=== msrv32_csr_unit ===
`src/rtl/msrv32_csr_pkg.sv`:
```
// Shared definitions for the MSRV32 machine-mode CSR unit: address map,
// operation encodings, mstatus field positions and read-modify-write helpers.
package msrv32_csr_pkg;

   localparam logic [11:0] CSR_MSTATUS   = 12'h300;
   localparam logic [11:0] CSR_MTVEC     = 12'h305;
   localparam logic [11:0] CSR_MSCRATCH  = 12'h340;
   localparam logic [11:0] CSR_MEPC      = 12'h341;
   localparam logic [11:0] CSR_MCAUSE    = 12'h342;
   localparam logic [11:0] CSR_MCYCLE    = 12'hB00;
   localparam logic [11:0] CSR_MCYCLEH   = 12'hB80;
   localparam logic [11:0] CSR_MINSTRET  = 12'hB02;
   localparam logic [11:0] CSR_MINSTRETH = 12'hB82;
   localparam logic [11:0] CSR_CYCLE     = 12'hC00;
   localparam logic [11:0] CSR_CYCLEH    = 12'hC80;
   localparam logic [11:0] CSR_INSTRET   = 12'hC02;
   localparam logic [11:0] CSR_INSTRETH  = 12'hC82;
   localparam logic [11:0] CSR_MHARTID   = 12'hF14;

   typedef enum logic [1:0] {
      CSR_NOP = 2'b00,
      CSR_RW  = 2'b01,
      CSR_RS  = 2'b10,
      CSR_RC  = 2'b11
   } csr_op_e;

   localparam int MSTATUS_MIE    = 3;
   localparam int MSTATUS_MPIE   = 7;
   localparam int MSTATUS_MPP_HI = 12;
   localparam int MSTATUS_MPP_LO = 11;

   // Only machine mode exists, so MPP is hardwired to 2'b11.
   function automatic logic [31:0] mstatus_value(input logic mie, input logic mpie);
      logic [31:0] v;
      v = '0;
      v[MSTATUS_MPP_HI:MSTATUS_MPP_LO] = 2'b11;
      v[MSTATUS_MPIE] = mpie;
      v[MSTATUS_MIE]  = mie;
      return v;
   endfunction

   function automatic logic [31:0] csr_apply(input csr_op_e op,
                                             input logic [31:0] old_val,
                                             input logic [31:0] operand);
      logic [31:0] v;
      case (op)
         CSR_RW:  v = operand;
         CSR_RS:  v = old_val | operand;
         CSR_RC:  v = old_val & ~operand;
         default: v = old_val;
      endcase
      return v;
   endfunction

endpackage

```
`src/rtl/msrv32_csr_counter64.sv`:
```
// 64-bit free-running counter with independently writable 32-bit halves;
// a half write replaces that cycle's increment and never carries across.
module msrv32_csr_counter64 (
   input  logic        clk_in,
   input  logic        reset_in,
   input  logic        inc_in,
   input  logic        wr_lo_in,
   input  logic        wr_hi_in,
   input  logic [31:0] wr_data_in,
   output logic [63:0] count_out
);

   logic [63:0] count;

   always_ff @(posedge clk_in) begin
      if (reset_in) begin
         count <= '0;
      end else if (wr_lo_in) begin
         count[31:0] <= wr_data_in;
      end else if (wr_hi_in) begin
         count[63:32] <= wr_data_in;
      end else if (inc_in) begin
         count <= count + 64'd1;
      end
   end

   assign count_out = count;

endmodule

```
`src/rtl/msrv32_csr_unit.sv`:
```
// Machine-mode CSR file and CSR execution unit: combinational old-value read,
// read-modify-write commit, cycle/instret counters, trap entry and mret.
module msrv32_csr_unit
   import msrv32_csr_pkg::*;
#(
   parameter logic [31:0] RESET_MTVEC = 32'h0000_0000,
   parameter logic [31:0] HART_ID     = 32'h0000_0000
) (
   input  logic        clk_in,
   input  logic        reset_in,
   input  logic [11:0] csr_addr_in,
   input  logic [2:0]  csr_op_in,
   input  logic        csr_wr_en_in,
   input  logic [31:0] rs1_in,
   input  logic [31:0] imm_in,
   input  logic [31:0] pc_in,
   input  logic        trap_taken_in,
   input  logic [31:0] mcause_in,
   input  logic        mret_in,
   input  logic        instret_inc_in,
   output logic [31:0] csr_data_out,
   output logic        illegal_csr_out,
   output logic [31:0] trap_address_out,
   output logic [31:0] epc_out,
   output logic        mie_out
);

   csr_op_e     op;
   logic [31:0] operand;
   logic [31:0] csr_rdata;
   logic [31:0] csr_wdata;
   logic        mapped;
   logic        read_only;
   logic        wr_attempt;
   logic        csr_active;
   logic        illegal;
   logic        csr_we;

   logic [29:0] mtvec_base;
   logic [29:0] mepc_word;
   logic [31:0] mscratch;
   logic [31:0] mcause;
   logic        mie;
   logic        mpie;
   logic [63:0] mcycle;
   logic [63:0] minstret;

   logic        unused_bits;

   assign unused_bits = ^{imm_in[31:5], pc_in[1:0]};

   assign op       = csr_op_e'(csr_op_in[1:0]);
   assign operand  = csr_op_in[2] ? {27'b0, imm_in[4:0]} : rs1_in;

   // Combinational read of the pre-write value; unmapped addresses read 0.
   always_comb begin
      mapped    = 1'b1;
      csr_rdata = '0;
      case (csr_addr_in)
         CSR_MSTATUS:                csr_rdata = mstatus_value(mie, mpie);
         CSR_MTVEC:                  csr_rdata = {mtvec_base, 2'b00};
         CSR_MSCRATCH:               csr_rdata = mscratch;
         CSR_MEPC:                   csr_rdata = {mepc_word, 2'b00};
         CSR_MCAUSE:                 csr_rdata = mcause;
         CSR_MCYCLE,   CSR_CYCLE:    csr_rdata = mcycle[31:0];
         CSR_MCYCLEH,  CSR_CYCLEH:   csr_rdata = mcycle[63:32];
         CSR_MINSTRET, CSR_INSTRET:  csr_rdata = minstret[31:0];
         CSR_MINSTRETH,CSR_INSTRETH: csr_rdata = minstret[63:32];
         CSR_MHARTID:                csr_rdata = HART_ID;
         default:                    mapped    = 1'b0;
      endcase
   end

   // RS/RC with a zero operand is a pure read, so it is legal on read-only CSRs.
   assign read_only  = (csr_addr_in[11:10] == 2'b11);
   assign wr_attempt = (op == CSR_RW) || ((op != CSR_NOP) && (operand != 32'd0));
   assign csr_active = csr_wr_en_in && (op != CSR_NOP);
   assign illegal    = csr_active && (!mapped || (read_only && wr_attempt));
   assign csr_we     = csr_active && !illegal && wr_attempt && !trap_taken_in;
   assign csr_wdata  = csr_apply(op, csr_rdata, operand);

   always_ff @(posedge clk_in) begin
      if (reset_in) begin
         mie  <= 1'b0;
         mpie <= 1'b0;
      end else if (trap_taken_in) begin
         mpie <= mie;
         mie  <= 1'b0;
      end else if (mret_in) begin
         mie  <= mpie;
         mpie <= 1'b1;
      end else if (csr_we && (csr_addr_in == CSR_MSTATUS)) begin
         mie  <= csr_wdata[MSTATUS_MIE];
         mpie <= csr_wdata[MSTATUS_MPIE];
      end
   end

   always_ff @(posedge clk_in) begin
      if (reset_in) begin
         mepc_word <= '0;
         mcause    <= '0;
      end else if (trap_taken_in) begin
         mepc_word <= pc_in[31:2];
         mcause    <= mcause_in;
      end else begin
         if (csr_we && (csr_addr_in == CSR_MEPC))   mepc_word <= csr_wdata[31:2];
         if (csr_we && (csr_addr_in == CSR_MCAUSE)) mcause    <= csr_wdata;
      end
   end

   always_ff @(posedge clk_in) begin
      if (reset_in) begin
         mtvec_base <= RESET_MTVEC[31:2];
         mscratch   <= '0;
      end else begin
         if (csr_we && (csr_addr_in == CSR_MTVEC))    mtvec_base <= csr_wdata[31:2];
         if (csr_we && (csr_addr_in == CSR_MSCRATCH)) mscratch   <= csr_wdata;
      end
   end

   msrv32_csr_counter64 u_mcycle (
      .clk_in     (clk_in),
      .reset_in   (reset_in),
      .inc_in     (1'b1),
      .wr_lo_in   (csr_we && (csr_addr_in == CSR_MCYCLE)),
      .wr_hi_in   (csr_we && (csr_addr_in == CSR_MCYCLEH)),
      .wr_data_in (csr_wdata),
      .count_out  (mcycle)
   );

   msrv32_csr_counter64 u_minstret (
      .clk_in     (clk_in),
      .reset_in   (reset_in),
      .inc_in     (instret_inc_in),
      .wr_lo_in   (csr_we && (csr_addr_in == CSR_MINSTRET)),
      .wr_hi_in   (csr_we && (csr_addr_in == CSR_MINSTRETH)),
      .wr_data_in (csr_wdata),
      .count_out  (minstret)
   );

   assign csr_data_out     = csr_rdata;
   assign illegal_csr_out  = illegal;
   assign trap_address_out = {mtvec_base, 2'b00};
   assign epc_out          = {mepc_word, 2'b00};
   assign mie_out          = mie;

endmodule

```
`config.mk`:
```
export PLATFORM = sky130hd
export DESIGN_NAME = msrv32_csr_unit
export DESIGN_NICKNAME = d
export VERILOG_FILES = /design/src/rtl/msrv32_csr_pkg.sv /design/src/rtl/msrv32_csr_counter64.sv /design/src/rtl/msrv32_csr_unit.sv
export SDC_FILE = /design/constraint.sdc
export NUM_CORES = 1
export LEC_CHECK = 0
export ABC_CLOCK_PERIOD_IN_PS = 8350
export CORE_MARGIN = 8
export CORE_UTILIZATION = 35
export CTS_BUF_LIST = sky130_fd_sc_hd__clkbuf_16
export DETAILED_ROUTE_END_ITERATION = 12
export HOLD_SLACK_MARGIN = 0.08
export SYNTH_ARGS = -nofsm -noshare
export SYNTH_HDL_FRONTEND = slang
export SYNTH_SLANG_ARGS = --single-unit
```
`constraint.sdc`:
```
create_clock -name clk_in -period 8.35 [get_ports clk_in]
set_clock_uncertainty 0.1 [all_clocks]
set_input_delay 2.0875 -clock clk_in [delete_from_list [all_inputs] [get_ports clk_in]]
set_output_delay 2.0875 -clock clk_in [all_outputs]
set_load 0.05 [all_outputs]
```
=== execute_pipe ===
[config.mk]
export PLATFORM = sky130hd
export DESIGN_NAME = execute_pipe
export DESIGN_NICKNAME = d
export VERILOG_FILES = /design/src/rtl/execute_pipe.sv
export SDC_FILE = /design/constraint.sdc
export NUM_CORES = 2
export LEC_CHECK = 0
export ABC_AREA = 1
export CELL_PAD_IN_SITES_DETAIL_PLACEMENT = 0
export CELL_PAD_IN_SITES_GLOBAL_PLACEMENT = 2
export CORE_MARGIN = 3
export CORE_UTILIZATION = 33
export DETAILED_ROUTE_END_ITERATION = 10
export PLACE_DENSITY_LB_ADDON = 0.15
export SYNTH_ARGS = -nofsm -noshare
export SYNTH_HDL_FRONTEND = slang
export SYNTH_SLANG_ARGS = --single-unit
[constraint.sdc]
create_clock -name clk -period 14.3 [get_ports clk]
set_input_delay 2.86 -clock clk [delete_from_list [all_inputs] [get_ports clk]]
set_output_delay 2.86 -clock clk [all_outputs]
set_load 0.01 [all_outputs]
[src/rtl/execute_pipe.sv]
// execute_pipe: pipelined execute stage (ALU, branch target, store data)
// with an iterative shift-add multiplier, valid/ready handshakes on both
// sides, a registered EX/MEM output stage and a synchronous flush.
// Optional build macro EXECUTE_PIPE_FLAGS_EN adds the flags_M {N,Z,C,V} port.
module execute_pipe #(
    parameter int N      = 64,
    parameter bit MUL_EN = 1'b1
) (
    input  logic         clk,
    input  logic         reset,
    input  logic         flush,
    input  logic         in_valid,
    output logic         in_ready,
    input  logic         AluSrc,
    input  logic [3:0]   AluControl,
    input  logic [N-1:0] PC_E,
    input  logic [N-1:0] signImm_E,
    input  logic [N-1:0] readData1_E,
    input  logic [N-1:0] readData2_E,
    output logic         out_valid,
    input  logic         out_ready,
    output logic         zero_M,
    output logic [N-1:0] PCBranch_M,
    output logic [N-1:0] aluResult_M,
    output logic [N-1:0] writeData_M,
`ifdef EXECUTE_PIPE_FLAGS_EN
    output logic [3:0]   flags_M,
`endif
    output logic         busy
);

    localparam int CW = (N > 1) ? $clog2(N) : 1;

    localparam logic [3:0] OP_AND  = 4'b0000;
    localparam logic [3:0] OP_OR   = 4'b0001;
    localparam logic [3:0] OP_ADD  = 4'b0010;
    localparam logic [3:0] OP_SUB  = 4'b0110;
    localparam logic [3:0] OP_PASS = 4'b0111;
    localparam logic [3:0] OP_NOR  = 4'b1100;
    localparam logic [3:0] OP_MUL  = 4'b1000;

    typedef enum logic {IDLE, MUL} state_t;

    state_t         state, state_nx;
    logic [N-1:0]   op_a, op_b;
    logic [N-1:0]   alu_res;
    logic [N-1:0]   pc_branch;
    logic [N-1:0]   mul_a, mul_b, mul_acc, mul_acc_nx;
    logic [N-1:0]   mul_pcb, mul_wd;
    logic [CW-1:0]  cnt;
    logic           slot_free, accept, is_mul;
    logic           mul_last, mul_done, mul_step;

    assign op_a      = readData1_E;
    assign op_b      = AluSrc ? signImm_E : readData2_E;
    assign pc_branch = PC_E + {signImm_E[N-3:0], 2'b00};

    // Output slot can take a new result if empty or draining this cycle.
    assign slot_free = !out_valid || out_ready;
    assign in_ready  = (state == IDLE) && !flush && slot_free;
    assign accept    = in_valid && in_ready;
    assign is_mul    = MUL_EN && (AluControl == OP_MUL);
    assign busy      = (state == MUL);

    // Final iteration is held (not applied) until the output slot frees,
    // so the product is computed exactly once, on the completing edge.
    assign mul_last  = (state == MUL) && (cnt == CW'(N - 1));
    assign mul_done  = mul_last && slot_free;
    assign mul_step  = (state == MUL) && (!mul_last || slot_free);
    assign mul_acc_nx = mul_acc + (mul_b[0] ? mul_a : '0);

    // Single-cycle ALU result; MUL and unknown codes fall to zero here.
    always_comb begin
        alu_res = '0;
        case (AluControl)
            OP_AND:  alu_res = op_a & op_b;
            OP_OR:   alu_res = op_a | op_b;
            OP_ADD:  alu_res = op_a + op_b;
            OP_SUB:  alu_res = op_a - op_b;
            OP_PASS: alu_res = op_b;
            OP_NOR:  alu_res = ~(op_a | op_b);
            default: alu_res = '0;
        endcase
    end

`ifdef EXECUTE_PIPE_FLAGS_EN
    logic [N:0] add_w, sub_w;
    logic [3:0] alu_flags;
    logic [3:0] mul_flags;

    // {N,Z,C,V} for the single-cycle ops; C is no-borrow for SUB.
    always_comb begin
        add_w     = {1'b0, op_a} + {1'b0, op_b};
        sub_w     = {1'b0, op_a} + {1'b0, ~op_b} + {{N{1'b0}}, 1'b1};
        alu_flags = {alu_res[N-1], (alu_res == '0), 2'b00};
        case (AluControl)
            OP_ADD: begin
                alu_flags[1] = add_w[N];
                alu_flags[0] = (op_a[N-1] == op_b[N-1]) && (add_w[N-1] != op_a[N-1]);
            end
            OP_SUB: begin
                alu_flags[1] = sub_w[N];
                alu_flags[0] = (op_a[N-1] != op_b[N-1]) && (sub_w[N-1] != op_a[N-1]);
            end
            default: ;
        endcase
    end

    assign mul_flags = {mul_acc_nx[N-1], (mul_acc_nx == '0), 2'b00};
`endif

    // Next-state: flush always returns to IDLE and drops any MUL in flight.
    always_comb begin
        state_nx = state;
        case (state)
            IDLE: if (accept && is_mul) state_nx = MUL;
            MUL:  if (mul_done)         state_nx = IDLE;
            default: state_nx = IDLE;
        endcase
        if (flush) state_nx = IDLE;
    end

    // State register.
    always_ff @(posedge clk) begin
        if (!reset) state <= IDLE;
        else        state <= state_nx;
    end

    // Multiplier operand/accumulator registers: capture on accept, then shift-add.
    always_ff @(posedge clk) begin
        if (!reset) begin
            mul_a   <= '0;
            mul_b   <= '0;
            mul_acc <= '0;
            mul_pcb <= '0;
            mul_wd  <= '0;
            cnt     <= '0;
        end else if (accept && is_mul) begin
            mul_a   <= op_a;
            mul_b   <= op_b;
            mul_acc <= '0;
            mul_pcb <= pc_branch;
            mul_wd  <= readData2_E;
            cnt     <= '0;
        end else if (mul_step && !flush) begin
            mul_a   <= mul_a << 1;
            mul_b   <= mul_b >> 1;
            mul_acc <= mul_acc_nx;
            cnt     <= cnt + 1'b1;
        end
    end

    // EX/MEM register: load single-cycle result or finished product, else drain.
    always_ff @(posedge clk) begin
        if (!reset) begin
            out_valid   <= 1'b0;
            zero_M      <= 1'b0;
            PCBranch_M  <= '0;
            aluResult_M <= '0;
            writeData_M <= '0;
`ifdef EXECUTE_PIPE_FLAGS_EN
            flags_M     <= '0;
`endif
        end else if (flush) begin
            out_valid   <= 1'b0;
        end else if (accept && !is_mul) begin
            out_valid   <= 1'b1;
            zero_M      <= (alu_res == '0);
            PCBranch_M  <= pc_branch;
            aluResult_M <= alu_res;
            writeData_M <= readData2_E;
`ifdef EXECUTE_PIPE_FLAGS_EN
            flags_M     <= alu_flags;
`endif
        end else if (mul_done) begin
            out_valid   <= 1'b1;
            zero_M      <= (mul_acc_nx == '0);
            PCBranch_M  <= mul_pcb;
            aluResult_M <= mul_acc_nx;
            writeData_M <= mul_wd;
`ifdef EXECUTE_PIPE_FLAGS_EN
            flags_M     <= mul_flags;
`endif
        end else if (out_ready) begin
            out_valid   <= 1'b0;
        end
    end

endmodule


## Gallery

Placed cells, one colour a class.
picture 1
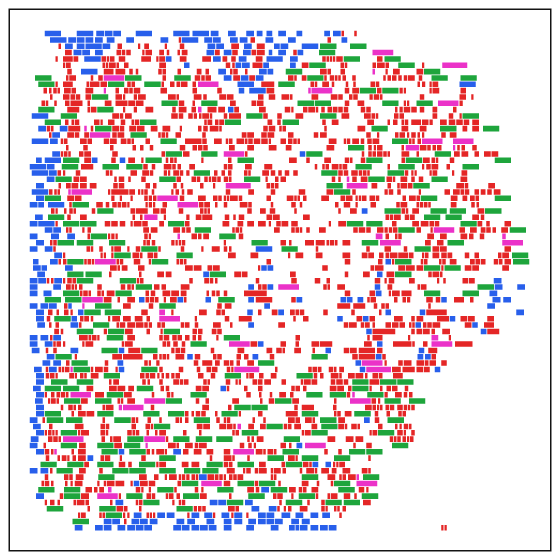
picture 2
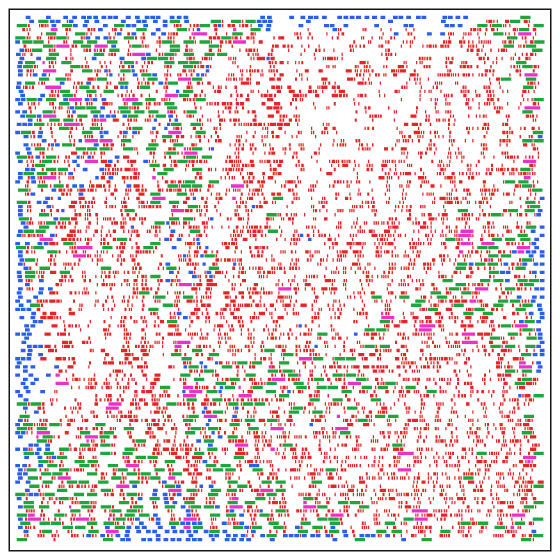
Picture 2 is execute_pipe.
Picture 1 is msrv32_csr_unit.

### Register map, names as in the netlist, msrv32_csr_unit

Bar = 50 microns.
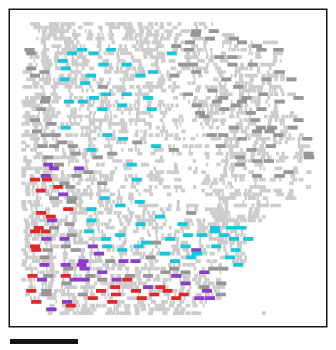
signal	colour	flops
mcause	purple	32
u_mcycle.count_out	cyan	64
mepc_word	red	30
not coloured	128
register area: 5085 sq um
post-layout util: 44.17%

==> flow_summary_export.csv, msrv32_csr_unit <==
group,metric,value,unit
run_status,status,"complete, no violations",
route,dr.pass1.iters,5,
cells_and_area,drive_above_1_share,10.47,%
route,vias,18720,
setup_path,cp.arrival,5.28,ns
synth,syn_area_per_cell,7.736,sq um
setup_path,crit_chain,"clkdlybuf4s50_1 > and3b_1 > o2111ai_2 > o2bb2ai_1 > a2111oi_1 > buf_4 > inv_1 > buf_12",
cells_and_area,stdcell_area,20430,sq um
synth,xor_share,5.427,%
synth,async_flop_share,0,%
place,gp_congestion,1.053,
timing,whs,0.3817,ns
synth,synth_area,16300,sq um
cells_and_area,seq_cell_count,254,
pwr,leakage,0.006957,uW
pwr,switching_share,29.55,%
cells_and_area,layout.cells.non_filler,2893,
synth,simple_gate_share,26.54,%
global_routing,grt-ovfl-total,0,
synth,ys_seq_elements,254,
route,ant_nets,0,
==> msrv32_csr_unit: state kept, by name, indices dropped and copies added (netlist names) <==
signal / flops
mpie: 1
mcause: 32
mie_out: 1
mepc_word: 30
u_mcycle.count_out: 64
mtvec_base: 30
u_minstret.count_out: 64
mscratch: 32
==> msrv32_csr_unit: worst min-delay path by stage <==
stage,endpoint,cells past startpoint
finish,mtvec_base[13]$_SDFFE_PP0P_,2
floorplan,mie_out$_SDFFE_PP0P_,2
detailed placement,mtvec_base[13]$_SDFFE_PP0P_,2
global placement,mtvec_base[20]$_SDFFE_PP0P_,2
global route,mcause[11]$_SDFFE_PP0P_,2
CTS,mtvec_base[13]$_SDFFE_PP0P_,2
==> msrv32_csr_unit: power by group through the flow <==
stage          combinational (uW)  clock (uW)  sequential, uW
5_1_grt                       415        1540            1260
3_3_place_gp                  391           0            1280
6_report                      404        1490            1260
3_5_place_dp                  393           0            1280
2_1_floorplan                 170           0            1300
4_1_cts                       394        1490            1250
==> msrv32_csr_unit: layer usage <==
metal  up-vias  part of all wire, %  track usage [%]
li1       8133                    -                -
met1      9149                   40            40.76
met2      1167                   42            46.54
met3       268                   11            8.466
met4         0                  7.5            21.09
met5         -                    0                0
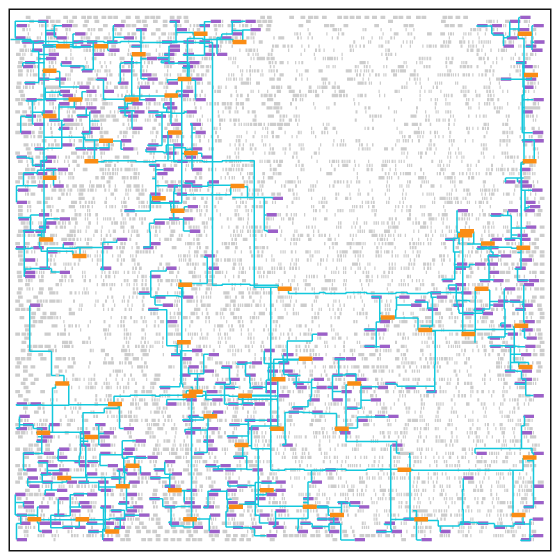
*Clock distribution, execute_pipe*
[clock-net drivers] orange | count: 67
[flip-flops] purple | count: 521
[clock wires] cyan | length: 8880 microns
flops lie	all over the die
clk pwr: 1810 uW
Worst-Skew Late Latency: 0.68 ns

==> flow_summary_export.csv, execute_pipe <==
group,metric,value,unit
synth,syn_nets,7273,
timing,finalSetupViolCount,0,
global_routing,grtUsageMet1,45.40,%
cells_and_area,seq_cell_count,521,
cells_and_area,comb_area,25570,sq um
floorplan,nWellTaps,1625,
timing,setup_slack,5.347,ns
run_status,status,"complete, no violations",
timing,tns,0,ns
timing,max_slew.worst_pin.slew,1.203,ns
global_routing,antenna_found_initial,25,
timing,whs,0.4510,ns
pwr,leakage,0.02221,uW
route,via_per_inst,5.356,
cells_and_area,sh_comb_area,52.06,%
timing,finalClockPeriodUsage,62.61,%
cells_and_area,regArea,10430,sq um
clock_network,postCtsHoldBufs,0,
setup_path,slowest_stage,"o21ai_0",
place,gp_congestion,1.016,
floorplan,core-area,122000,sq um
synth,async_flop_share,0,%
synth,syn_area_per_cell,5.971,sq um
synth,synth_area,40680,sq um
setup_path,crit_family,"buffers and inverters",
cells_and_area,area_share_nonclk_buffers,10.43,%
synth,synth_cell_types,56,
timing,finalCriticalPeriod,8.953,ns
timing,maxSlewViolCount,0,
setup_path,crit_fanout,40,
execute_pipe: where the power goes:
part / switching, uW / internal [uW]
Sequential: 19.3 / 1480
Clock: 745 / 1070
Combinational: 826 / 350
Total: 1590 / 2900
execute_pipe: through the flow:
stage	cells	total power [uW]
2_1_floorplan	6813	2138
3_3_place_gp	8684	2689
3_5_place_dp	8684	2681
4_1_cts	8805	4498
5_1_grt	8807	4657
6_report	8822	4486
execute_pipe: logic make-up (layout without fill, tap and decap cells):
family,after synthesis,in the layout,synth area share [%]
flip-flops,521,521,25.64
XOR/XNOR,122,122,2.645
other,0,17,0
AND/OR/NAND/NOR,3236,3236,32.32
multiplexers,1,1,0.02461
adder cells (fa/ha/maj),194,194,6.022
AND-OR/OR-AND,1508,1508,21.73
buffers and inverters,1231,1598,11.62
execute_pipe: registers in the layout, summed over array words and instances, names as in the netlist:
| signal | cells |
|---|---|
| busy | 1 |
| out_valid | 1 |
| aluResult_M | 64 |
| mul_b | 64 |
| writeData_M | 64 |
| zero_M | 1 |
| mul_wd | 64 |
| mul_pcb | 64 |
| mul_acc | 64 |
| cnt | 6 |
| mul_a | 64 |
| PCBranch_M | 64 |

=== im_byte_writer ===
### Register map, names as in the netlist, im_byte_writer

Bar = 50 microns.
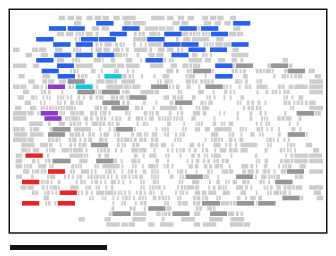

[config.mk]
export PLATFORM = sky130hd
export DESIGN_NAME = im_byte_writer
export DESIGN_NICKNAME = d
export VERILOG_FILES = /design/src/rtl/im_pkg.sv /design/src/rtl/im_byte_writer.sv
export SDC_FILE = /design/constraint.sdc
export NUM_CORES = 1
export LEC_CHECK = 0
export ABC_AREA = 1
export CAP_MARGIN = 10
export CORE_ASPECT_RATIO = 0.7
export CORE_UTILIZATION = 35
export CTS_CLUSTER_SIZE = 16
export DETAILED_ROUTE_END_ITERATION = 7
export PLACE_DENSITY_LB_ADDON = 0.3
export SKIP_CTS_REPAIR_TIMING = 1
export SLEW_MARGIN = 20
export SYNTH_ARGS = -nofsm -noshare
export SYNTH_HDL_FRONTEND = slang
export SYNTH_SLANG_ARGS = --single-unit
export TNS_END_PERCENT = 1
[constraint.sdc]
create_clock -name clk -period 3.4 [get_ports clk]
set_clock_uncertainty 0.15 [all_clocks]
set_input_delay 0.68 -clock clk [delete_from_list [all_inputs] [get_ports clk]]
set_output_delay 0.68 -clock clk [all_outputs]
set_load 0.05 [all_outputs]
[src/rtl/im_pkg.sv]
// Shared definitions for the instruction-memory write path.
// Holds the memory size, byte/word geometry and the writer FSM state encoding.
package im_pkg;

    localparam int INSTR_MEM_SIZE = 128;
    localparam int BYTE_W         = 8;
    localparam int WORD_BYTES     = 4;

    typedef enum logic [2:0] {
        IDLE      = 3'd0,
        CHECK     = 3'd1,
        WAIT_WORD = 3'd2,
        WRITE     = 3'd3,
        DONE      = 3'd4
    } imState_t;

endpackage

[src/rtl/im_byte_writer.sv]
// im_byte_writer: takes 32-bit instruction words from a valid/ready stream and
// writes them big-endian, one byte per cycle, into the instruction memory.
// Optional feature macro: IM_BYTE_WRITER_CHECKSUM_EN adds a 32-bit running sum
// of accepted words on output port checksum.
module im_byte_writer
    import im_pkg::*;
#(
    parameter int MEM_SIZE = INSTR_MEM_SIZE,
    parameter int CNT_W    = 6
) (
    input  logic             clk,
    input  logic             rst_n,
    input  logic             start,
    input  logic [31:0]      base_addr,
    input  logic [CNT_W-1:0] word_count,
    input  logic             in_valid,
    input  logic [31:0]      in_data,
    output logic             in_ready,
    output logic             mem_we,
    output logic [31:0]      mem_addr,
    output logic [7:0]       mem_wdata,
    output logic             busy,
    output logic             done,
    output logic             err
`ifdef IM_BYTE_WRITER_CHECKSUM_EN
    ,
    output logic [31:0]      checksum
`endif
);

    imState_t              stateReg;
    imState_t              stateNext;
    logic [31:0]           curAddrReg;
    logic [CNT_W-1:0]      remainingReg;
    logic [31:0]           wordBufReg;
    logic [1:0]            byteIdxReg;
    logic                  errReg;
    logic [32:0]           endAddr;
    logic                  checkFail;
    logic                  handshake;
    logic                  lastByte;
    logic [BYTE_W-1:0]     byteLane [WORD_BYTES];

    // Big-endian lane split: lane 0 is the most significant byte.
    for (genvar gi = 0; gi < WORD_BYTES; gi++) begin : g_lane
        assign byteLane[gi] = wordBufReg[(WORD_BYTES-1-gi)*BYTE_W +: BYTE_W];
    end

    // End address is formed at 33 bits so a huge base cannot wrap into range.
    assign endAddr   = {1'b0, curAddrReg} + {{(33-CNT_W-2){1'b0}}, remainingReg, 2'b00};
    assign checkFail = (curAddrReg[1:0] != 2'b00) || (endAddr > 33'(MEM_SIZE));
    assign handshake = (stateReg == WAIT_WORD) && in_valid;
    assign lastByte  = (byteIdxReg == 2'(WORD_BYTES-1));

    // Outputs decode straight from registered state, so reset clears them at once.
    assign in_ready  = (stateReg == WAIT_WORD);
    assign mem_we    = (stateReg == WRITE);
    assign mem_addr  = (stateReg == WRITE) ? (curAddrReg + {30'd0, byteIdxReg}) : 32'd0;
    assign mem_wdata = (stateReg == WRITE) ? byteLane[byteIdxReg] : 8'd0;
    assign busy      = (stateReg != IDLE);
    assign done      = (stateReg == DONE);
    assign err       = errReg;

    // State register.
    always_ff @(posedge clk or negedge rst_n) begin
        if (!rst_n) begin
            stateReg <= IDLE;
        end else begin
            stateReg <= stateNext;
        end
    end

    // Next-state logic for the load sequence.
    always_comb begin
        stateNext = stateReg;
        unique case (stateReg)
            IDLE: begin
                if (start) stateNext = CHECK;
            end
            CHECK: begin
                if (checkFail)                 stateNext = IDLE;
                else if (remainingReg == '0)   stateNext = DONE;
                else                           stateNext = WAIT_WORD;
            end
            WAIT_WORD: begin
                if (in_valid) stateNext = WRITE;
            end
            WRITE: begin
                if (lastByte) begin
                    stateNext = (remainingReg == CNT_W'(1)) ? DONE : WAIT_WORD;
                end
            end
            DONE: begin
                stateNext = IDLE;
            end
            default: stateNext = IDLE;
        endcase
    end

    // Address, word-count, data buffer and sticky error bookkeeping.
    always_ff @(posedge clk or negedge rst_n) begin
        if (!rst_n) begin
            curAddrReg   <= 32'd0;
            remainingReg <= '0;
            wordBufReg   <= 32'd0;
            byteIdxReg   <= 2'd0;
            errReg       <= 1'b0;
        end else begin
            unique case (stateReg)
                IDLE: begin
                    if (start) begin
                        curAddrReg   <= base_addr;
                        remainingReg <= word_count;
                        errReg       <= 1'b0;
                    end
                end
                CHECK: begin
                    if (checkFail) errReg <= 1'b1;
                end
                WAIT_WORD: begin
                    if (handshake) begin
                        wordBufReg <= in_data;
                        byteIdxReg <= 2'd0;
                    end
                end
                WRITE: begin
                    byteIdxReg <= byteIdxReg + 2'd1;
                    if (lastByte) begin
                        curAddrReg   <= curAddrReg + 32'(WORD_BYTES);
                        remainingReg <= remainingReg - CNT_W'(1);
                    end
                end
                default: ;
            endcase
        end
    end

`ifdef IM_BYTE_WRITER_CHECKSUM_EN
    logic [31:0] checksumReg;

    // Running modulo-2^32 sum of accepted words, restarted by each accepted start.
    always_ff @(posedge clk or negedge rst_n) begin
        if (!rst_n) begin
            checksumReg <= 32'd0;
        end else if ((stateReg == IDLE) && start) begin
            checksumReg <= 32'd0;
        end else if (handshake) begin
            checksumReg <= checksumReg + in_data;
        end
    end

    assign checksum = checksumReg;
`endif

endmodule

=== draw_arbiter_flat ===
File: config.mk
export PLATFORM = sky130hd
export DESIGN_NAME = draw_arbiter_flat
export DESIGN_NICKNAME = d
export VERILOG_FILES = /design/src/rtl/draw_arbiter_pkg.sv /design/src/rtl/draw_arbiter_if.sv /design/src/rtl/draw_arbiter_rr_select.sv /design/src/rtl/draw_arbiter.sv /design/src/flat_wrapper.sv
export SDC_FILE = /design/constraint.sdc
export NUM_CORES = 1
export LEC_CHECK = 0
export ABC_CLOCK_PERIOD_IN_PS = 11700
export CAP_MARGIN = 20
export CORE_AREA = 2 2 109 111
export DETAILED_ROUTE_END_ITERATION = 7
export DIE_AREA = 0 0 111 113
export HOLD_SLACK_MARGIN = 0.05
export PLACE_DENSITY = 0.77
export SLEW_MARGIN = 20
export SYNTH_ARGS = -nofsm -noshare
export SYNTH_HDL_FRONTEND = slang
export SYNTH_SLANG_ARGS = --single-unit
File: constraint.sdc
create_clock -name clk -period 11.7 [get_ports clk]
set_clock_uncertainty 0.05 [all_clocks]
set_input_delay 3.51 -clock clk [delete_from_list [all_inputs] [get_ports clk]]
set_output_delay 3.51 -clock clk [all_outputs]
set_load 0.02 [all_outputs]
File: src/rtl/draw_arbiter_pkg.sv
// Shared definitions for the draw arbiter: FSM state encoding and default widths.
package draw_arbiter_pkg;

  localparam int unsigned DEF_NREQ = 3;  // 0 wall, 1 player, 2 score
  localparam int unsigned DEF_XW   = 8;
  localparam int unsigned DEF_YW   = 7;
  localparam int unsigned DEF_CW   = 3;
  localparam int unsigned DEF_SW   = 5;

  typedef enum logic [1:0] {
    IDLE = 2'd0,
    DRAW = 2'd1,
    DONE = 2'd2
  } state_e;

endpackage

File: src/rtl/draw_arbiter_if.sv
// Request/plot bus between the object controllers and the draw arbiter.
interface draw_arbiter_if
  import draw_arbiter_pkg::*;
#(
  parameter int unsigned NREQ = DEF_NREQ,
  parameter int unsigned XW   = DEF_XW,
  parameter int unsigned YW   = DEF_YW,
  parameter int unsigned CW   = DEF_CW,
  parameter int unsigned SW   = DEF_SW
);

  logic [NREQ-1:0]    req;
  logic [NREQ*XW-1:0] req_x;
  logic [NREQ*YW-1:0] req_y;
  logic [NREQ*SW-1:0] req_w;
  logic [NREQ*SW-1:0] req_h;
  logic [NREQ*CW-1:0] req_colour;
  logic [NREQ-1:0]    grant;
  logic [NREQ-1:0]    done;
  logic [XW-1:0]      vga_x;
  logic [YW-1:0]      vga_y;
  logic [CW-1:0]      vga_colour;
  logic               plot;

  // Requester side (object controllers)
  modport master (
    output req, req_x, req_y, req_w, req_h, req_colour,
    input  grant, done, vga_x, vga_y, vga_colour, plot
  );

  // Arbiter side
  modport slave (
    input  req, req_x, req_y, req_w, req_h, req_colour,
    output grant, done, vga_x, vga_y, vga_colour, plot
  );

endinterface

File: src/rtl/draw_arbiter_rr_select.sv
// Round-robin picker: searches from last_owner+1 upward (mod NREQ), returns one-hot pick.
module rr_select
  import draw_arbiter_pkg::*;
#(
  parameter int unsigned NREQ = DEF_NREQ,
  parameter int unsigned OW   = 2
) (
  input  logic [NREQ-1:0] req_i,
  input  logic [OW-1:0]   last_owner_i,
  output logic [NREQ-1:0] pick_o
);

  logic [OW-1:0] idx;
  logic          found;

  // First requesting index after the previous owner wins
  always_comb begin
    pick_o = '0;
    found  = 1'b0;
    idx    = '0;
    for (int unsigned k = 1; k <= NREQ; k++) begin
      idx = OW'((32'(last_owner_i) + k) % NREQ);
      if (!found && req_i[idx]) begin
        pick_o[idx] = 1'b1;
        found       = 1'b1;
      end
    end
  end

endmodule

File: src/rtl/draw_arbiter.sv
// Draw arbiter: grants the shared pixel plotter to one object controller at a
// time and scans its filled box row-major, one pixel per cycle.
module draw_arbiter
  import draw_arbiter_pkg::*;
#(
  parameter int unsigned NREQ = DEF_NREQ,
  parameter int unsigned XW   = DEF_XW,
  parameter int unsigned YW   = DEF_YW,
  parameter int unsigned CW   = DEF_CW,
  parameter int unsigned SW   = DEF_SW
) (
  input  logic           clk,
  input  logic           resetn,
  draw_arbiter_if.slave  bus
);

  localparam int unsigned OW = (NREQ > 1) ? $clog2(NREQ) : 1;

  state_e          state_q;
  logic [OW-1:0]   owner_q, last_owner_q, pick_idx;
  logic [NREQ-1:0] pick, grant_q, done_q;
  logic [XW-1:0]   x0_q, vga_x_q, sel_x;
  logic [YW-1:0]   y0_q, vga_y_q, sel_y;
  logic [SW-1:0]   w_q, h_q, sel_w, sel_h;
  logic [SW-1:0]   col_q, row_q, col_nxt, row_nxt;
  logic [CW-1:0]   colour_q, vga_colour_q, sel_colour;
  logic            plot_q, col_last, row_last;

  rr_select #(.NREQ(NREQ), .OW(OW)) u_rr (
    .req_i       (bus.req),
    .last_owner_i(last_owner_q),
    .pick_o      (pick)
  );

  // One-hot pick to index
  always_comb begin
    pick_idx = '0;
    for (int unsigned i = 0; i < NREQ; i++) begin
      if (pick[i]) pick_idx = OW'(i);
    end
  end

  // Box parameters of the picked requester
  always_comb begin
    sel_x      = bus.req_x[pick_idx*XW +: XW];
    sel_y      = bus.req_y[pick_idx*YW +: YW];
    sel_w      = bus.req_w[pick_idx*SW +: SW];
    sel_h      = bus.req_h[pick_idx*SW +: SW];
    sel_colour = bus.req_colour[pick_idx*CW +: CW];
  end

  // Scan-position bookkeeping for the pixel after the current one
  always_comb begin
    col_last = (col_q == w_q - SW'(1));
    row_last = (row_q == h_q - SW'(1));
    col_nxt  = col_last ? '0 : col_q + SW'(1);
    row_nxt  = col_last ? row_q + SW'(1) : row_q;
  end

  // Arbitration/scan FSM; outputs are registered alongside the state so the
  // pixel presented during each DRAW cycle is the one the counters point at.
  always_ff @(posedge clk or negedge resetn) begin
    if (!resetn) begin
      state_q      <= IDLE;
      owner_q      <= '0;
      last_owner_q <= OW'(NREQ - 1);
      grant_q      <= '0;
      done_q       <= '0;
      x0_q         <= '0;
      y0_q         <= '0;
      w_q          <= '0;
      h_q          <= '0;
      colour_q     <= '0;
      col_q        <= '0;
      row_q        <= '0;
      vga_x_q      <= '0;
      vga_y_q      <= '0;
      vga_colour_q <= '0;
      plot_q       <= 1'b0;
    end else begin
      case (state_q)
        IDLE: begin
          if (|bus.req) begin
            owner_q  <= pick_idx;
            grant_q  <= pick;
            x0_q     <= sel_x;
            y0_q     <= sel_y;
            w_q      <= sel_w;
            h_q      <= sel_h;
            colour_q <= sel_colour;
            col_q    <= '0;
            row_q    <= '0;
            if (sel_w == '0 || sel_h == '0) begin
              state_q <= DONE;
              done_q  <= pick;
            end else begin
              state_q      <= DRAW;
              plot_q       <= 1'b1;
              vga_x_q      <= sel_x;
              vga_y_q      <= sel_y;
              vga_colour_q <= sel_colour;
            end
          end
        end
        DRAW: begin
          if (col_last && row_last) begin
            state_q <= DONE;
            plot_q  <= 1'b0;
            done_q  <= grant_q;
          end else begin
            col_q   <= col_nxt;
            row_q   <= row_nxt;
            vga_x_q <= x0_q + XW'(col_nxt);
            vga_y_q <= y0_q + YW'(row_nxt);
          end
        end
        DONE: begin
          done_q       <= '0;
          grant_q      <= '0;
          last_owner_q <= owner_q;
          state_q      <= IDLE;
        end
        default: state_q <= IDLE;
      endcase
    end
  end

  assign bus.grant      = grant_q;
  assign bus.done       = done_q;
  assign bus.vga_x      = vga_x_q;
  assign bus.vga_y      = vga_y_q;
  assign bus.vga_colour = vga_colour_q;
  assign bus.plot       = plot_q;

endmodule

File: src/flat_wrapper.sv
// flat-port wrapper written by rule: the top's interface ports become plain ports
module draw_arbiter_flat import draw_arbiter_pkg::*;
#(
  parameter int unsigned NREQ = DEF_NREQ,
  parameter int unsigned XW   = DEF_XW,
  parameter int unsigned YW   = DEF_YW,
  parameter int unsigned CW   = DEF_CW,
  parameter int unsigned SW   = DEF_SW
)
  (clk, resetn, bus_req, bus_req_x, bus_req_y, bus_req_w, bus_req_h, bus_req_colour, bus_grant, bus_done, bus_vga_x, bus_vga_y, bus_vga_colour, bus_plot);
  draw_arbiter_if #(.NREQ(NREQ), .XW(XW), .YW(YW), .CW(CW), .SW(SW)) bus_i ();
  input  logic clk;
  input  logic resetn;
  input wire logic [$bits(bus_i.req)-1:0] bus_req;
  input wire logic [$bits(bus_i.req_x)-1:0] bus_req_x;
  input wire logic [$bits(bus_i.req_y)-1:0] bus_req_y;
  input wire logic [$bits(bus_i.req_w)-1:0] bus_req_w;
  input wire logic [$bits(bus_i.req_h)-1:0] bus_req_h;
  input wire logic [$bits(bus_i.req_colour)-1:0] bus_req_colour;
  output wire logic [$bits(bus_i.grant)-1:0] bus_grant;
  output wire logic [$bits(bus_i.done)-1:0] bus_done;
  output wire logic [$bits(bus_i.vga_x)-1:0] bus_vga_x;
  output wire logic [$bits(bus_i.vga_y)-1:0] bus_vga_y;
  output wire logic [$bits(bus_i.vga_colour)-1:0] bus_vga_colour;
  output wire logic [$bits(bus_i.plot)-1:0] bus_plot;
  assign bus_i.req = bus_req;
  assign bus_i.req_x = bus_req_x;
  assign bus_i.req_y = bus_req_y;
  assign bus_i.req_w = bus_req_w;
  assign bus_i.req_h = bus_req_h;
  assign bus_i.req_colour = bus_req_colour;
  assign bus_grant = bus_i.grant;
  assign bus_done = bus_i.done;
  assign bus_vga_x = bus_i.vga_x;
  assign bus_vga_y = bus_i.vga_y;
  assign bus_vga_colour = bus_i.vga_colour;
  assign bus_plot = bus_i.plot;
  draw_arbiter #(.NREQ(NREQ), .XW(XW), .YW(YW), .CW(CW), .SW(SW)) u_core (.clk(clk), .resetn(resetn), .bus(bus_i));
endmodule

==> gallery <==
Cell sizes after repair.
Plate I
Bar = 20 microns.
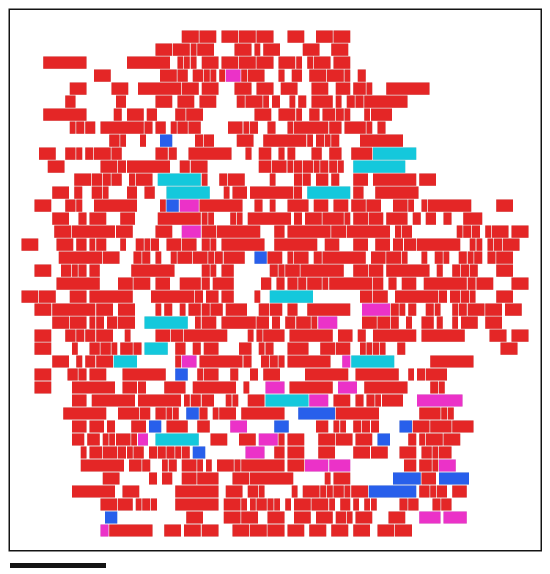
Plate II
Bar = 50 microns.
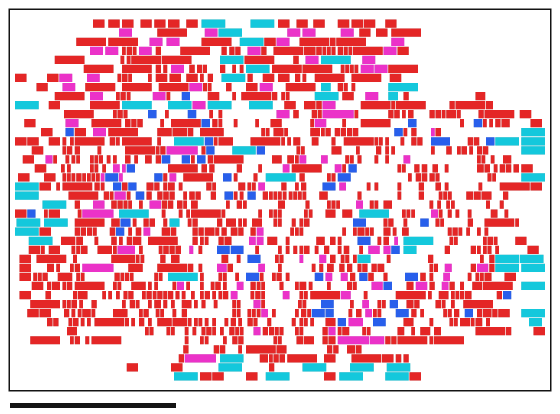
Plate I -> draw_arbiter_flat
Plate II -> im_byte_writer
Of these, largest die: Plate II

### Clock distribution, draw_arbiter_flat

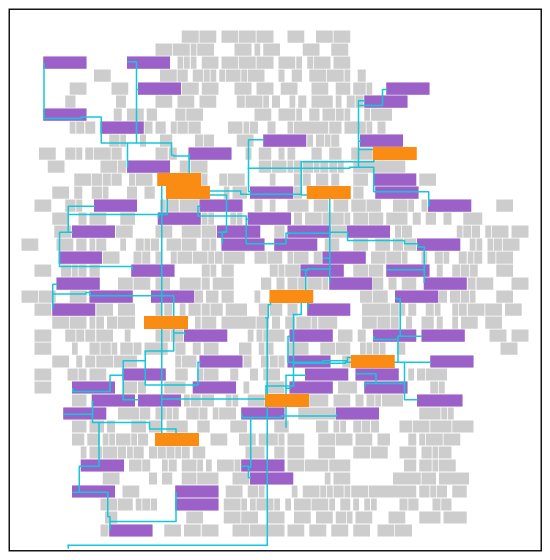
[clock-net drivers] orange | count: 9
[clock wires] cyan | length: 988 microns
[flip-flops] purple | count: 66
routed clock nets	10

==> flow_summary_export.csv, draw_arbiter_flat <==
group,metric,value,unit
run,openroad.warnings,32,
worst_hold_path,min_to,"u_core.y0_q[4]$_DFFE_PN0P_",
cells_and_area,regArea,1653,sq um
floorplan,core_util_floorplan,44.84,%
place,postPlaceCellArea,6225,sq um
route,top_layer,"met4",
synth,synth_area,5055,sq um
cells_and_area,drive_above_1_share,6.916,%
worst_hold_path,hold_path.class,"reg2reg",
timing,max_slew.worst_pin.slew,1.123,ns
synth,topCombFamilyByArea,"AND-OR/OR-AND gates",
synth,top_area_share,32.18,%
clock_network,root_buffer,"clkbuf_16",
pwr,p_total,1975,uW
place,gp_congestion,0.9090,
route,wl_met3,987,microns
timing,fmax,0.1402,GHz
route,met2_length,7.500,mm
synth,aoi_share,22.80,%
cells_and_area,fill_cells,964,
setup_path,reg2reg_from,"u_core.last_owner_q[0]$_DFFE_PN0P_",
route,ant_nets,0,
synth,async_flop_share,100.0,%
run_status,status,"complete, no violations",
setup_path,worstReg2RegEnd,"u_core.bus.vga_colour[1]$_DFFE_PN0P_",
floorplan,dieArea,12540,sq um
clock_network,cts_buffers,9,
synth,yosysTopAreaCell,"dfrtp_1",
route,finalWirelength,14.99,mm
global_routing,grt_pass1_wl,24.67,mm
==> draw_arbiter_flat: power breakdown <==
group	total [uW]	switching, uW	internal [uW]
sequential	430	90.0	340
combinational	1270	732	536
clock	278	107	171
==> draw_arbiter_flat: cell usage in the layout, fill, tap and decap left out, types with 8 or more instances in the layout <==
cell type and n:
xor2_1 10, dfrtp_1 65, mux2_2 8, and2_1 18, clkdlybuf4s50_1 112, clkbuf_16 9
ha_1 22, a222oi_1 15, a22o_1 10, nand4_1 17, inv_1 16, a31oi_1 10
nor3_1 11, mux2i_1 18, nand2_1 87, xnor2_1 15, nor2_1 44, nand3_1 26
o21ai_0 41, a21oi_1 28
==> draw_arbiter_flat: worst max-delay path, delay by kind of cell <==
| kind | cells | cell delay (ns) |
|---|---|---|
| AND/OR/NAND/NOR | 4 | 1.47 |
| buffers and inverters | 1 | 0.58 |
| AND-OR/OR-AND | 2 | 1.10 |
| multiplexers | 2 | 0.61 |
==> draw_arbiter_flat: area by class of cell <==
class | count | share of cell area (%)
flip-flops and latches | 66 | 25.26
multi-input cells | 475 | 48.20
inverters | 16 | 0.9178
repair buffers | 121 | 18.22
clock inverters | 6 | 1.013
well taps | 143 | 2.734
clock buffers | 10 | 3.652
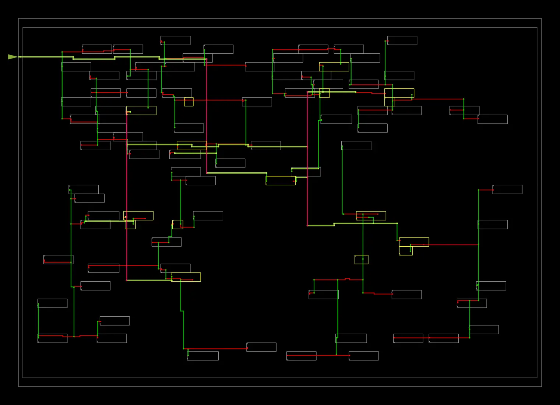
*The clock network, im_byte_writer*
Worst-Skew Late Latency: 0.35 ns
final-layout clock buffer total: 9
Num Clock Sinks: 76

About 'Register map, names as in the netlist' of im_byte_writer:
signal	colour	flops
remainingReg	red	6
byteLane	blue	32
byteIdxReg	cyan	2
stateReg	purple	3
not coloured	33
post-layout util: 50.02%
sequential logic power: 1920 uW
Seq/total area: 21.98%
register area: 1909 sq um

==> flow_summary_export.csv, im_byte_writer <==
group,metric,value,unit
run_status,status,"complete, no violations",
pwr,p_per_area,1052,nW/um^2
synth,yosys_area,6304,sq um
setup_path,worstPathRequired,2.57,ns
place,numPortBuffers,118,
synth,simple_gate_share,35.27,%
cells_and_area,nets,1169,
timing,fmax,0.2943,GHz
run,openroad.warnings,29,
worst_hold_path,hold_path.class,"in2async",
timing,tns,0,ns
pwr,power_frac_comb,68.3,%
place,gp_congestion,0.9762,
pwr,p_clk_share,10.8,%
setup_path,worstSetupStartpoint,"curAddrReg[3]$_DFFE_PN0P_",
cells_and_area,layout.cells.non_filler,1317,
timing,rsz0062_at_grt,"yes",
floorplan,dieArea,18560,sq um
route,ant_nets,0,
cells_and_area,layout_top_cell,"nand2_1",
floorplan,fp.dieH,114.3,microns
timing,finalCriticalPeriod,3.398,ns
route,top_layer,"met4",
synth,syn_nets,1041,
synth,ys_seq_elements,76,
cells_and_area,drive_above_1_share,18.32,%
timing,setup_slack,0.002006,ns
synth,yosys-stat-cells,953,
setup_path,crit_fanout,7,
cells_and_area,area_growth,37.81,%
pwr,intPower,4217,uW
route,vias,6978,
setup_path,reg2reg_from,"stateReg[1]$_DFFE_PN0P_",
im_byte_writer: power groups by stage:
stage	logic, uW	clock network, uW	registers, uW
after detailed placement	6100	0	1890
after CTS	6130	1000	1880
final	6240	985	1920
after floorplan	3990	0	1680
after global placement	6070	0	1880
after global routing	6800	1040	1970
im_byte_writer: area by class of cell:
cell class	instances	area (sq um)
fillers	1731	8680
clock buffers	9	225.2
multi-input cells	739	3970
inverters	102	382.9
repair buffers	153	1846
flip-flops and latches	76	1909
clock inverters	7	65.06
well taps	231	289.0
im_byte_writer: kinds of logic (layout without fill, tap and decap cells):
logic type      after synthesis  in the layout
flops                        76             76
mux                          32             32
simple gates                504            504
buf+inv                     138            271
fa+ha+maj                    14             14
compound gates              169            169
xor+xnor                     20             20
im_byte_writer: path summary, 6_finish.rpt:
check | depth (start not counted) | to
setup / recovery | 14 | mem_addr[16]
hold / removal | 1 | curAddrReg[28]$_DFFE_PN0P_
setup reg to reg | 13 | curAddrReg[28]$_DFFE_PN0P_
hold reg to reg | 1 | byteLane[16]$_DFFE_PN0P_
max in group asynchronous | 1 | curAddrReg[2]$_DFFE_PN0P_
min in group clk | 1 | byteLane[16]$_DFFE_PN0P_

=== alu_cmd_sequencer ===
### Register map, names as in the netlist, alu_cmd_sequencer

Bar = 20 microns.
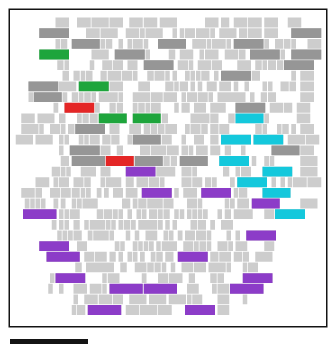

--- src/rtl/alu_cmd_sequencer.sv ---
// alu_cmd_sequencer: registered front end for the combinational 4-bit ALU.
// Accepts packed instruction words, screens out illegal opcodes and
// divide/modulo by zero, drives the ALU from registers for one cycle,
// captures the result and returns it with status.
//
// Handshake rule (both ports): a transfer happens at a rising clk edge where
// valid and ready are both 1. The producer holds valid and data stable until
// that edge. The consumer may move ready freely. in_ready and out_valid are
// registered outputs of this block.
module alu_cmd_sequencer #(
  parameter int unsigned         DW     = 4,
  parameter int unsigned         OPW    = 8,
  parameter logic [OPW-1:0]      MAX_OP = 8'h19,
  parameter int unsigned         CNT_W  = 16
) (
  input  logic                   clk,
  input  logic                   rst,
  // command input
  input  logic                   in_valid,
  output logic                   in_ready,
  input  logic [OPW+2*DW-1:0]    in_instr,
  // ALU drive / return
  output logic [OPW-1:0]         alu_sel,
  output logic [DW-1:0]          alu_a,
  output logic [DW-1:0]          alu_b,
  input  logic [DW-1:0]          alu_result,
  // result output
  output logic                   out_valid,
  input  logic                   out_ready,
  output logic [DW-1:0]          out_result,
  output logic [OPW-1:0]         out_opcode,
  output logic                   out_err,
  output logic [1:0]             out_err_code,
  output logic [CNT_W-1:0]       done_count,
  // debug view of the FSM state (0 IDLE, 1 EXEC, 2 DONE)
  output logic [1:0]             dbg_state
);

  typedef enum logic [1:0] {
    IDLE = 2'd0,
    EXEC = 2'd1,
    DONE = 2'd2
  } state_t;

  localparam logic [OPW-1:0] OP_DIV   = OPW'(8'h01);
  localparam logic [OPW-1:0] OP_ADD   = OPW'(8'h02);
  localparam logic [OPW-1:0] OP_MOD   = OPW'(8'h04);

  localparam logic [1:0] ERR_NONE     = 2'b00;
  localparam logic [1:0] ERR_ILLEGAL  = 2'b01;
  localparam logic [1:0] ERR_DIVZERO  = 2'b10;

  state_t              state_q,        state_d;
  logic                in_ready_q,     in_ready_d;
  logic                out_valid_q,    out_valid_d;
  logic [DW-1:0]       out_result_q,   out_result_d;
  logic [OPW-1:0]      out_opcode_q,   out_opcode_d;
  logic                out_err_q,      out_err_d;
  logic [1:0]          out_err_code_q, out_err_code_d;
  logic [CNT_W-1:0]    done_count_q,   done_count_d;
  logic [OPW-1:0]      alu_sel_q,      alu_sel_d;
  logic [DW-1:0]       alu_a_q,        alu_a_d;
  logic [DW-1:0]       alu_b_q,        alu_b_d;

  // Instruction fields: [OPW+2*DW-1 : 2*DW] opcode, then a, then b.
  logic [OPW-1:0]      instr_op;
  logic [DW-1:0]       instr_a;
  logic [DW-1:0]       instr_b;
  logic                accept;
  logic                op_illegal;
  logic                op_divzero;

  // Field split and screening of the word currently presented.
  always_comb begin
    instr_op   = in_instr[OPW+2*DW-1 -: OPW];
    instr_a    = in_instr[2*DW-1 -: DW];
    instr_b    = in_instr[DW-1:0];
    accept     = in_valid & in_ready_q;
    op_illegal = (instr_op > MAX_OP);
    op_divzero = ((instr_op == OP_DIV) || (instr_op == OP_MOD)) &&
                 (instr_b == '0);
  end

  // Next-state and next-output computation; every register holds by default.
  always_comb begin
    state_d        = state_q;
    in_ready_d     = in_ready_q;
    out_valid_d    = out_valid_q;
    out_result_d   = out_result_q;
    out_opcode_d   = out_opcode_q;
    out_err_d      = out_err_q;
    out_err_code_d = out_err_code_q;
    done_count_d   = done_count_q;
    alu_sel_d      = alu_sel_q;
    alu_a_d        = alu_a_q;
    alu_b_d        = alu_b_q;

    unique case (state_q)
      IDLE: begin
        if (accept) begin
          out_opcode_d = instr_op;
          in_ready_d   = 1'b0;
          if (op_illegal) begin
            // Never reaches the ALU; its default branch stays unexercised.
            out_err_d      = 1'b1;
            out_err_code_d = ERR_ILLEGAL;
            out_result_d   = '0;
            out_valid_d    = 1'b1;
            state_d        = DONE;
          end else if (op_divzero) begin
            out_err_d      = 1'b1;
            out_err_code_d = ERR_DIVZERO;
            out_result_d   = '0;
            out_valid_d    = 1'b1;
            state_d        = DONE;
          end else begin
            alu_sel_d      = instr_op;
            alu_a_d        = instr_a;
            alu_b_d        = instr_b;
            out_err_d      = 1'b0;
            out_err_code_d = ERR_NONE;
            state_d        = EXEC;
          end
        end
      end

      EXEC: begin
        // ALU inputs have been stable for this whole cycle; take the result.
        out_result_d = alu_result;
        out_valid_d  = 1'b1;
        state_d      = DONE;
      end

      DONE: begin
        if (out_ready) begin
          out_valid_d = 1'b0;
          in_ready_d  = 1'b1;
          state_d     = IDLE;
          if (done_count_q != {CNT_W{1'b1}}) begin
            done_count_d = done_count_q + CNT_W'(1);
          end
        end
      end

      default: begin
        state_d     = IDLE;
        in_ready_d  = 1'b1;
        out_valid_d = 1'b0;
      end
    endcase
  end

  // Single register bank for the FSM and all registered outputs.
  always_ff @(posedge clk) begin
    if (rst) begin
      state_q        <= IDLE;
      in_ready_q     <= 1'b1;
      out_valid_q    <= 1'b0;
      out_result_q   <= '0;
      out_opcode_q   <= '0;
      out_err_q      <= 1'b0;
      out_err_code_q <= ERR_NONE;
      done_count_q   <= '0;
      alu_sel_q      <= OP_ADD;
      alu_a_q        <= '0;
      alu_b_q        <= '0;
    end else begin
      state_q        <= state_d;
      in_ready_q     <= in_ready_d;
      out_valid_q    <= out_valid_d;
      out_result_q   <= out_result_d;
      out_opcode_q   <= out_opcode_d;
      out_err_q      <= out_err_d;
      out_err_code_q <= out_err_code_d;
      done_count_q   <= done_count_d;
      alu_sel_q      <= alu_sel_d;
      alu_a_q        <= alu_a_d;
      alu_b_q        <= alu_b_d;
    end
  end

  assign in_ready     = in_ready_q;
  assign out_valid    = out_valid_q;
  assign out_result   = out_result_q;
  assign out_opcode   = out_opcode_q;
  assign out_err      = out_err_q;
  assign out_err_code = out_err_code_q;
  assign done_count   = done_count_q;
  assign alu_sel      = alu_sel_q;
  assign alu_a        = alu_a_q;
  assign alu_b        = alu_b_q;
  assign dbg_state    = state_q;

endmodule
--- config.mk ---
export PLATFORM = sky130hd
export DESIGN_NAME = alu_cmd_sequencer
export DESIGN_NICKNAME = d
export VERILOG_FILES = /design/src/rtl/alu_cmd_sequencer.sv
export SDC_FILE = /design/constraint.sdc
export NUM_CORES = 1
export LEC_CHECK = 0
export ABC_AREA = 1
export ABC_CLOCK_PERIOD_IN_PS = 1700
export CAP_MARGIN = 20
export CORE_UTILIZATION = 40
export CTS_CLUSTER_SIZE = 14
export DETAILED_ROUTE_END_ITERATION = 8
export PLACE_DENSITY = 0.71
export SYNTH_ARGS = -nofsm -noshare
export SYNTH_HDL_FRONTEND = slang
export SYNTH_SLANG_ARGS = --single-unit
--- constraint.sdc ---
create_clock -name clk -period 1.7 [get_ports clk]
set_input_delay 0.51 -clock clk [delete_from_list [all_inputs] [get_ports clk]]
set_output_delay 0.51 -clock clk [all_outputs]
set_load 0.005 [all_outputs]
=== sample_reader ===
--- src/rtl/dso_la_pkg.sv ---
// Shared definitions for the DSO/LA capture path: sample width, default buffer
// address width and the sample_reader state encoding.
// Build option: SAMPLE_READER_CHKSUM_EN adds the checksum state.
package dso_la_pkg;

    localparam int unsigned AwDefault = 18;
    localparam int unsigned SampleW   = 8;

    typedef logic [2:0] state_t;

    localparam state_t StIdle    = 3'd0;
    localparam state_t StAccess  = 3'd1;
    localparam state_t StPresent = 3'd2;
    localparam state_t StStep    = 3'd3;
`ifdef SAMPLE_READER_CHKSUM_EN
    localparam state_t StCsum    = 3'd4;
`endif

endpackage

--- src/rtl/rd_cnt_dn.sv ---
// Remaining-sample down counter: load, saturating decrement, zero/one flags.
module rd_cnt_dn #(
    parameter int unsigned W = 19
) (
    input  logic         clk,
    input  logic         nrst,
    input  logic         load_i,
    input  logic [W-1:0] load_val_i,
    input  logic         dec_i,
    output logic         zero_o,
    output logic         one_o
);

    logic [W-1:0] cnt_q, cnt_d;

    // Next count: load has priority over decrement; never wrap below zero.
    always_comb begin
        cnt_d = cnt_q;
        if (load_i) begin
            cnt_d = load_val_i;
        end else if (dec_i && (cnt_q != '0)) begin
            cnt_d = cnt_q - W'(1);
        end
    end

    // Counter register.
    always_ff @(posedge clk or negedge nrst) begin
        if (!nrst) begin
            cnt_q <= '0;
        end else begin
            cnt_q <= cnt_d;
        end
    end

    assign zero_o = (cnt_q == '0);
    assign one_o  = (cnt_q == W'(1));

endmodule

--- src/rtl/sample_reader.sv ---
// Sample buffer readout: walks the SRAM through the external address generator,
// presents each byte on a valid/ready stream and reports completion.
// Build option: SAMPLE_READER_CHKSUM_EN appends a mod-256 checksum beat.
module sample_reader
    import dso_la_pkg::*;
#(
    parameter int unsigned RD_LAT = 2,
    parameter int unsigned AW     = AwDefault
) (
    input  logic               clk,
    input  logic               nrst,
    input  logic               start,
    input  logic               abort,
    input  logic               wr_end,
    input  logic [AW:0]        rd_count,
    input  logic [7:0]         rd_step_cfg,
    input  logic [SampleW-1:0] sram_dq,
    output logic               sram_oe,
    output logic               rd_inc,
    output logic [7:0]         rd_step,
    output logic [SampleW-1:0] dout,
    output logic               dout_valid,
    input  logic               dout_ready,
    output logic               dout_last,
    output logic               busy,
    output logic               done
);

    localparam logic [2:0] TmrLast = 3'(RD_LAT - 1);

    state_t               state_q, state_d;
    logic [2:0]           tmr_q, tmr_d;
    logic [SampleW-1:0]   dout_q, dout_d;
    logic                 dout_valid_q, dout_valid_d;
    logic [7:0]           rd_step_q, rd_step_d;
    logic                 done_q, done_d;
    logic                 cnt_load, cnt_dec, cnt_zero, cnt_one;
    logic                 accept, cancel;
`ifdef SAMPLE_READER_CHKSUM_EN
    logic [SampleW-1:0]   sum_q, sum_d;
`endif

    assign accept = dout_valid_q & dout_ready;
    // wr_end can only be low here after falling, since readout requires it high.
    assign cancel = abort | ~wr_end;

    rd_cnt_dn #(
        .W (AW + 1)
    ) u_rd_cnt_dn (
        .clk        (clk),
        .nrst       (nrst),
        .load_i     (cnt_load),
        .load_val_i (rd_count),
        .dec_i      (cnt_dec),
        .zero_o     (cnt_zero),
        .one_o      (cnt_one)
    );

    // Next-state logic for the readout FSM, latency timer and output beat.
    always_comb begin
        state_d      = state_q;
        tmr_d        = tmr_q;
        dout_d       = dout_q;
        dout_valid_d = dout_valid_q;
        rd_step_d    = rd_step_q;
        done_d       = 1'b0;
        cnt_load     = 1'b0;
        cnt_dec      = 1'b0;
`ifdef SAMPLE_READER_CHKSUM_EN
        sum_d        = sum_q;
`endif
        case (state_q)
            StIdle: begin
                if (start && wr_end && !abort) begin
                    cnt_load  = 1'b1;
                    rd_step_d = rd_step_cfg;
                    tmr_d     = '0;
`ifdef SAMPLE_READER_CHKSUM_EN
                    sum_d     = '0;
`endif
                    if (rd_count != '0) begin
                        state_d = StAccess;
                    end else begin
`ifdef SAMPLE_READER_CHKSUM_EN
                        state_d      = StCsum;
                        dout_d       = '0;
                        dout_valid_d = 1'b1;
`else
                        done_d       = 1'b1;
`endif
                    end
                end
            end
            StAccess: begin
                // sram_oe has been high RD_LAT cycles when the timer hits its last value.
                if (tmr_q == TmrLast) begin
                    dout_d       = sram_dq;
                    dout_valid_d = 1'b1;
                    tmr_d        = '0;
                    state_d      = StPresent;
                end else begin
                    tmr_d = tmr_q + 3'd1;
                end
            end
            StPresent: begin
                if (accept) begin
                    dout_valid_d = 1'b0;
`ifdef SAMPLE_READER_CHKSUM_EN
                    sum_d        = sum_q + dout_q;
`endif
                    state_d      = StStep;
                end
            end
            StStep: begin
                cnt_dec = 1'b1;
                // Decision uses the pre-decrement count: one left means this was the last.
                if (cnt_one || cnt_zero) begin
`ifdef SAMPLE_READER_CHKSUM_EN
                    state_d      = StCsum;
                    dout_d       = sum_q;
                    dout_valid_d = 1'b1;
`else
                    state_d      = StIdle;
                    done_d       = 1'b1;
`endif
                end else begin
                    tmr_d   = '0;
                    state_d = StAccess;
                end
            end
`ifdef SAMPLE_READER_CHKSUM_EN
            StCsum: begin
                if (accept) begin
                    dout_valid_d = 1'b0;
                    state_d      = StIdle;
                    done_d       = 1'b1;
                end
            end
`endif
            default: begin
                state_d      = StIdle;
                dout_valid_d = 1'b0;
            end
        endcase

        // Abort or loss of the captured buffer drops everything in flight.
        if ((state_q != StIdle) && cancel) begin
            state_d      = StIdle;
            dout_valid_d = 1'b0;
            done_d       = 1'b0;
            tmr_d        = '0;
            cnt_dec      = 1'b0;
        end
    end

    // FSM and datapath registers.
    always_ff @(posedge clk or negedge nrst) begin
        if (!nrst) begin
            state_q      <= StIdle;
            tmr_q        <= '0;
            dout_q       <= '0;
            dout_valid_q <= 1'b0;
            rd_step_q    <= '0;
            done_q       <= 1'b0;
        end else begin
            state_q      <= state_d;
            tmr_q        <= tmr_d;
            dout_q       <= dout_d;
            dout_valid_q <= dout_valid_d;
            rd_step_q    <= rd_step_d;
            done_q       <= done_d;
        end
    end

`ifdef SAMPLE_READER_CHKSUM_EN
    // Running checksum of accepted sample beats.
    always_ff @(posedge clk or negedge nrst) begin
        if (!nrst) begin
            sum_q <= '0;
        end else begin
            sum_q <= sum_d;
        end
    end
`endif

    // Moore outputs decoded from the current state.
    always_comb begin
        sram_oe = (state_q == StAccess);
        rd_inc  = (state_q == StStep);
        busy    = (state_q != StIdle);
`ifdef SAMPLE_READER_CHKSUM_EN
        dout_last = (state_q == StCsum);
`else
        dout_last = (state_q == StPresent) && cnt_one;
`endif
    end

    assign dout       = dout_q;
    assign dout_valid = dout_valid_q;
    assign rd_step    = rd_step_q;
    assign done       = done_q;

endmodule

--- config.mk ---
export PLATFORM = sky130hd
export DESIGN_NAME = sample_reader
export DESIGN_NICKNAME = d
export VERILOG_FILES = /design/src/rtl/dso_la_pkg.sv /design/src/rtl/rd_cnt_dn.sv /design/src/rtl/sample_reader.sv
export SDC_FILE = /design/constraint.sdc
export NUM_CORES = 1
export LEC_CHECK = 0
export CORE_UTILIZATION = 52
export CTS_CLUSTER_DIAMETER = 150
export DETAILED_ROUTE_END_ITERATION = 12
export HOLD_SLACK_MARGIN = 0.15
export PLACE_DENSITY = 0.9
export SYNTH_ARGS = -nofsm -noshare
export SYNTH_HDL_FRONTEND = slang
export SYNTH_SLANG_ARGS = --single-unit
--- constraint.sdc ---
create_clock -name clk -period 6.95 [get_ports clk]
set_input_delay 1.0425 -clock clk [delete_from_list [all_inputs] [get_ports clk]]
set_output_delay 1.0425 -clock clk [all_outputs]
set_load 0.05 [all_outputs]
### Clock distribution, sample_reader

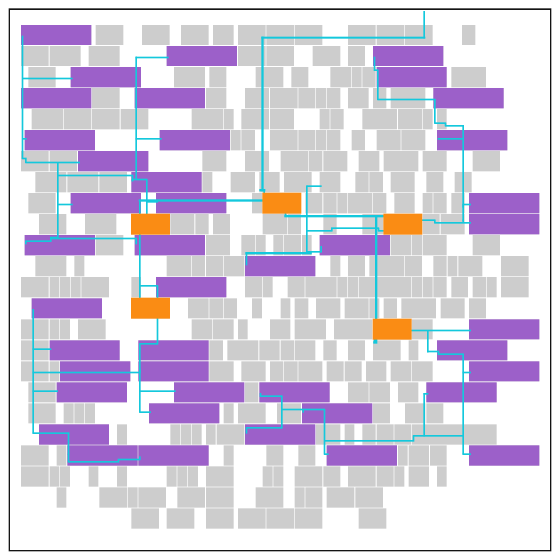
[flip-flops] purple | count: 42
[clock-net drivers] orange | count: 5
[clock wires] cyan | length: 464 microns
flops lie	all over the die
routed clock nets	6
clk pwr: 190 uW
Worst-Skew Late Latency: 0.29 ns
clock network power share: 14.9%

==> flow_summary_export.csv, sample_reader <==
group,metric,value,unit
run_status,status,"complete, no violations",
cells_and_area,area_growth,31.12,%
synth,top_area_share,43.86,%
worst_hold_path,hp-start,"rd_step[6]$_DFFE_PN0P_",
run,openroad.warnings,31,
setup_path,rr_worst_depth,6,
cells_and_area,clk_share,3.505,%
cells_and_area,inverters_excl_clock,7,
cells_and_area,buffers,62,
setup_path,critical_path_class,"reg2out",
setup_path,reg2reg_from,"state_q[0]$_DFFE_PN0P_",
setup_path,slowest_stage,"clkdlybuf4s50_1",
clock_network,cts_buffer_depth,2,
synth,syn_nets,304,
synth,syn_area_per_cell,9.360,sq um
cells_and_area,layout.cells.non_filler,368,
cells_and_area,final_layout_top_logic_cells,"clkdlybuf4s50_1, dfrtp_1, nand2_1, nor2_1, o21ai_0",
pwr,p_comb,640,uW
synth,aoi_share,16.45,%
cells_and_area,comb_area,1274,sq um
synth,area_leaders,"dfrtp_1, nand2_1, mux2_2",
timing,fmax,0.2394,GHz
clock_network,htree_levels,2,
synth,synthFlopType,"dfrtp_1",
cells_and_area,fin_util,71.66,%
synth,edf_count,0,
pwr,switching_share,44.46,%
clock_network,clkTransAtPathRegs,0.08,ns
floorplan,fp.dieH,69.88,microns
route,first_iter_violations,283,
synth,top_cells_by_count,"dfrtp_1, nand2_1, nor2_1, o21ai_0",
pwr,pwr-share-seq,34.8,%
setup_path,crit_path_end_kind,"primary output",
## sample_reader: worst max path at each step
stage	slack, ns	end	depth (start not counted)	startpoint
finish	2.77	dout_last	5	u_rd_cnt_dn.cnt_q[14]$_DFFE_PN0P_
detailed placement	3.10	u_rd_cnt_dn.cnt_q[18]$_DFFE_PN0P_	6	wr_end
CTS	2.78	dout_last	5	u_rd_cnt_dn.cnt_q[14]$_DFFE_PN0P_
global route	2.64	dout_last	5	u_rd_cnt_dn.cnt_q[14]$_DFFE_PN0P_
floorplan	3.83	dout_last	4	u_rd_cnt_dn.cnt_q[14]$_DFFE_PN0P_
global placement	3.17	dout_last	5	u_rd_cnt_dn.cnt_q[14]$_DFFE_PN0P_
## sample_reader: per-layer routing
layer	wire, microns	part of all wire [%]
met2	2795	49
met4	83	1.5
met3	328	5.7
met1	2514	44
met5	0	0
## sample_reader: sequential cells by signal (all words and copies together) (netlist names)
name / cells
dout: 8
state_q: 2
u_rd_cnt_dn.cnt_q: 19
tmr_q: 3
rd_step: 8
done: 1
dout_valid: 1
## sample_reader: tightest hold or removal path: stages, from the launching register on
cell and delay, ns:
dfrtp_1 0.35, nand2_1 0.05, nand2_1 0.05
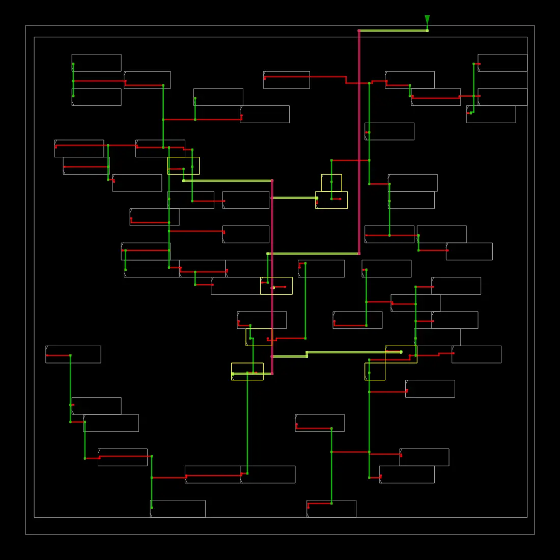
*The clock network, alu_cmd_sequencer*
Worst-Skew Late Latency: 0.32 ns
sequential cell count: 51
Num CTS Buffers: 5

Notes on 'Register map, names as in the netlist' of alu_cmd_sequencer above:
signal	colour	flops
alu_sel	cyan	8
out_result	green	4
out_err_code	red	2
done_count	purple	16
not coloured	21

==> flow_summary_export.csv, alu_cmd_sequencer <==
group,metric,value,unit
cells_and_area,seq_share,28.22,%
global_routing,grtUsageTotal,21.55,%
setup_path,slowest_delay,0.50,ns
timing,finalCriticalPeriod,1.670,ns
run,openroad.warnings,26,
place,numPortBuffers,74,
route,post-route-drc-count,0,
route,via_per_inst,4.868,
setup_path,crit_fanout,2,
cells_and_area,fin_util,64.62,%
timing,setup_slack,0.03040,ns
timing,whs,0.4464,ns
route,routedWlPerCell,12.85,microns
place,gp_congestion,0.8625,
timing,maxSlewViolCount,0,
cells_and_area,area_share_nonclk_buffers,30.66,%
route,dr.pass1.iters,5,
setup_path,worstReg2RegEnd,"done_count[11]$_SDFFE_PP0P_",
setup_path,worstSetupPathDepth,1,
synth,yosys-stat-cells,352,
cells_and_area,largest_reg_flops,16,
setup_path,crit_end,"out_result[0]",
floorplan,ios,75,
cells_and_area,layout.cells.non_filler,544,
synth,syn_nets,377,
setup_path,cp.arrival,1.16,ns
cells_and_area,area_growth,55.28,%
synth,synth_area,2479,sq um
worst_hold_path,hold-path-cell-count,2,
run_status,status,"complete, no violations",
setup_path,crit_buf_inv,1,
clock_network,post_cts_buffers,12,
timing,fmax,0.5989,GHz
pwr,intPower,1763,uW
cells_and_area,fill_cells,538,
global_routing,grt_pass1_wl,10.79,mm
setup_path,worstPathRequired,1.19,ns
setup_path,crit_family,"buffers and inverters",
setup_path,reg2reg_from,"done_count[0]$_SDFFE_PP0P_",
pwr,pwr-share-seq,51.2,%
floorplan,core-area,5956,sq um
[alu_cmd_sequencer: routing by layer]
| layer | wire (microns) | GRT usage [%] | up-vias |
|---|---|---|---|
| met5 | 0 | 0 | - |
| met4 | 113 | 6.786 | 0 |
| met3 | 289 | 3.864 | 13 |
| met2 | 3314 | 34.66 | 54 |
| met1 | 3270 | 29.10 | 1220 |
| li1 | - | - | 1361 |
[alu_cmd_sequencer: synth_stat cells]
master	instances	area (sq um)
a31oi_1	1	6.260
nand2_2	6	37.54
buf_2	6	30.03
buf_1	1	3.750
nor2_1	34	127.6
xor2_1	3	26.28
o211ai_1	1	7.510
a21oi_1	27	135.1
nand3_1	24	120.1
nor2_4	4	45.04
nor2_2	4	25.02
dfxtp_1	51	1021
buf_4	1	7.510
nand2_1	102	382.9
nand3b_1	1	7.510
buf_12	1	20.02
clkinv_1	3	11.26
a21oi_2	11	96.34
nand4_1	17	106.4
nor3_1	1	5.000
a211oi_1	1	7.510
buf_6	1	11.26
nand2_4	3	33.78
inv_1	31	116.4
clkbuf_1	4	15.01
ha_1	1	12.51
inv_2	4	15.01
nand3_2	1	10.01
o21ai_0	6	30.03
o21ai_1	1	5.000

=== mmio_uart_tx_flat ===
### The clock network, mmio_uart_tx_flat

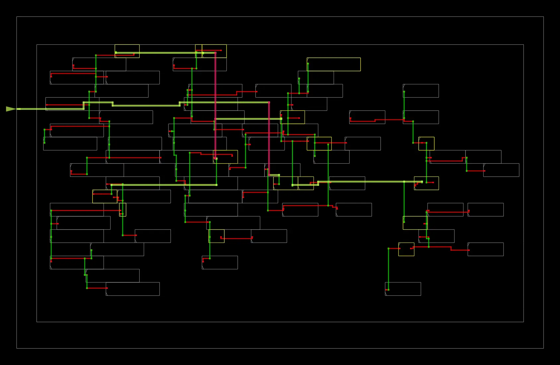

File: src/rtl/mmio_uart_tx_if.sv
// Core-side data bus snooped by the MMIO UART transmitter.
// master: core drives adr/writedata/memwrite; slave: UART returns sel/rdata.
interface mmio_uart_tx_if;
  logic [31:0] adr;
  logic [31:0] writedata;
  logic        memwrite;
  logic        sel;
  logic [31:0] rdata;

  modport master (
    output adr, writedata, memwrite,
    input  sel, rdata
  );

  modport slave (
    input  adr, writedata, memwrite,
    output sel, rdata
  );
endinterface

File: src/rtl/mmio_uart_tx.sv
// Memory-mapped 8N1 UART transmitter with a byte FIFO, snooping core stores.
// Ports: clk, reset (sync, high), bus (slave: adr/writedata/memwrite in,
// sel/rdata out), txd (serial, idle high), irq (FIFO empty and idle).
// Build option: define UART_TX_PARITY_EN for an even-parity bit (8E1).
module mmio_uart_tx #(
  parameter logic [31:0] BASE_ADDR    = 32'h0000_0100,
  parameter int          CLKS_PER_BIT = 16,
  parameter int          FIFO_DEPTH   = 4
) (
  input  logic           clk,
  input  logic           reset,
  mmio_uart_tx_if.slave  bus,
  output logic           txd,
  output logic           irq
);

  localparam int PW = $clog2(FIFO_DEPTH);
  localparam int CW = PW + 1;
  localparam int BW = $clog2(CLKS_PER_BIT);
  localparam logic [31:0] STAT_ADDR = BASE_ADDR + 32'd4;

`ifdef UART_TX_PARITY_EN
  localparam logic PAR_ID = 1'b1;
`else
  localparam logic PAR_ID = 1'b0;
`endif

  typedef enum logic [2:0] {
    S_IDLE,
    S_START,
    S_DATA,
`ifdef UART_TX_PARITY_EN
    S_PARITY,
`endif
    S_STOP
  } state_e;

  state_e        state_q, state_d;
  logic [BW-1:0] cnt_q, cnt_d;
  logic [2:0]    idx_q, idx_d;
  logic [7:0]    shift_q, shift_d;
  logic          txd_q, txd_d;
`ifdef UART_TX_PARITY_EN
  logic          par_q, par_d;
`endif

  logic [7:0]    mem_q [FIFO_DEPTH];
  logic [PW-1:0] wptr_q, wptr_d;
  logic [PW-1:0] rptr_q, rptr_d;
  logic [CW-1:0] count_q, count_d;
  logic          ovf_q, ovf_d;

  logic empty, full, busy, last;
  logic push_req, push_ok, pop, ovf_clr;
  logic unused_wdata;

  assign unused_wdata = ^bus.writedata[31:8];

  assign empty = (count_q == '0);
  assign full  = (count_q == CW'(FIFO_DEPTH));
  assign busy  = (state_q != S_IDLE);
  assign last  = (cnt_q == BW'(CLKS_PER_BIT - 1));

  assign push_req = bus.memwrite && (bus.adr == BASE_ADDR);
  assign ovf_clr  = bus.memwrite && (bus.adr == STAT_ADDR)
                    && bus.writedata[3];
  // A pop on the same edge frees a slot, so a full FIFO still accepts.
  assign push_ok  = push_req && (!full || pop);

  assign bus.sel   = (bus.adr == BASE_ADDR) || (bus.adr == STAT_ADDR);
  assign bus.rdata = {27'b0, PAR_ID, ovf_q, busy, full, empty};
  assign txd       = txd_q;
  assign irq       = empty && !busy;

  always_comb begin
    wptr_d  = wptr_q;
    rptr_d  = rptr_q;
    count_d = count_q;
    ovf_d   = ovf_q;
    if (push_ok) wptr_d = wptr_q + PW'(1);
    if (pop)     rptr_d = rptr_q + PW'(1);
    unique case ({push_ok, pop})
      2'b10:   count_d = count_q + CW'(1);
      2'b01:   count_d = count_q - CW'(1);
      default: count_d = count_q;
    endcase
    if (push_req && !push_ok) ovf_d = 1'b1;
    else if (ovf_clr)         ovf_d = 1'b0;
  end

  always_comb begin
    state_d = state_q;
    cnt_d   = cnt_q;
    idx_d   = idx_q;
    shift_d = shift_q;
    pop     = 1'b0;
`ifdef UART_TX_PARITY_EN
    par_d   = par_q;
`endif
    unique case (state_q)
      S_IDLE: begin
        if (!empty) begin
          pop     = 1'b1;
          shift_d = mem_q[rptr_q];
`ifdef UART_TX_PARITY_EN
          par_d   = ^mem_q[rptr_q];
`endif
          idx_d   = '0;
          cnt_d   = '0;
          state_d = S_START;
        end
      end
      S_START: begin
        if (last) begin
          cnt_d   = '0;
          state_d = S_DATA;
        end else begin
          cnt_d = cnt_q + BW'(1);
        end
      end
      S_DATA: begin
        if (last) begin
          cnt_d   = '0;
          shift_d = shift_q >> 1;
          idx_d   = idx_q + 3'd1;
          if (idx_q == 3'd7) begin
`ifdef UART_TX_PARITY_EN
            state_d = S_PARITY;
`else
            state_d = S_STOP;
`endif
          end
        end else begin
          cnt_d = cnt_q + BW'(1);
        end
      end
`ifdef UART_TX_PARITY_EN
      S_PARITY: begin
        if (last) begin
          cnt_d   = '0;
          state_d = S_STOP;
        end else begin
          cnt_d = cnt_q + BW'(1);
        end
      end
`endif
      S_STOP: begin
        if (last) begin
          cnt_d   = '0;
          state_d = S_IDLE;
        end else begin
          cnt_d = cnt_q + BW'(1);
        end
      end
      default: state_d = S_IDLE;
    endcase

    // txd is registered from the next state so it has no input path.
    unique case (state_d)
      S_START:  txd_d = 1'b0;
      S_DATA:   txd_d = shift_d[0];
`ifdef UART_TX_PARITY_EN
      S_PARITY: txd_d = par_d;
`endif
      default:  txd_d = 1'b1;
    endcase
  end

  always_ff @(posedge clk) begin
    if (push_ok) mem_q[wptr_q] <= bus.writedata[7:0];
  end

  always_ff @(posedge clk) begin
    if (reset) begin
      state_q <= S_IDLE;
      cnt_q   <= '0;
      idx_q   <= '0;
      shift_q <= '0;
      txd_q   <= 1'b1;
      wptr_q  <= '0;
      rptr_q  <= '0;
      count_q <= '0;
      ovf_q   <= 1'b0;
`ifdef UART_TX_PARITY_EN
      par_q   <= 1'b0;
`endif
    end else begin
      state_q <= state_d;
      cnt_q   <= cnt_d;
      idx_q   <= idx_d;
      shift_q <= shift_d;
      txd_q   <= txd_d;
      wptr_q  <= wptr_d;
      rptr_q  <= rptr_d;
      count_q <= count_d;
      ovf_q   <= ovf_d;
`ifdef UART_TX_PARITY_EN
      par_q   <= par_d;
`endif
    end
  end

endmodule

File: src/flat_wrapper.sv
// flat-port wrapper written by rule: the top's interface ports become plain ports
module mmio_uart_tx_flat 
#(
  parameter logic [31:0] BASE_ADDR    = 32'h0000_0100,
  parameter int          CLKS_PER_BIT = 16,
  parameter int          FIFO_DEPTH   = 4
)
  (clk, reset, txd, irq, bus_adr, bus_writedata, bus_memwrite, bus_sel, bus_rdata);
  mmio_uart_tx_if bus_i ();
  input  logic clk;
  input  logic reset;
  output logic txd;
  output logic irq;
  input wire logic [$bits(bus_i.adr)-1:0] bus_adr;
  input wire logic [$bits(bus_i.writedata)-1:0] bus_writedata;
  input wire logic [$bits(bus_i.memwrite)-1:0] bus_memwrite;
  output wire logic [$bits(bus_i.sel)-1:0] bus_sel;
  output wire logic [$bits(bus_i.rdata)-1:0] bus_rdata;
  assign bus_i.adr = bus_adr;
  assign bus_i.writedata = bus_writedata;
  assign bus_i.memwrite = bus_memwrite;
  assign bus_sel = bus_i.sel;
  assign bus_rdata = bus_i.rdata;
  mmio_uart_tx #(.BASE_ADDR(BASE_ADDR), .CLKS_PER_BIT(CLKS_PER_BIT), .FIFO_DEPTH(FIFO_DEPTH)) u_core (.clk(clk), .reset(reset), .bus(bus_i), .txd(txd), .irq(irq));
endmodule
File: config.mk
export PLATFORM = sky130hd
export DESIGN_NAME = mmio_uart_tx_flat
export DESIGN_NICKNAME = d
export VERILOG_FILES = /design/src/rtl/mmio_uart_tx_if.sv /design/src/rtl/mmio_uart_tx.sv /design/src/flat_wrapper.sv
export SDC_FILE = /design/constraint.sdc
export NUM_CORES = 1
export LEC_CHECK = 0
export CAP_MARGIN = 30
export CORE_ASPECT_RATIO = 0.6
export CORE_MARGIN = 4
export CORE_UTILIZATION = 49
export DETAILED_ROUTE_END_ITERATION = 8
export GPL_TIMING_DRIVEN = 0
export HOLD_SLACK_MARGIN = 0.1
export PLACE_DENSITY = 0.83
export SYNTH_ARGS = -nofsm -noshare
export SYNTH_HDL_FRONTEND = slang
export SYNTH_SLANG_ARGS = --single-unit
export TNS_END_PERCENT = 1
File: constraint.sdc
create_clock -name clk -period 6.1 [get_ports clk]
set_input_delay 0.61 -clock clk [delete_from_list [all_inputs] [get_ports clk]]
set_output_delay 0.61 -clock clk [all_outputs]
set_load 0.01 [all_outputs]
=== fifo2apb_master ===
**src/rtl/fifo2apb_master.sv**
```systemverilog
// fifo2apb_master: pops commands from the async command FIFO and runs each one
// as an APB3 transfer. The completion status and read data are pushed to the
// async response FIFO.
//
// Build option: define APB_TIMEOUT_EN to abort an ACCESS phase that waits
// longer than TIMEOUT_CYCLES. The aborted transfer returns {timeout=1, error=1}.
//
// state  | meaning
// -------+-------------------------------------------------------------
// IDLE   | waiting for a command while the response FIFO has space
// SETUP  | APB setup phase; the command FIFO pop strobe is high
// ACCESS | APB access phase; waiting for pready (or for the timeout)
module fifo2apb_master #(
   parameter int ADDR_WIDTH     = 16,
   parameter int DATA_WIDTH     = 32,
   parameter int TIMEOUT_CYCLES = 16
) (
   input  logic                             pclk,
   input  logic                             preset_n,
   input  logic                             cmd_read_empty,
   input  logic [ADDR_WIDTH+DATA_WIDTH:0]   cmd_read_data,
   output logic                             cmd_read_inc,
   input  logic                             rsp_write_full,
   output logic [DATA_WIDTH+1:0]            rsp_write_data,
   output logic                             rsp_write_inc,
   output logic [ADDR_WIDTH-1:0]            paddr,
   output logic                             psel,
   output logic                             penable,
   output logic                             pwrite,
   output logic [DATA_WIDTH-1:0]            pwdata,
   input  logic [DATA_WIDTH-1:0]            prdata,
   input  logic                             pready,
   input  logic                             pslverr,
   output logic                             busy
);

   localparam int CMD_W = ADDR_WIDTH + DATA_WIDTH + 1;

   typedef enum logic [2:0] {
      IDLE   = 3'b001,
      SETUP  = 3'b010,
      ACCESS = 3'b100
   } state_t;

   state_t state;
   logic   start;

   if (TIMEOUT_CYCLES < 1) begin : g_bad_timeout
      $error("TIMEOUT_CYCLES must be at least 1");
   end

   // A transfer only starts when its response is guaranteed a slot.
   assign start = !cmd_read_empty && !rsp_write_full;

`ifdef APB_TIMEOUT_EN
   localparam int TO_W = $clog2(TIMEOUT_CYCLES + 1);

   logic [TO_W-1:0] to_cnt;
   logic            to_hit;

   // This wait cycle is the one that brings the count up to the limit.
   assign to_hit = (to_cnt == TO_W'(TIMEOUT_CYCLES - 1));
`endif

   // Transfer sequencing with every output registered.
   always_ff @(posedge pclk or negedge preset_n) begin
      if (!preset_n) begin
         state          <= IDLE;
         psel           <= 1'b0;
         penable        <= 1'b0;
         pwrite         <= 1'b0;
         paddr          <= '0;
         pwdata         <= '0;
         cmd_read_inc   <= 1'b0;
         rsp_write_inc  <= 1'b0;
         rsp_write_data <= '0;
         busy           <= 1'b0;
`ifdef APB_TIMEOUT_EN
         to_cnt         <= '0;
`endif
      end else begin
         cmd_read_inc  <= 1'b0;
         rsp_write_inc <= 1'b0;
         case (state)
            IDLE: begin
               if (start) begin
                  pwrite       <= cmd_read_data[CMD_W-1];
                  paddr        <= cmd_read_data[CMD_W-2:DATA_WIDTH];
                  pwdata       <= cmd_read_data[DATA_WIDTH-1:0];
                  psel         <= 1'b1;
                  cmd_read_inc <= 1'b1;
                  busy         <= 1'b1;
                  state        <= SETUP;
               end
            end
            SETUP: begin
               penable <= 1'b1;
               state   <= ACCESS;
`ifdef APB_TIMEOUT_EN
               to_cnt  <= '0;
`endif
            end
            ACCESS: begin
               if (pready) begin
                  rsp_write_data <= {1'b0, pslverr,
                                     pwrite ? {DATA_WIDTH{1'b0}} : prdata};
                  rsp_write_inc  <= 1'b1;
                  psel           <= 1'b0;
                  penable        <= 1'b0;
                  pwrite         <= 1'b0;
                  paddr          <= '0;
                  pwdata         <= '0;
                  busy           <= 1'b0;
                  state          <= IDLE;
               end
`ifdef APB_TIMEOUT_EN
               else if (to_hit) begin
                  rsp_write_data <= {2'b11, {DATA_WIDTH{1'b0}}};
                  rsp_write_inc  <= 1'b1;
                  psel           <= 1'b0;
                  penable        <= 1'b0;
                  pwrite         <= 1'b0;
                  paddr          <= '0;
                  pwdata         <= '0;
                  busy           <= 1'b0;
                  state          <= IDLE;
               end else begin
                  to_cnt <= to_cnt + TO_W'(1);
               end
`endif
            end
            default: begin
               psel    <= 1'b0;
               penable <= 1'b0;
               busy    <= 1'b0;
               state   <= IDLE;
            end
         endcase
      end
   end

endmodule

```
**config.mk**
```make
export PLATFORM = sky130hd
export DESIGN_NAME = fifo2apb_master
export DESIGN_NICKNAME = d
export VERILOG_FILES = /design/src/rtl/fifo2apb_master.sv
export SDC_FILE = /design/constraint.sdc
export NUM_CORES = 1
export LEC_CHECK = 0
export ABC_CLOCK_PERIOD_IN_PS = 2080
export CORE_MARGIN = 2
export CORE_UTILIZATION = 36
export CTS_CLUSTER_DIAMETER = 200
export DETAILED_ROUTE_END_ITERATION = 8
export GPL_TIMING_DRIVEN = 1
export HOLD_SLACK_MARGIN = 0.06
export PLACE_DENSITY_LB_ADDON = 0.08
export SETUP_SLACK_MARGIN = 0.15
export SLEW_MARGIN = 20
export SYNTH_ARGS = -nofsm -noshare
export SYNTH_HDL_FRONTEND = slang
export SYNTH_SLANG_ARGS = --single-unit
```
**constraint.sdc**
```tcl
create_clock -name pclk -period 2.08 [get_ports pclk]
set_clock_uncertainty 0.15 [all_clocks]
set_input_delay 0.416 -clock pclk [delete_from_list [all_inputs] [get_ports pclk]]
set_output_delay 0.416 -clock pclk [all_outputs]
set_load 0.1 [all_outputs]
```
### Register map, names as in the netlist, mmio_uart_tx_flat

Bar = 20 microns.
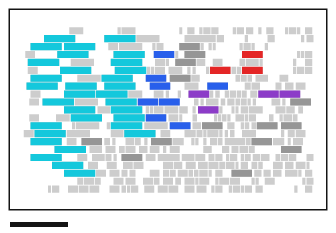
signal	colour	flops
u_core.cnt_q	purple	4
u_core.mem_q	cyan	32
u_core.shift_q	blue	8
u_core.idx_q	red	3
sequential logic power: 431 uW
post-layout util: 67.45%
register area: 1541 sq um
Seq/total area: 39.90%

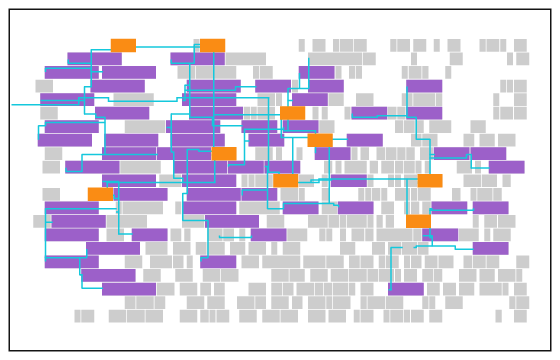
*Clock distribution, mmio_uart_tx_flat*
[flip-flops] purple | count: 61
[clock-net drivers] orange | count: 9
[clock wires] cyan | length: 721 microns
routed clock nets	10

## Picture notes: 'The clock network' of mmio_uart_tx_flat
clk pwr: 355 uW
final-layout clock buffer total: 9
Num Clock Sinks: 61
sequential cell count: 61

==> flow_summary_export.csv, mmio_uart_tx_flat <==
group,metric,value,unit
run_status,status,"complete, no violations",
worst_hold_path,hold-path-cell-count,2,
route,wl_met3,406,microns
synth,yosys-stat-cells,255,
setup_path,crit_family,"simple AND/OR/NAND/NOR gates",
cells_and_area,nets,418,
route,routedWlPerCell,14.67,microns
timing,tns,0,ns
pwr,vdd_drop_max,145.6,uV
cells_and_area,comb_area,1200,sq um
global_routing,antenna_found_initial,0,
pwr,p_clk_share,41.7,%
pwr,power_leader,"registers",
floorplan,core-area,5728,sq um
global_routing,grt-ovfl-total,0,
synth,synth_cell_types,49,
setup_path,crit_chain,"clkdlybuf4s50_1 > nor4_1 > nand4_1 > nor4_2 > nor3_1 > fa_1 > nor3_1 > nor2_1 > mux2_2 > nor4_1",
pwr,leakage,0.001455,uW
setup_path,worstPathRequired,6.33,ns
cells_and_area,layout.cells.non_filler,428,
cells_and_area,stdcell_area,3864,sq um
-- mmio_uart_tx_flat: Yosys cell counts, types with 4 or more instances --
| cell type | instances | area, sq um |
|---|---|---|
| and2_1 | 4 | 25.02 |
| mux4_2 | 8 | 180.2 |
| nor4b_1 | 5 | 43.79 |
| inv_1 | 7 | 26.28 |
| nor2_1 | 29 | 108.9 |
| buf_4 | 33 | 247.7 |
| a222oi_1 | 6 | 60.06 |
| edfxtp_1 | 32 | 960.9 |
| ha_1 | 7 | 87.58 |
| dfxtp_1 | 29 | 580.6 |
| nor3b_1 | 5 | 37.54 |
| a21oi_1 | 7 | 35.03 |
| nand2_1 | 6 | 22.52 |
| o21ai_0 | 4 | 20.02 |
| nor4_1 | 8 | 50.05 |
| nand4_1 | 5 | 31.28 |
| nor3_1 | 9 | 45.04 |
-- mmio_uart_tx_flat: layout make-up --
type	instances	area share (%)
Timing Repair Buffer	49	12.69
Tap cell	80	2.591
Inverter	7	0.6801
Buffer	44	7.999
Sequential cell	61	39.90
Clock inverter	7	1.878
Multi-Input combinational cell	171	31.06
Clock buffer	9	3.206
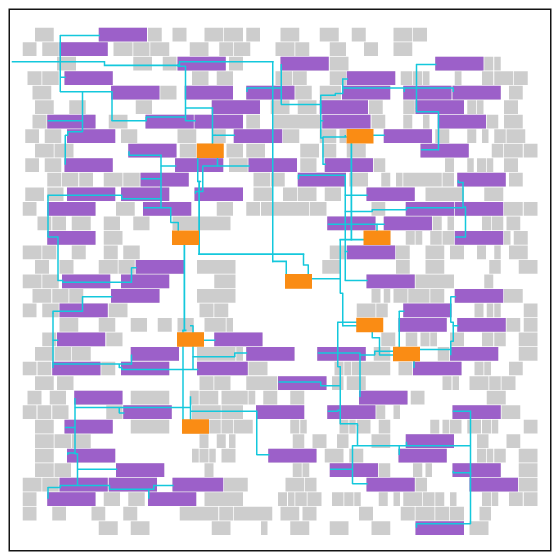
*Clock distribution, fifo2apb_master*
[clock wires] cyan | length: 1030 microns
[flip-flops] purple | count: 89
[clock-net drivers] orange | count: 9
flops lie	all over the die
Worst-Skew Late Latency: 0.34 ns
clk pwr: 1170 uW

==> flow_summary_export.csv, fifo2apb_master <==
group,metric,value,unit
timing,tns,0,ns
run,openroad.warnings,28,
route,finalWirelength,8.650,mm
synth,simple_gate_share,11.67,%
setup_path,slowest_stage,"dfstp_2",
run_status,status,"complete, no violations",
cells_and_area,area_growth,62.37,%
cells_and_area,layout_top_cell,"buf_4",
setup_path,worstSetupPathDepth,6,
synth,yosys_area,3398,sq um
cells_and_area,logic_gates,169,
cells_and_area,biggestCellCategory,"flip-flops and latches",
synth,synth_area,3398,sq um
floorplan,chipWidth,101.2,microns
synth,syn_nets,369,
cells_and_area,regArea,2230,sq um
setup_path,r2r_slack,0.14,ns
cells_and_area,stdcell_area,5518,sq um
route,vias,2724,
place,dp.cells,556,
global_routing,grt_max_degree,30,
route,dr.pass1.iters,4,
place,gp_congestion,0.7580,
cells_and_area,seq_cell_count,89,
global_routing,grt_pass1_vias,2609,
synth,xor_share,0,%
setup_path,start_kind,"flop",
clock_network,clkTransAtPathRegs,0.08,ns
route,post-route-drc-count,0,
route,routedWlPerCell,14.94,microns
clock_network,post_cts_buffers,0,
fifo2apb_master: routing by layer:
layer / global-route usage (%) / up-vias / part of all wire, %
met1: 22.75 / 1259 / 46
li1: - / 1342 / -
met5: 0 / - / 0
met3: 4.417 / 9 / 8.0
met4: 5.925 / 0 / 1.0
met2: 25.06 / 114 / 45
fifo2apb_master: cell usage after synthesis:
cell type and number:
o21bai_1 1, mux2_2 1, inv_1 1, nand4bb_1 1
nor4b_1 1, or4b_1 1, buf_2 7, dfstp_2 1
a21o_1 1, clkbuf_1 14, a22oi_1 1, nand2b_1 32
dfrtp_1 88, o21ai_0 33, mux2i_1 1, nand3b_1 1
a22o_1 49, buf_4 2, conb_1 1, a21oi_1 2
o21ai_1 1, nand2_1 34, nor2b_1 2, o21ba_2 1
nor2_1 5
fifo2apb_master: stage by stage:
stage	hold slack, ns	worst slack, ns	utilization (%)	power [uW]
2_1_floorplan	-0.02959	0.1538	-	4697
3_3_place_gp	0.1963	-0.2030	56.67	5592
3_5_place_dp	0.2011	-0.2285	56.67	5610
4_1_cts	0.3421	0.1477	58.98	6801
5_1_grt	0.3611	0.06408	60.00	7022
6_report	0.3354	0.1414	60.00	6759

=== umpire_point_encoder ===
### Register map, names as in the netlist, umpire_point_encoder

Bar = 20 microns.
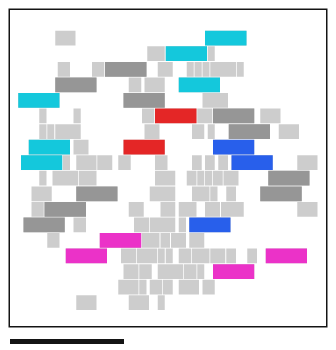

**src/rtl/umpire_point_encoder.sv**
```systemverilog
// umpire_point_encoder
//   Turns two raw umpire push-buttons into clean single-cycle point pulses
//   for the scoring FSM. Each button is synchronised, debounced and
//   edge-detected. Simultaneous presses are rejected, and each press can
//   score at most once. Presses are discarded for a short lockout window
//   after the scorer reports a game win.
//
// Parameters
//   DEBOUNCE_CYCLES  stable synchronised cycles needed to accept a level change (>= 1)
//   LOCKOUT_CYCLES   cycles presses are discarded after a game win (>= 1)
//
// Ports
//   clk          clock
//   rst_n        synchronous active-low reset
//   btn_p1/p2    raw asynchronous buttons, active-high
//   p1/p2_game_win  single-cycle game-won pulses from the scorer
//   p1/p2_point  registered single-cycle point pulses
//   conflict     registered single-cycle pulse, simultaneous press rejected
//   busy         registered, high whenever the controller is not idle

module umpire_point_encoder #(
  parameter int DEBOUNCE_CYCLES = 4,
  parameter int LOCKOUT_CYCLES  = 8
) (
  input  logic clk,
  input  logic rst_n,
  input  logic btn_p1,
  input  logic btn_p2,
  input  logic p1_game_win,
  input  logic p2_game_win,
  output logic p1_point,
  output logic p2_point,
  output logic conflict,
  output logic busy
);

  localparam int unsigned DEB_W = $clog2(DEBOUNCE_CYCLES + 1);
  localparam int unsigned LK_W  = $clog2(LOCKOUT_CYCLES + 1);
  localparam logic [DEB_W-1:0] DEB_LAST = DEB_W'(DEBOUNCE_CYCLES - 1);
  localparam logic [LK_W-1:0]  LK_LOAD  = LK_W'(LOCKOUT_CYCLES - 1);

  typedef enum logic [2:0] {
    ST_IDLE,
    ST_EMIT_P1,
    ST_EMIT_P2,
    ST_HOLDOFF,
    ST_LOCKOUT
  } state_t;

  logic [1:0] btn_raw;
  logic [1:0] deb;
  logic [1:0] press;

  assign btn_raw = {btn_p2, btn_p1};

  // Per-button synchroniser, debouncer and rising-edge detector.
  for (genvar g = 0; g < 2; g++) begin : g_chan
    logic             s1_r;
    logic             s2_r;
    logic             deb_r;
    logic             deb_prev_r;
    logic [DEB_W-1:0] cnt_r;

    always_ff @(posedge clk) begin
      if (!rst_n) begin
        s1_r       <= 1'b0;
        s2_r       <= 1'b0;
        deb_r      <= 1'b0;
        deb_prev_r <= 1'b0;
        cnt_r      <= '0;
      end else begin
        s1_r       <= btn_raw[g];
        s2_r       <= s1_r;
        deb_prev_r <= deb_r;
        if (s2_r == deb_r) begin
          cnt_r <= '0;
        end else if (cnt_r == DEB_LAST) begin
          deb_r <= s2_r;
          cnt_r <= '0;
        end else begin
          cnt_r <= cnt_r + DEB_W'(1);
        end
      end
    end

    assign deb[g]   = deb_r;
    assign press[g] = deb_r & ~deb_prev_r;
  end

  state_t          state;
  state_t          state_d;
  logic [LK_W-1:0] lk_cnt;
  logic [LK_W-1:0] lk_cnt_d;
  logic            p1_point_d;
  logic            p2_point_d;
  logic            conflict_d;
  logic            game_win;

  assign game_win = p1_game_win | p2_game_win;

  // Next-state and next-output logic; a game win overrides everything.
  always_comb begin
    state_d    = state;
    lk_cnt_d   = lk_cnt;
    p1_point_d = 1'b0;
    p2_point_d = 1'b0;
    conflict_d = 1'b0;
    if (game_win) begin
      state_d  = ST_LOCKOUT;
      lk_cnt_d = LK_LOAD;
    end else begin
      case (state)
        ST_IDLE: begin
          if (press[0] && press[1]) begin
            state_d    = ST_HOLDOFF;
            conflict_d = 1'b1;
          end else if (press[0]) begin
            state_d    = ST_EMIT_P1;
            p1_point_d = 1'b1;
          end else if (press[1]) begin
            state_d    = ST_EMIT_P2;
            p2_point_d = 1'b1;
          end
        end
        ST_EMIT_P1, ST_EMIT_P2: state_d = ST_HOLDOFF;
        // Wait until both buttons are released so a held button cannot score twice.
        ST_HOLDOFF: if (deb == 2'b00) state_d = ST_IDLE;
        ST_LOCKOUT: begin
          if (lk_cnt == '0) state_d = ST_HOLDOFF;
          else              lk_cnt_d = lk_cnt - LK_W'(1);
        end
        default: state_d = ST_IDLE;
      endcase
    end
  end

  // State and registered outputs.
  always_ff @(posedge clk) begin
    if (!rst_n) begin
      state    <= ST_IDLE;
      lk_cnt   <= '0;
      p1_point <= 1'b0;
      p2_point <= 1'b0;
      conflict <= 1'b0;
      busy     <= 1'b0;
    end else begin
      state    <= state_d;
      lk_cnt   <= lk_cnt_d;
      p1_point <= p1_point_d;
      p2_point <= p2_point_d;
      conflict <= conflict_d;
      busy     <= (state_d != ST_IDLE);
    end
  end

endmodule

```
**config.mk**
```make
export PLATFORM = sky130hd
export DESIGN_NAME = umpire_point_encoder
export DESIGN_NICKNAME = d
export VERILOG_FILES = /design/src/rtl/umpire_point_encoder.sv
export SDC_FILE = /design/constraint.sdc
export NUM_CORES = 1
export LEC_CHECK = 0
export ABC_CLOCK_PERIOD_IN_PS = 1900
export CORE_UTILIZATION = 35
export CTS_CLUSTER_DIAMETER = 30
export DETAILED_ROUTE_END_ITERATION = 10
export GPL_ROUTABILITY_DRIVEN = 0
export HOLD_SLACK_MARGIN = 0.1
export REMOVE_ABC_BUFFERS = 1
export SLEW_MARGIN = 20
export SYNTH_ARGS = -nofsm -noshare
export SYNTH_HDL_FRONTEND = slang
export SYNTH_SLANG_ARGS = --single-unit
```
**constraint.sdc**
```tcl
create_clock -name clk -period 1.9 [get_ports clk]
set_clock_uncertainty 0.05 [all_clocks]
set_input_delay 0.38 -clock clk [delete_from_list [all_inputs] [get_ports clk]]
set_output_delay 0.38 -clock clk [all_outputs]
set_load 0.01 [all_outputs]
```
=== rv32i_iter_alu_flat ===
[config.mk]
export PLATFORM = sky130hd
export DESIGN_NAME = rv32i_iter_alu_flat
export DESIGN_NICKNAME = d
export VERILOG_FILES = /design/src/rtl/rv32i_iter_alu_if.sv /design/src/rtl/rv32i_iter_alu.sv /design/src/flat_wrapper.sv
export SDC_FILE = /design/constraint.sdc
export NUM_CORES = 1
export LEC_CHECK = 0
export ABC_AREA = 1
export CAP_MARGIN = 10
export CORE_MARGIN = 1
export CORE_UTILIZATION = 35
export CTS_CLUSTER_SIZE = 20
export DETAILED_ROUTE_END_ITERATION = 10
export PLACE_DENSITY = 0.65
export SETUP_SLACK_MARGIN = 0.15
export SLEW_MARGIN = 20
export SYNTH_ARGS = -nofsm -noshare
export SYNTH_HDL_FRONTEND = slang
export SYNTH_SLANG_ARGS = --single-unit
export TNS_END_PERCENT = 5
[constraint.sdc]
create_clock -name clk -period 4.44 [get_ports clk]
set_input_delay 1.332 -clock clk [delete_from_list [all_inputs] [get_ports clk]]
set_output_delay 1.332 -clock clk [all_outputs]
set_load 0.005 [all_outputs]
[src/rtl/rv32i_iter_alu_if.sv]
// Request/response bundle for rv32i_iter_alu: valid/ready in, registered result out.
interface rv32i_iter_alu_if #(parameter int XLEN = 32);
  logic            in_valid;
  logic            in_ready;
  logic [3:0]      alu_ctrl;
  logic [XLEN-1:0] op_a;
  logic [XLEN-1:0] op_b;
  logic            out_valid;
  logic            out_ready;
  logic [XLEN-1:0] result;
  logic            zero;
  logic            illegal;

  modport master (
    output in_valid, alu_ctrl, op_a, op_b, out_ready,
    input  in_ready, out_valid, result, zero, illegal
  );

  modport slave (
    input  in_valid, alu_ctrl, op_a, op_b, out_ready,
    output in_ready, out_valid, result, zero, illegal
  );
endinterface

[src/rtl/rv32i_iter_alu.sv]
// RV32I execute ALU; shifts iterate one bit per cycle unless ALU_FAST_SHIFT_EN
// selects a single-cycle barrel shifter. All other ops complete in one cycle.
module rv32i_iter_alu #(
  parameter int XLEN = 32
) (
  input logic            clk,
  input logic            rst_n,
  rv32i_iter_alu_if.slave bus
);
  localparam int SHW = $clog2(XLEN);

  localparam logic [3:0] C_ADD  = 4'b0000;
  localparam logic [3:0] C_SUB  = 4'b1000;
  localparam logic [3:0] C_SLL  = 4'b0001;
  localparam logic [3:0] C_SLT  = 4'b0010;
  localparam logic [3:0] C_SLTU = 4'b0011;
  localparam logic [3:0] C_XOR  = 4'b0100;
  localparam logic [3:0] C_SRL  = 4'b0101;
  localparam logic [3:0] C_SRA  = 4'b1101;
  localparam logic [3:0] C_OR   = 4'b0110;
  localparam logic [3:0] C_AND  = 4'b0111;

  typedef enum logic [1:0] {S_IDLE = 2'd0, S_SHIFT = 2'd1, S_DONE = 2'd2} state_e;

  state_e          state_q, state_d;
  logic [XLEN-1:0] res_q, res_d;
  logic            zero_q, zero_d;
  logic            ill_q, ill_d;

  logic [XLEN-1:0] alu_res;
  logic            alu_ill;
  logic [SHW-1:0]  shamt;

  assign shamt = bus.op_b[SHW-1:0];

`ifndef ALU_FAST_SHIFT_EN
  // res_q doubles as the shift working register while in SHIFT
  logic [SHW-1:0]  cnt_q, cnt_d;
  logic            sh_left_q, sh_left_d;
  logic            sh_arith_q, sh_arith_d;
  logic            is_shift;
  logic [XLEN-1:0] sh_step;

  assign is_shift = (bus.alu_ctrl == C_SLL) || (bus.alu_ctrl == C_SRL) ||
                    (bus.alu_ctrl == C_SRA);
  assign sh_step  = sh_left_q ? {res_q[XLEN-2:0], 1'b0}
                              : {(sh_arith_q & res_q[XLEN-1]), res_q[XLEN-1:1]};
`endif

  // Single-cycle result for the request presented in IDLE
  always_comb begin
    alu_res = '0;
    alu_ill = 1'b0;
    case (bus.alu_ctrl)
      C_ADD:  alu_res = bus.op_a + bus.op_b;
      C_SUB:  alu_res = bus.op_a - bus.op_b;
      C_SLT:  alu_res = {{(XLEN-1){1'b0}}, ($signed(bus.op_a) < $signed(bus.op_b))};
      C_SLTU: alu_res = {{(XLEN-1){1'b0}}, (bus.op_a < bus.op_b)};
      C_XOR:  alu_res = bus.op_a ^ bus.op_b;
      C_OR:   alu_res = bus.op_a | bus.op_b;
      C_AND:  alu_res = bus.op_a & bus.op_b;
`ifdef ALU_FAST_SHIFT_EN
      C_SLL:  alu_res = bus.op_a << shamt;
      C_SRL:  alu_res = bus.op_a >> shamt;
      C_SRA:  alu_res = $unsigned($signed(bus.op_a) >>> shamt);
`else
      C_SLL, C_SRL, C_SRA: alu_res = bus.op_a;
`endif
      default: alu_ill = 1'b1;
    endcase
  end

  // State register
  always_ff @(posedge clk or negedge rst_n) begin
    if (!rst_n) begin
      state_q    <= S_IDLE;
      res_q      <= '0;
      zero_q     <= 1'b0;
      ill_q      <= 1'b0;
`ifndef ALU_FAST_SHIFT_EN
      cnt_q      <= '0;
      sh_left_q  <= 1'b0;
      sh_arith_q <= 1'b0;
`endif
    end else begin
      state_q    <= state_d;
      res_q      <= res_d;
      zero_q     <= zero_d;
      ill_q      <= ill_d;
`ifndef ALU_FAST_SHIFT_EN
      cnt_q      <= cnt_d;
      sh_left_q  <= sh_left_d;
      sh_arith_q <= sh_arith_d;
`endif
    end
  end

  // Next state
  always_comb begin
    state_d    = state_q;
    res_d      = res_q;
    zero_d     = zero_q;
    ill_d      = ill_q;
`ifndef ALU_FAST_SHIFT_EN
    cnt_d      = cnt_q;
    sh_left_d  = sh_left_q;
    sh_arith_d = sh_arith_q;
`endif
    case (state_q)
      S_IDLE: begin
        if (bus.in_valid) begin
          res_d   = alu_res;
          zero_d  = (alu_res == '0);
          ill_d   = alu_ill;
          state_d = S_DONE;
`ifndef ALU_FAST_SHIFT_EN
          if (is_shift && (shamt != '0)) begin
            state_d    = S_SHIFT;
            cnt_d      = shamt;
            sh_left_d  = (bus.alu_ctrl == C_SLL);
            sh_arith_d = (bus.alu_ctrl == C_SRA);
          end
`endif
        end
      end
`ifndef ALU_FAST_SHIFT_EN
      S_SHIFT: begin
        res_d = sh_step;
        cnt_d = cnt_q - SHW'(1);
        if (cnt_q == SHW'(1)) begin
          state_d = S_DONE;
          zero_d  = (sh_step == '0);
        end
      end
`endif
      S_DONE: begin
        if (bus.out_ready) state_d = S_IDLE;
      end
      default: state_d = S_IDLE;
    endcase
  end

  // Outputs
  always_comb begin
    bus.in_ready  = (state_q == S_IDLE);
    bus.out_valid = (state_q == S_DONE);
    bus.result    = res_q;
    bus.zero      = zero_q;
    bus.illegal   = ill_q;
  end
endmodule

[src/flat_wrapper.sv]
// flat-port wrapper written by rule: the top's interface ports become plain ports
module rv32i_iter_alu_flat 
#(
  parameter int XLEN = 32
)
  (clk, rst_n, bus_in_valid, bus_alu_ctrl, bus_op_a, bus_op_b, bus_out_ready, bus_in_ready, bus_out_valid, bus_result, bus_zero, bus_illegal);
  rv32i_iter_alu_if #(.XLEN(XLEN)) bus_i ();
  input logic clk;
  input logic rst_n;
  input wire logic [$bits(bus_i.in_valid)-1:0] bus_in_valid;
  input wire logic [$bits(bus_i.alu_ctrl)-1:0] bus_alu_ctrl;
  input wire logic [$bits(bus_i.op_a)-1:0] bus_op_a;
  input wire logic [$bits(bus_i.op_b)-1:0] bus_op_b;
  input wire logic [$bits(bus_i.out_ready)-1:0] bus_out_ready;
  output wire logic [$bits(bus_i.in_ready)-1:0] bus_in_ready;
  output wire logic [$bits(bus_i.out_valid)-1:0] bus_out_valid;
  output wire logic [$bits(bus_i.result)-1:0] bus_result;
  output wire logic [$bits(bus_i.zero)-1:0] bus_zero;
  output wire logic [$bits(bus_i.illegal)-1:0] bus_illegal;
  assign bus_i.in_valid = bus_in_valid;
  assign bus_i.alu_ctrl = bus_alu_ctrl;
  assign bus_i.op_a = bus_op_a;
  assign bus_i.op_b = bus_op_b;
  assign bus_i.out_ready = bus_out_ready;
  assign bus_in_ready = bus_i.in_ready;
  assign bus_out_valid = bus_i.out_valid;
  assign bus_result = bus_i.result;
  assign bus_zero = bus_i.zero;
  assign bus_illegal = bus_i.illegal;
  rv32i_iter_alu #(.XLEN(XLEN)) u_core (.clk(clk), .rst_n(rst_n), .bus(bus_i));
endmodule
=== deserializer_stream ===
## src/rtl/deserializer_stream.sv

```systemverilog
// Serial-to-parallel converter with selectable bit order, early frame end and a
// one-entry valid/ready output holding register that drops (and flags) words it cannot accept.
module deserializer_stream #(
  parameter int  DATA_BUS_WIDTH = 16,
  parameter bit  LSB_FIRST      = 1'b0,
  localparam int LEN_W          = $clog2(DATA_BUS_WIDTH + 1)
) (
  input  logic                      clk_i,
  input  logic                      arst_n_i,
  input  logic                      data_i,
  input  logic                      data_val_i,
  input  logic                      data_last_i,
  output logic [DATA_BUS_WIDTH-1:0] deser_data_o,
  output logic [LEN_W-1:0]          deser_len_o,
  output logic                      deser_data_val_o,
  input  logic                      deser_data_rdy_i,
  output logic                      deser_ovf_o
);

  localparam int CNT_W = $clog2(DATA_BUS_WIDTH);

  logic [CNT_W-1:0]          cnt_q;
  logic [DATA_BUS_WIDTH-1:0] asm_q;
  logic [DATA_BUS_WIDTH-1:0] word_c;
  logic [CNT_W-1:0]          pos_c;
  logic [LEN_W-1:0]          len_c;
  logic                      comp_c;
  logic                      free_c;

  // Current bit merged into the partial word; becomes the full word on completion.
  always_comb begin
    pos_c         = LSB_FIRST ? cnt_q : (CNT_W'(DATA_BUS_WIDTH - 1) - cnt_q);
    word_c        = asm_q;
    word_c[pos_c] = data_i;
    len_c         = LEN_W'(cnt_q) + LEN_W'(1);
    comp_c        = data_val_i && ((cnt_q == CNT_W'(DATA_BUS_WIDTH - 1)) || data_last_i);
    free_c        = !deser_data_val_o || deser_data_rdy_i;
  end

  always_ff @(posedge clk_i or negedge arst_n_i) begin
    if (!arst_n_i) begin
      cnt_q <= '0;
      asm_q <= '0;
    end else if (data_val_i) begin
      if (comp_c) begin
        cnt_q <= '0;
        asm_q <= '0;
      end else begin
        cnt_q <= cnt_q + CNT_W'(1);
        asm_q <= word_c;
      end
    end
  end

  // Holding register: a new word may replace one that is handed off this same cycle.
  always_ff @(posedge clk_i or negedge arst_n_i) begin
    if (!arst_n_i) begin
      deser_data_o     <= '0;
      deser_len_o      <= '0;
      deser_data_val_o <= 1'b0;
      deser_ovf_o      <= 1'b0;
    end else begin
      deser_ovf_o <= comp_c && !free_c;
      if (comp_c && free_c) begin
        deser_data_o     <= word_c;
        deser_len_o      <= len_c;
        deser_data_val_o <= 1'b1;
      end else if (deser_data_val_o && deser_data_rdy_i) begin
        deser_data_val_o <= 1'b0;
      end
    end
  end

endmodule

```

## config.mk

```make
export PLATFORM = sky130hd
export DESIGN_NAME = deserializer_stream
export DESIGN_NICKNAME = d
export VERILOG_FILES = /design/src/rtl/deserializer_stream.sv
export SDC_FILE = /design/constraint.sdc
export NUM_CORES = 1
export LEC_CHECK = 0
export ABC_AREA = 1
export CORE_MARGIN = 3
export CORE_UTILIZATION = 40
export CTS_BUF_LIST = sky130_fd_sc_hd__clkbuf_4
export CTS_CLUSTER_SIZE = 30
export DETAILED_ROUTE_END_ITERATION = 6
export GPL_ROUTABILITY_DRIVEN = 0
export PLACE_DENSITY_LB_ADDON = 0.12
export SETUP_SLACK_MARGIN = 0.2
export SLEW_MARGIN = 10
export SYNTH_ARGS = -nofsm -noshare
export SYNTH_HDL_FRONTEND = slang
export SYNTH_SLANG_ARGS = --single-unit
```

## constraint.sdc

```tcl
create_clock -name clk_i -period 1.8 [get_ports clk_i]
set_input_delay 0.18 -clock clk_i [delete_from_list [all_inputs] [get_ports clk_i]]
set_output_delay 0.18 -clock clk_i [all_outputs]
set_load 0.02 [all_outputs]
```

### Clock distribution, rv32i_iter_alu_flat

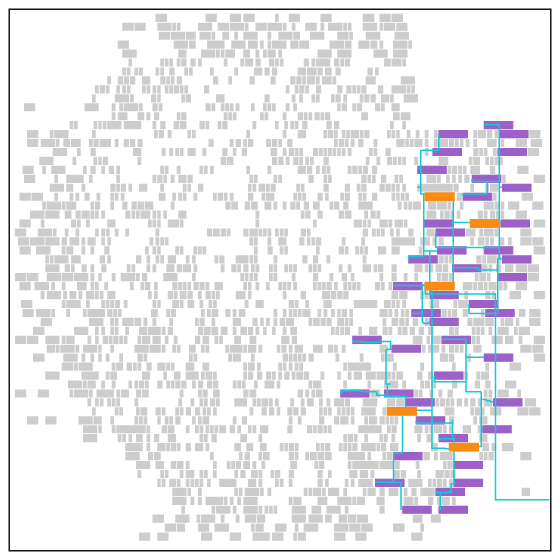
[clock-net drivers] orange | count: 5
[clock wires] cyan | length: 687 microns
[flip-flops] purple | count: 43
routed clock nets	6
Worst Skew: 0.004465 ns
clk pwr: 434 uW
clock network power share: 13.1%
Worst-Skew Late Latency: 0.29 ns

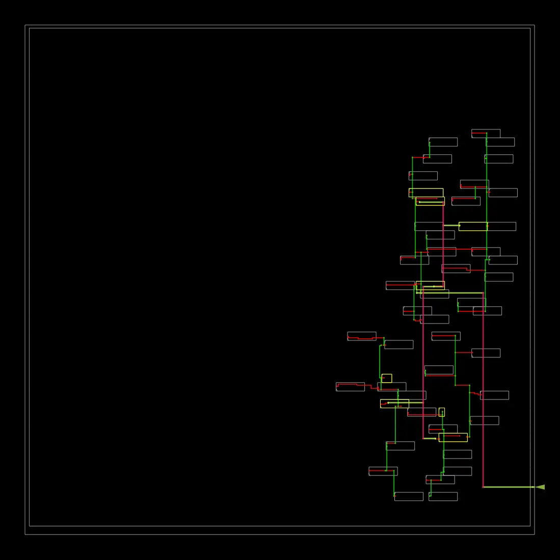
*The clock network, rv32i_iter_alu_flat*
sequential cell count: 43
final-layout clock buffer total: 5
Num CTS Buffers: 5
Num Clock Sinks: 43

==> flow_summary_export.csv, rv32i_iter_alu_flat <==
group,metric,value,unit
global_routing,antenna_found_initial,0,
global_routing,grt_use_met3,2.525,%
synth,top_cells_by_count,"nand2_1, inv_1, nand3_1, nor2_1, ha_1",
worst_hold_path,hold_path.class,"reg2reg",
cells_and_area,buffers,194,
run_status,status,"complete, no violations",
cells_and_area,logic_gates,1218,
place,dp_hpwl,30.75,mm
global_routing,grt_pass1_vias,10140,
cells_and_area,regArea,1076,sq um
global_routing,grt-ovfl-total,0,
pwr,vdd_drop_max,334.3,uV
global_routing,grtUsageTotal,27.32,%
route,dr.pass1.iters,8,
setup_path,reg2reg_from,"u_core.sh_left_q$_DFFE_PN0P_",
setup_path,cp.arrival,4.36,ns
global_routing,grt_max_degree,44,
place,gp_congestion,1.002,
cells_and_area,fill_cells,2829,
-- rv32i_iter_alu_flat: what timing repair did --
action,CTS,global route
gates resized,0,20
setup endpoints to repair,0,1
buffers inserted,0,0
-- rv32i_iter_alu_flat: worst max-delay path: stages --
cell and delay, ns:
clkdlybuf4s50_1 0.48, inv_1 0.10, ha_1 0.41, buf_4 0.19
nor2_4 0.13, inv_1 0.06, nor2_2 0.09, inv_1 0.08
nor2_1 0.09, nand2_1 0.10, nand2_2 0.15, nand2_1 0.06
nand2_1 0.08, nand2_1 0.05, nand2_1 0.05, nor2_1 0.04
nor2_1 0.31, nand3_1 0.12, nor2_1 0.17, nand3_1 0.11
a21oi_2 0.13
-- rv32i_iter_alu_flat: registers in the layout (all words and copies together), names as in the netlist --
signal,flops
u_core.bus.illegal,1
u_core.bus.result,32
u_core.bus.zero,1
u_core.cnt_q,5
u_core.sh_arith_q,1
u_core.sh_left_q,1
u_core.state_q,2
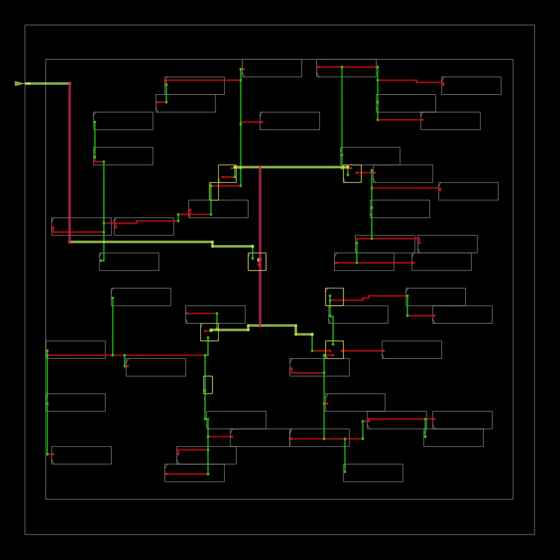
*The clock network, deserializer_stream*
final-layout clock buffer total: 6
Worst-Skew Late Latency: 0.35 ns
sequential cell count: 43

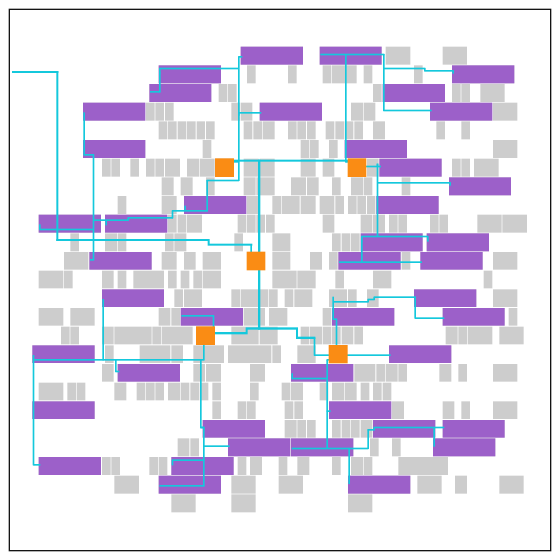
*Clock distribution, deserializer_stream*
[clock wires] cyan | length: 521 microns
[flip-flops] purple | count: 43
[clock-net drivers] orange | count: 5
routed clock nets	6
flops lie	all over the die
clk pwr: 462 uW
Worst Skew: 0.005567 ns
clock network power share: 23.6%

==> flow_summary_export.csv, deserializer_stream <==
group,metric,value,unit
global_routing,grt-ovfl-total,0,
route,via_per_inst,4.863,
timing,rsz0062_at_grt,"no",
route,routedWlPerCell,12.68,microns
synth,xor_share,0.4137,%
run_status,status,"complete, no violations",
cells_and_area,stdcell_area,2562,sq um
setup_path,worstReg2RegEnd,"deser_len_o[2]$_DFFE_PN0P_",
global_routing,grt_pass1_vias,1646,
synth,synthMuxAreaShare,0,%
cells_and_area,inverters_excl_clock,13,
synth,most_common_cell,"nand2_1",
cells_and_area,layout.cells.non_filler,365,
cells_and_area,nets,308,
cells_and_area,biggestCellCategory,"flip-flops and latches",
worst_hold_path,hold_path.class,"in2async",
synth,synthFlopType,"dfrtp_1",
-- deserializer_stream: what timing repair did --
action | CTS | global route
setup endpoints to repair | 0 | 9
buffers inserted | 0 | 2
hold endpoints to repair | 17 | 0
gates resized | 0 | 1
hold buffers | 1 | 0
-- deserializer_stream: state kept, by name (all words and copies together) (netlist names) --
register and flops:
deser_len_o 5, deser_data_val_o 1, asm_q 16, cnt_q 4, deser_data_o 16, deser_ovf_o 1
-- deserializer_stream: layer usage --
layer  up-vias  share of wire [%]  track usage [%]
met5         -                  0                0
met4         0                1.0            4.196
met3         5                3.3            3.401
met2        33                 42            24.19
met1       820                 53            24.84
li1        917                  -                -
-- deserializer_stream: where the power goes --
group          switching [uW]  internal [uW]
registers                43.3           1030
logic                     253            171
clock network             302            160
-- deserializer_stream: kinds of logic after synthesis --
family / Yosys count
AND/OR/NAND/NOR: 169
buffers and inverters: 29
adder cells (fa/ha/maj): 5
flip-flops: 43
AND-OR/OR-AND: 16
XOR/XNOR: 1
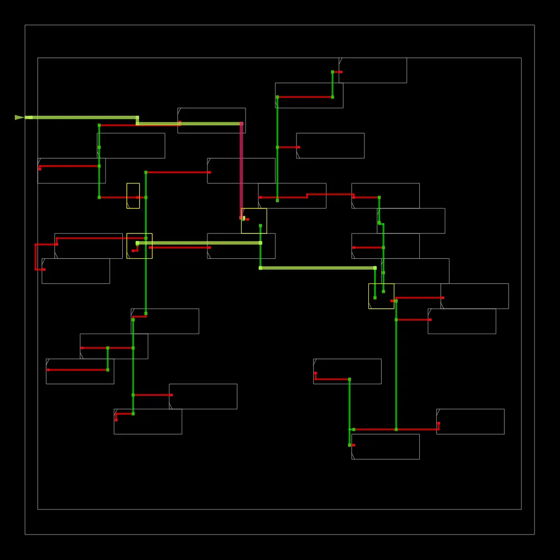
*The clock network, umpire_point_encoder*
final-layout clock buffer total: 4
Num CTS Buffers: 3
sequential cell count: 25
Worst-Skew Late Latency: 0.31 ns

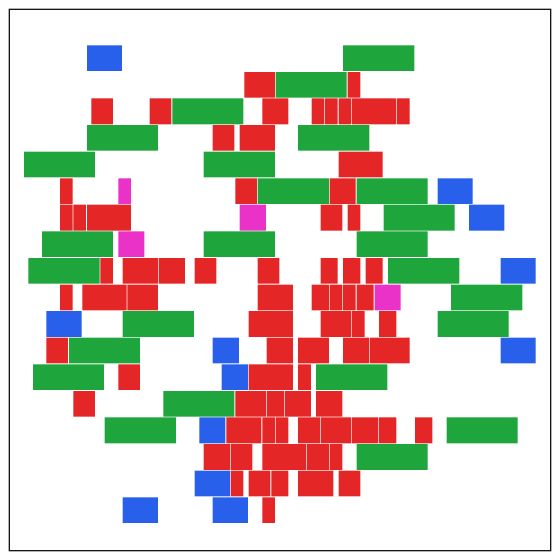
*Placed cells, one colour a class, umpire_point_encoder*
class	colour	cells
remaining logic cells	red	73
clock drivers and dummy loads	magenta	4
remaining buffers and delay cells	blue	12
registers	green	25
post-layout util: 45.37%
post-route cell area: 1165 sq um

About 'Register map, names as in the netlist' of umpire_point_encoder:
signal	colour	flops
lk_cnt	magenta	4
state	blue	3
g_chan.deb_prev_r	red	2
g_chan.cnt_r	cyan	6
register area: 500.5 sq um
sequential logic power: 552 uW
Seq/total area: 42.96%

==> flow_summary_export.csv, umpire_point_encoder <==
group,metric,value,unit
timing,slew_headroom,73.83,%
timing,maxSlewViolCount,0,
place,pre_cts_slack,0.09981,ns
synth,yosysTopAreaCell,"dfxtp_1",
route,vias,710,
setup_path,rr_worst_depth,3,
cells_and_area,fill_cells,262,
clock_network,htree_levels,1,
worst_hold_path,hp-start,"g_chan[0].deb_prev_r$_SDFF_PN0_",
synth,ys_seq_elements,25,
setup_path,crit_end,"busy",
synth,yosys_area,992.2,sq um
setup_path,start_kind,"flop",
cells_and_area,clk_share,2.256,%
synth,synth_cell_types,34,
timing,fmax,0.6295,GHz
pwr,vdd_drop_max,555.4,uV
synth,most_common_cell,"dfxtp_1",
synth,ys_sh_adder,6.305,%
floorplan,core-area,2567,sq um
route,dr.pass1.iters,4,
floorplan,dieArea,3052,sq um
run_status,status,"complete, no violations",
setup_path,slowest_stage,"clkdlybuf4s50_1",
synth,top_area_share,50.44,%
route,post-route-drc-count,0,
setup_path,cp.arrival,1.16,ns
pwr,power_leader,"registers",
umpire_point_encoder: metal layers:
| layer | track usage, % | vias to the layer above | share of wire, % | wire [microns] |
|---|---|---|---|---|
| met2 | 17.04 | 12 | 42 | 628 |
| met1 | 15.23 | 314 | 52 | 769 |
| met4 | 3.214 | 0 | 0.68 | 10 |
| met3 | 5.152 | 2 | 4.7 | 69 |
| met5 | 0 | - | 0 | 0 |
| li1 | - | 382 | - | - |
umpire_point_encoder: flip-flops by register name, indices dropped and copies added (netlist names):
register / count
p2_point: 1
g_chan.s2_r: 2
g_chan.deb_r: 2
g_chan.deb_prev_r: 2
lk_cnt: 4
g_chan.s1_r: 2
conflict: 1
g_chan.cnt_r: 6
p1_point: 1
busy: 1
state: 3
umpire_point_encoder: kinds of logic (layout without fill, tap and decap cells):
kind of cell	Yosys count	after routing
AOI/OAI and AO/OA	14	14
xor gates and xnor gates	2	2
adders and majority gates	5	5
buffers and inverters	8	23
DFF	25	25
muxes	2	2
and+or+nand+nor	43	43

==> layout pictures side by side <==
Cell sizes after repair.
image #1
Bar = 20 microns.
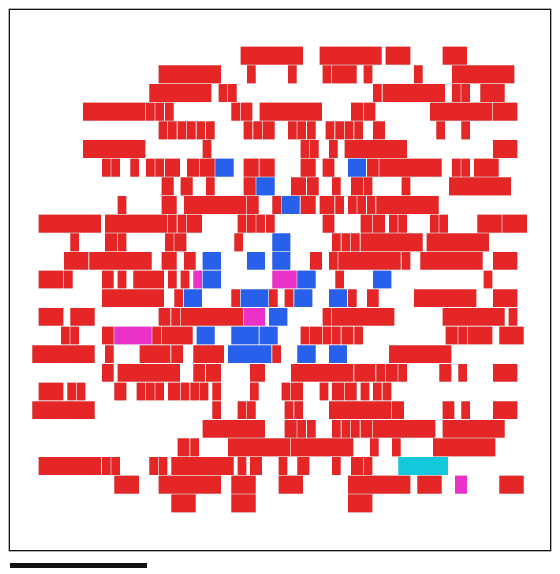
image #2
Bar = 50 microns.
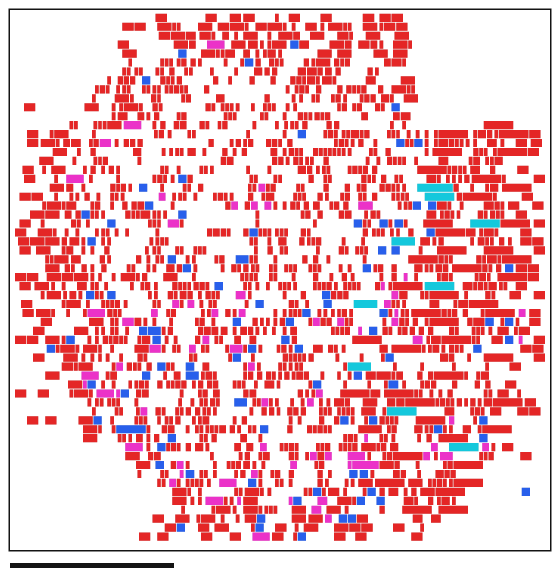
image #3
Bar = 20 microns.
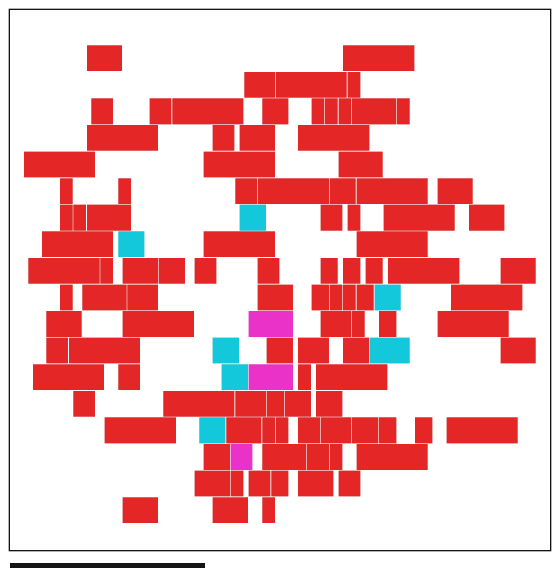
rv32i_iter_alu_flat: image #2
deserializer_stream: image #1
umpire_point_encoder: image #3
- largest die: image #2



## Gallery

Clock distribution.
shot_01.png
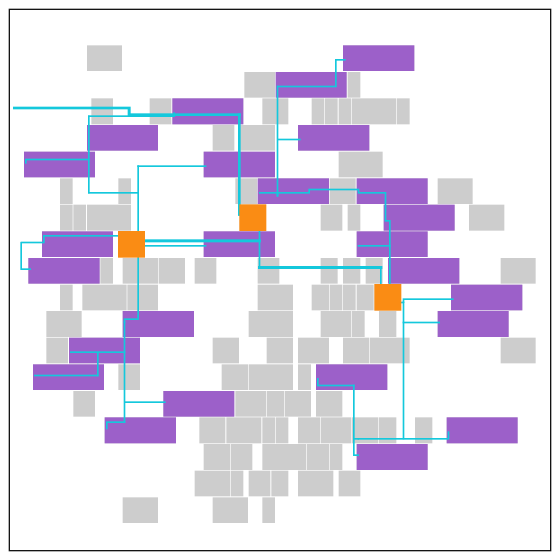
shot_02.png
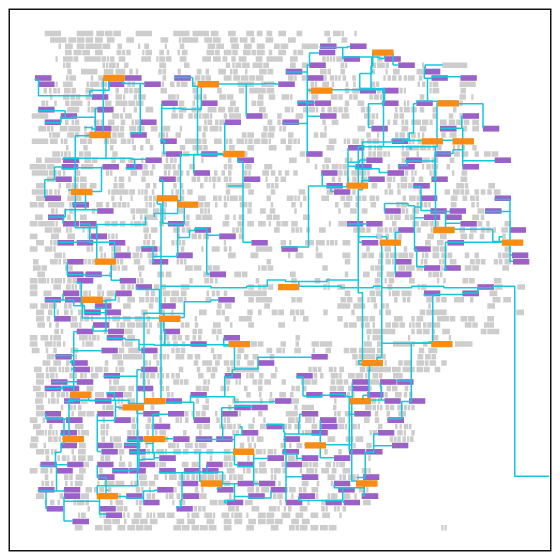
shot_03.png
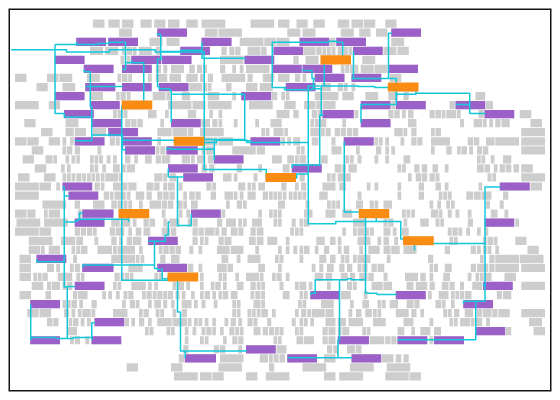
shot_04.png
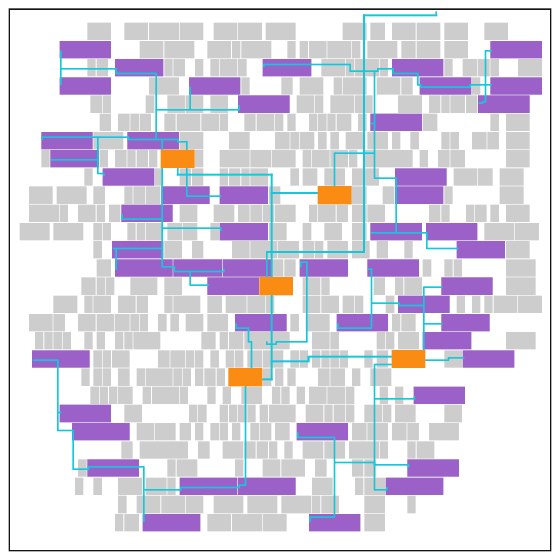
The one with the most sequential cells is shot_02.png.
The one with the fewest sequential cells is shot_01.png.
shot_02.png -> msrv32_csr_unit
shot_03.png -> im_byte_writer
shot_04.png -> alu_cmd_sequencer
shot_01.png -> umpire_point_encoder


## Gallery

Placed cells, one colour a class.
(a)
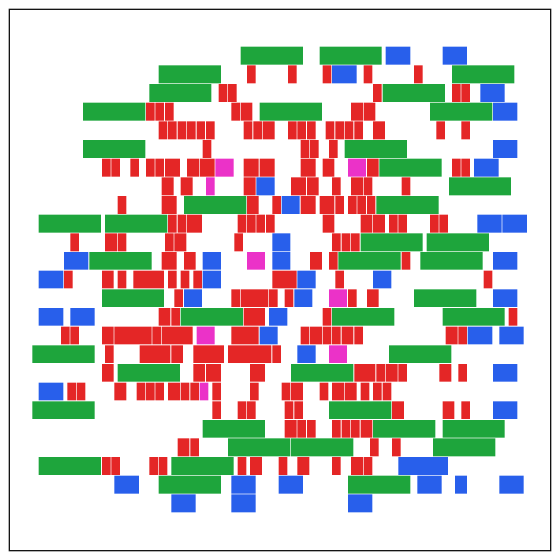
(b)
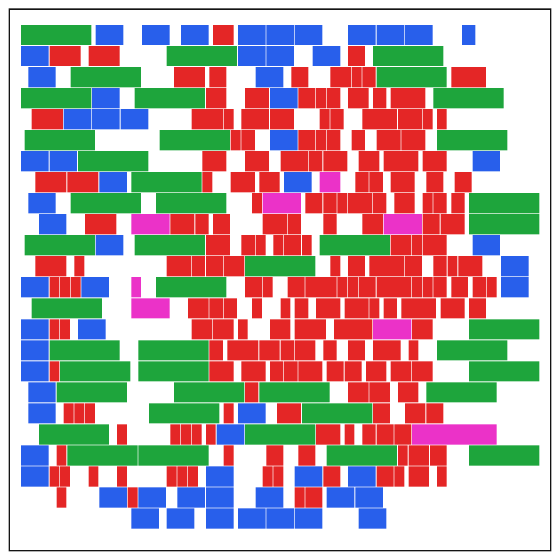
(c)
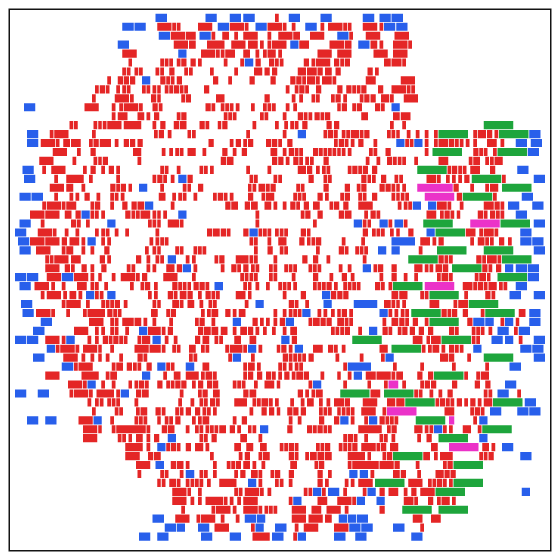
(d)
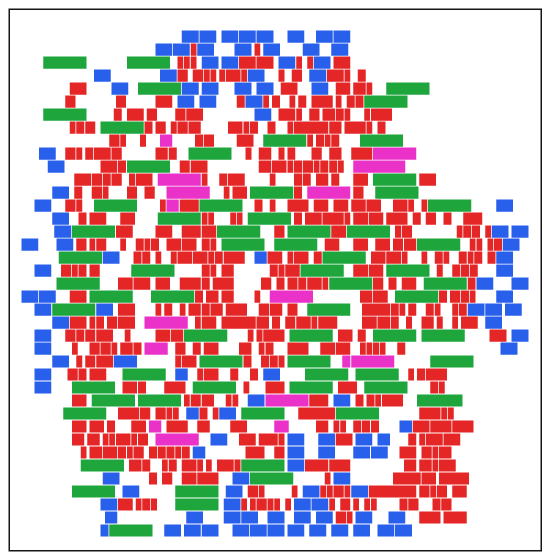
- deserializer_stream = (a)
- sample_reader = (b)
- rv32i_iter_alu_flat = (c)
- draw_arbiter_flat = (d)
The one with the highest utilization is (b).

Power and IR drop assume default switching activity.
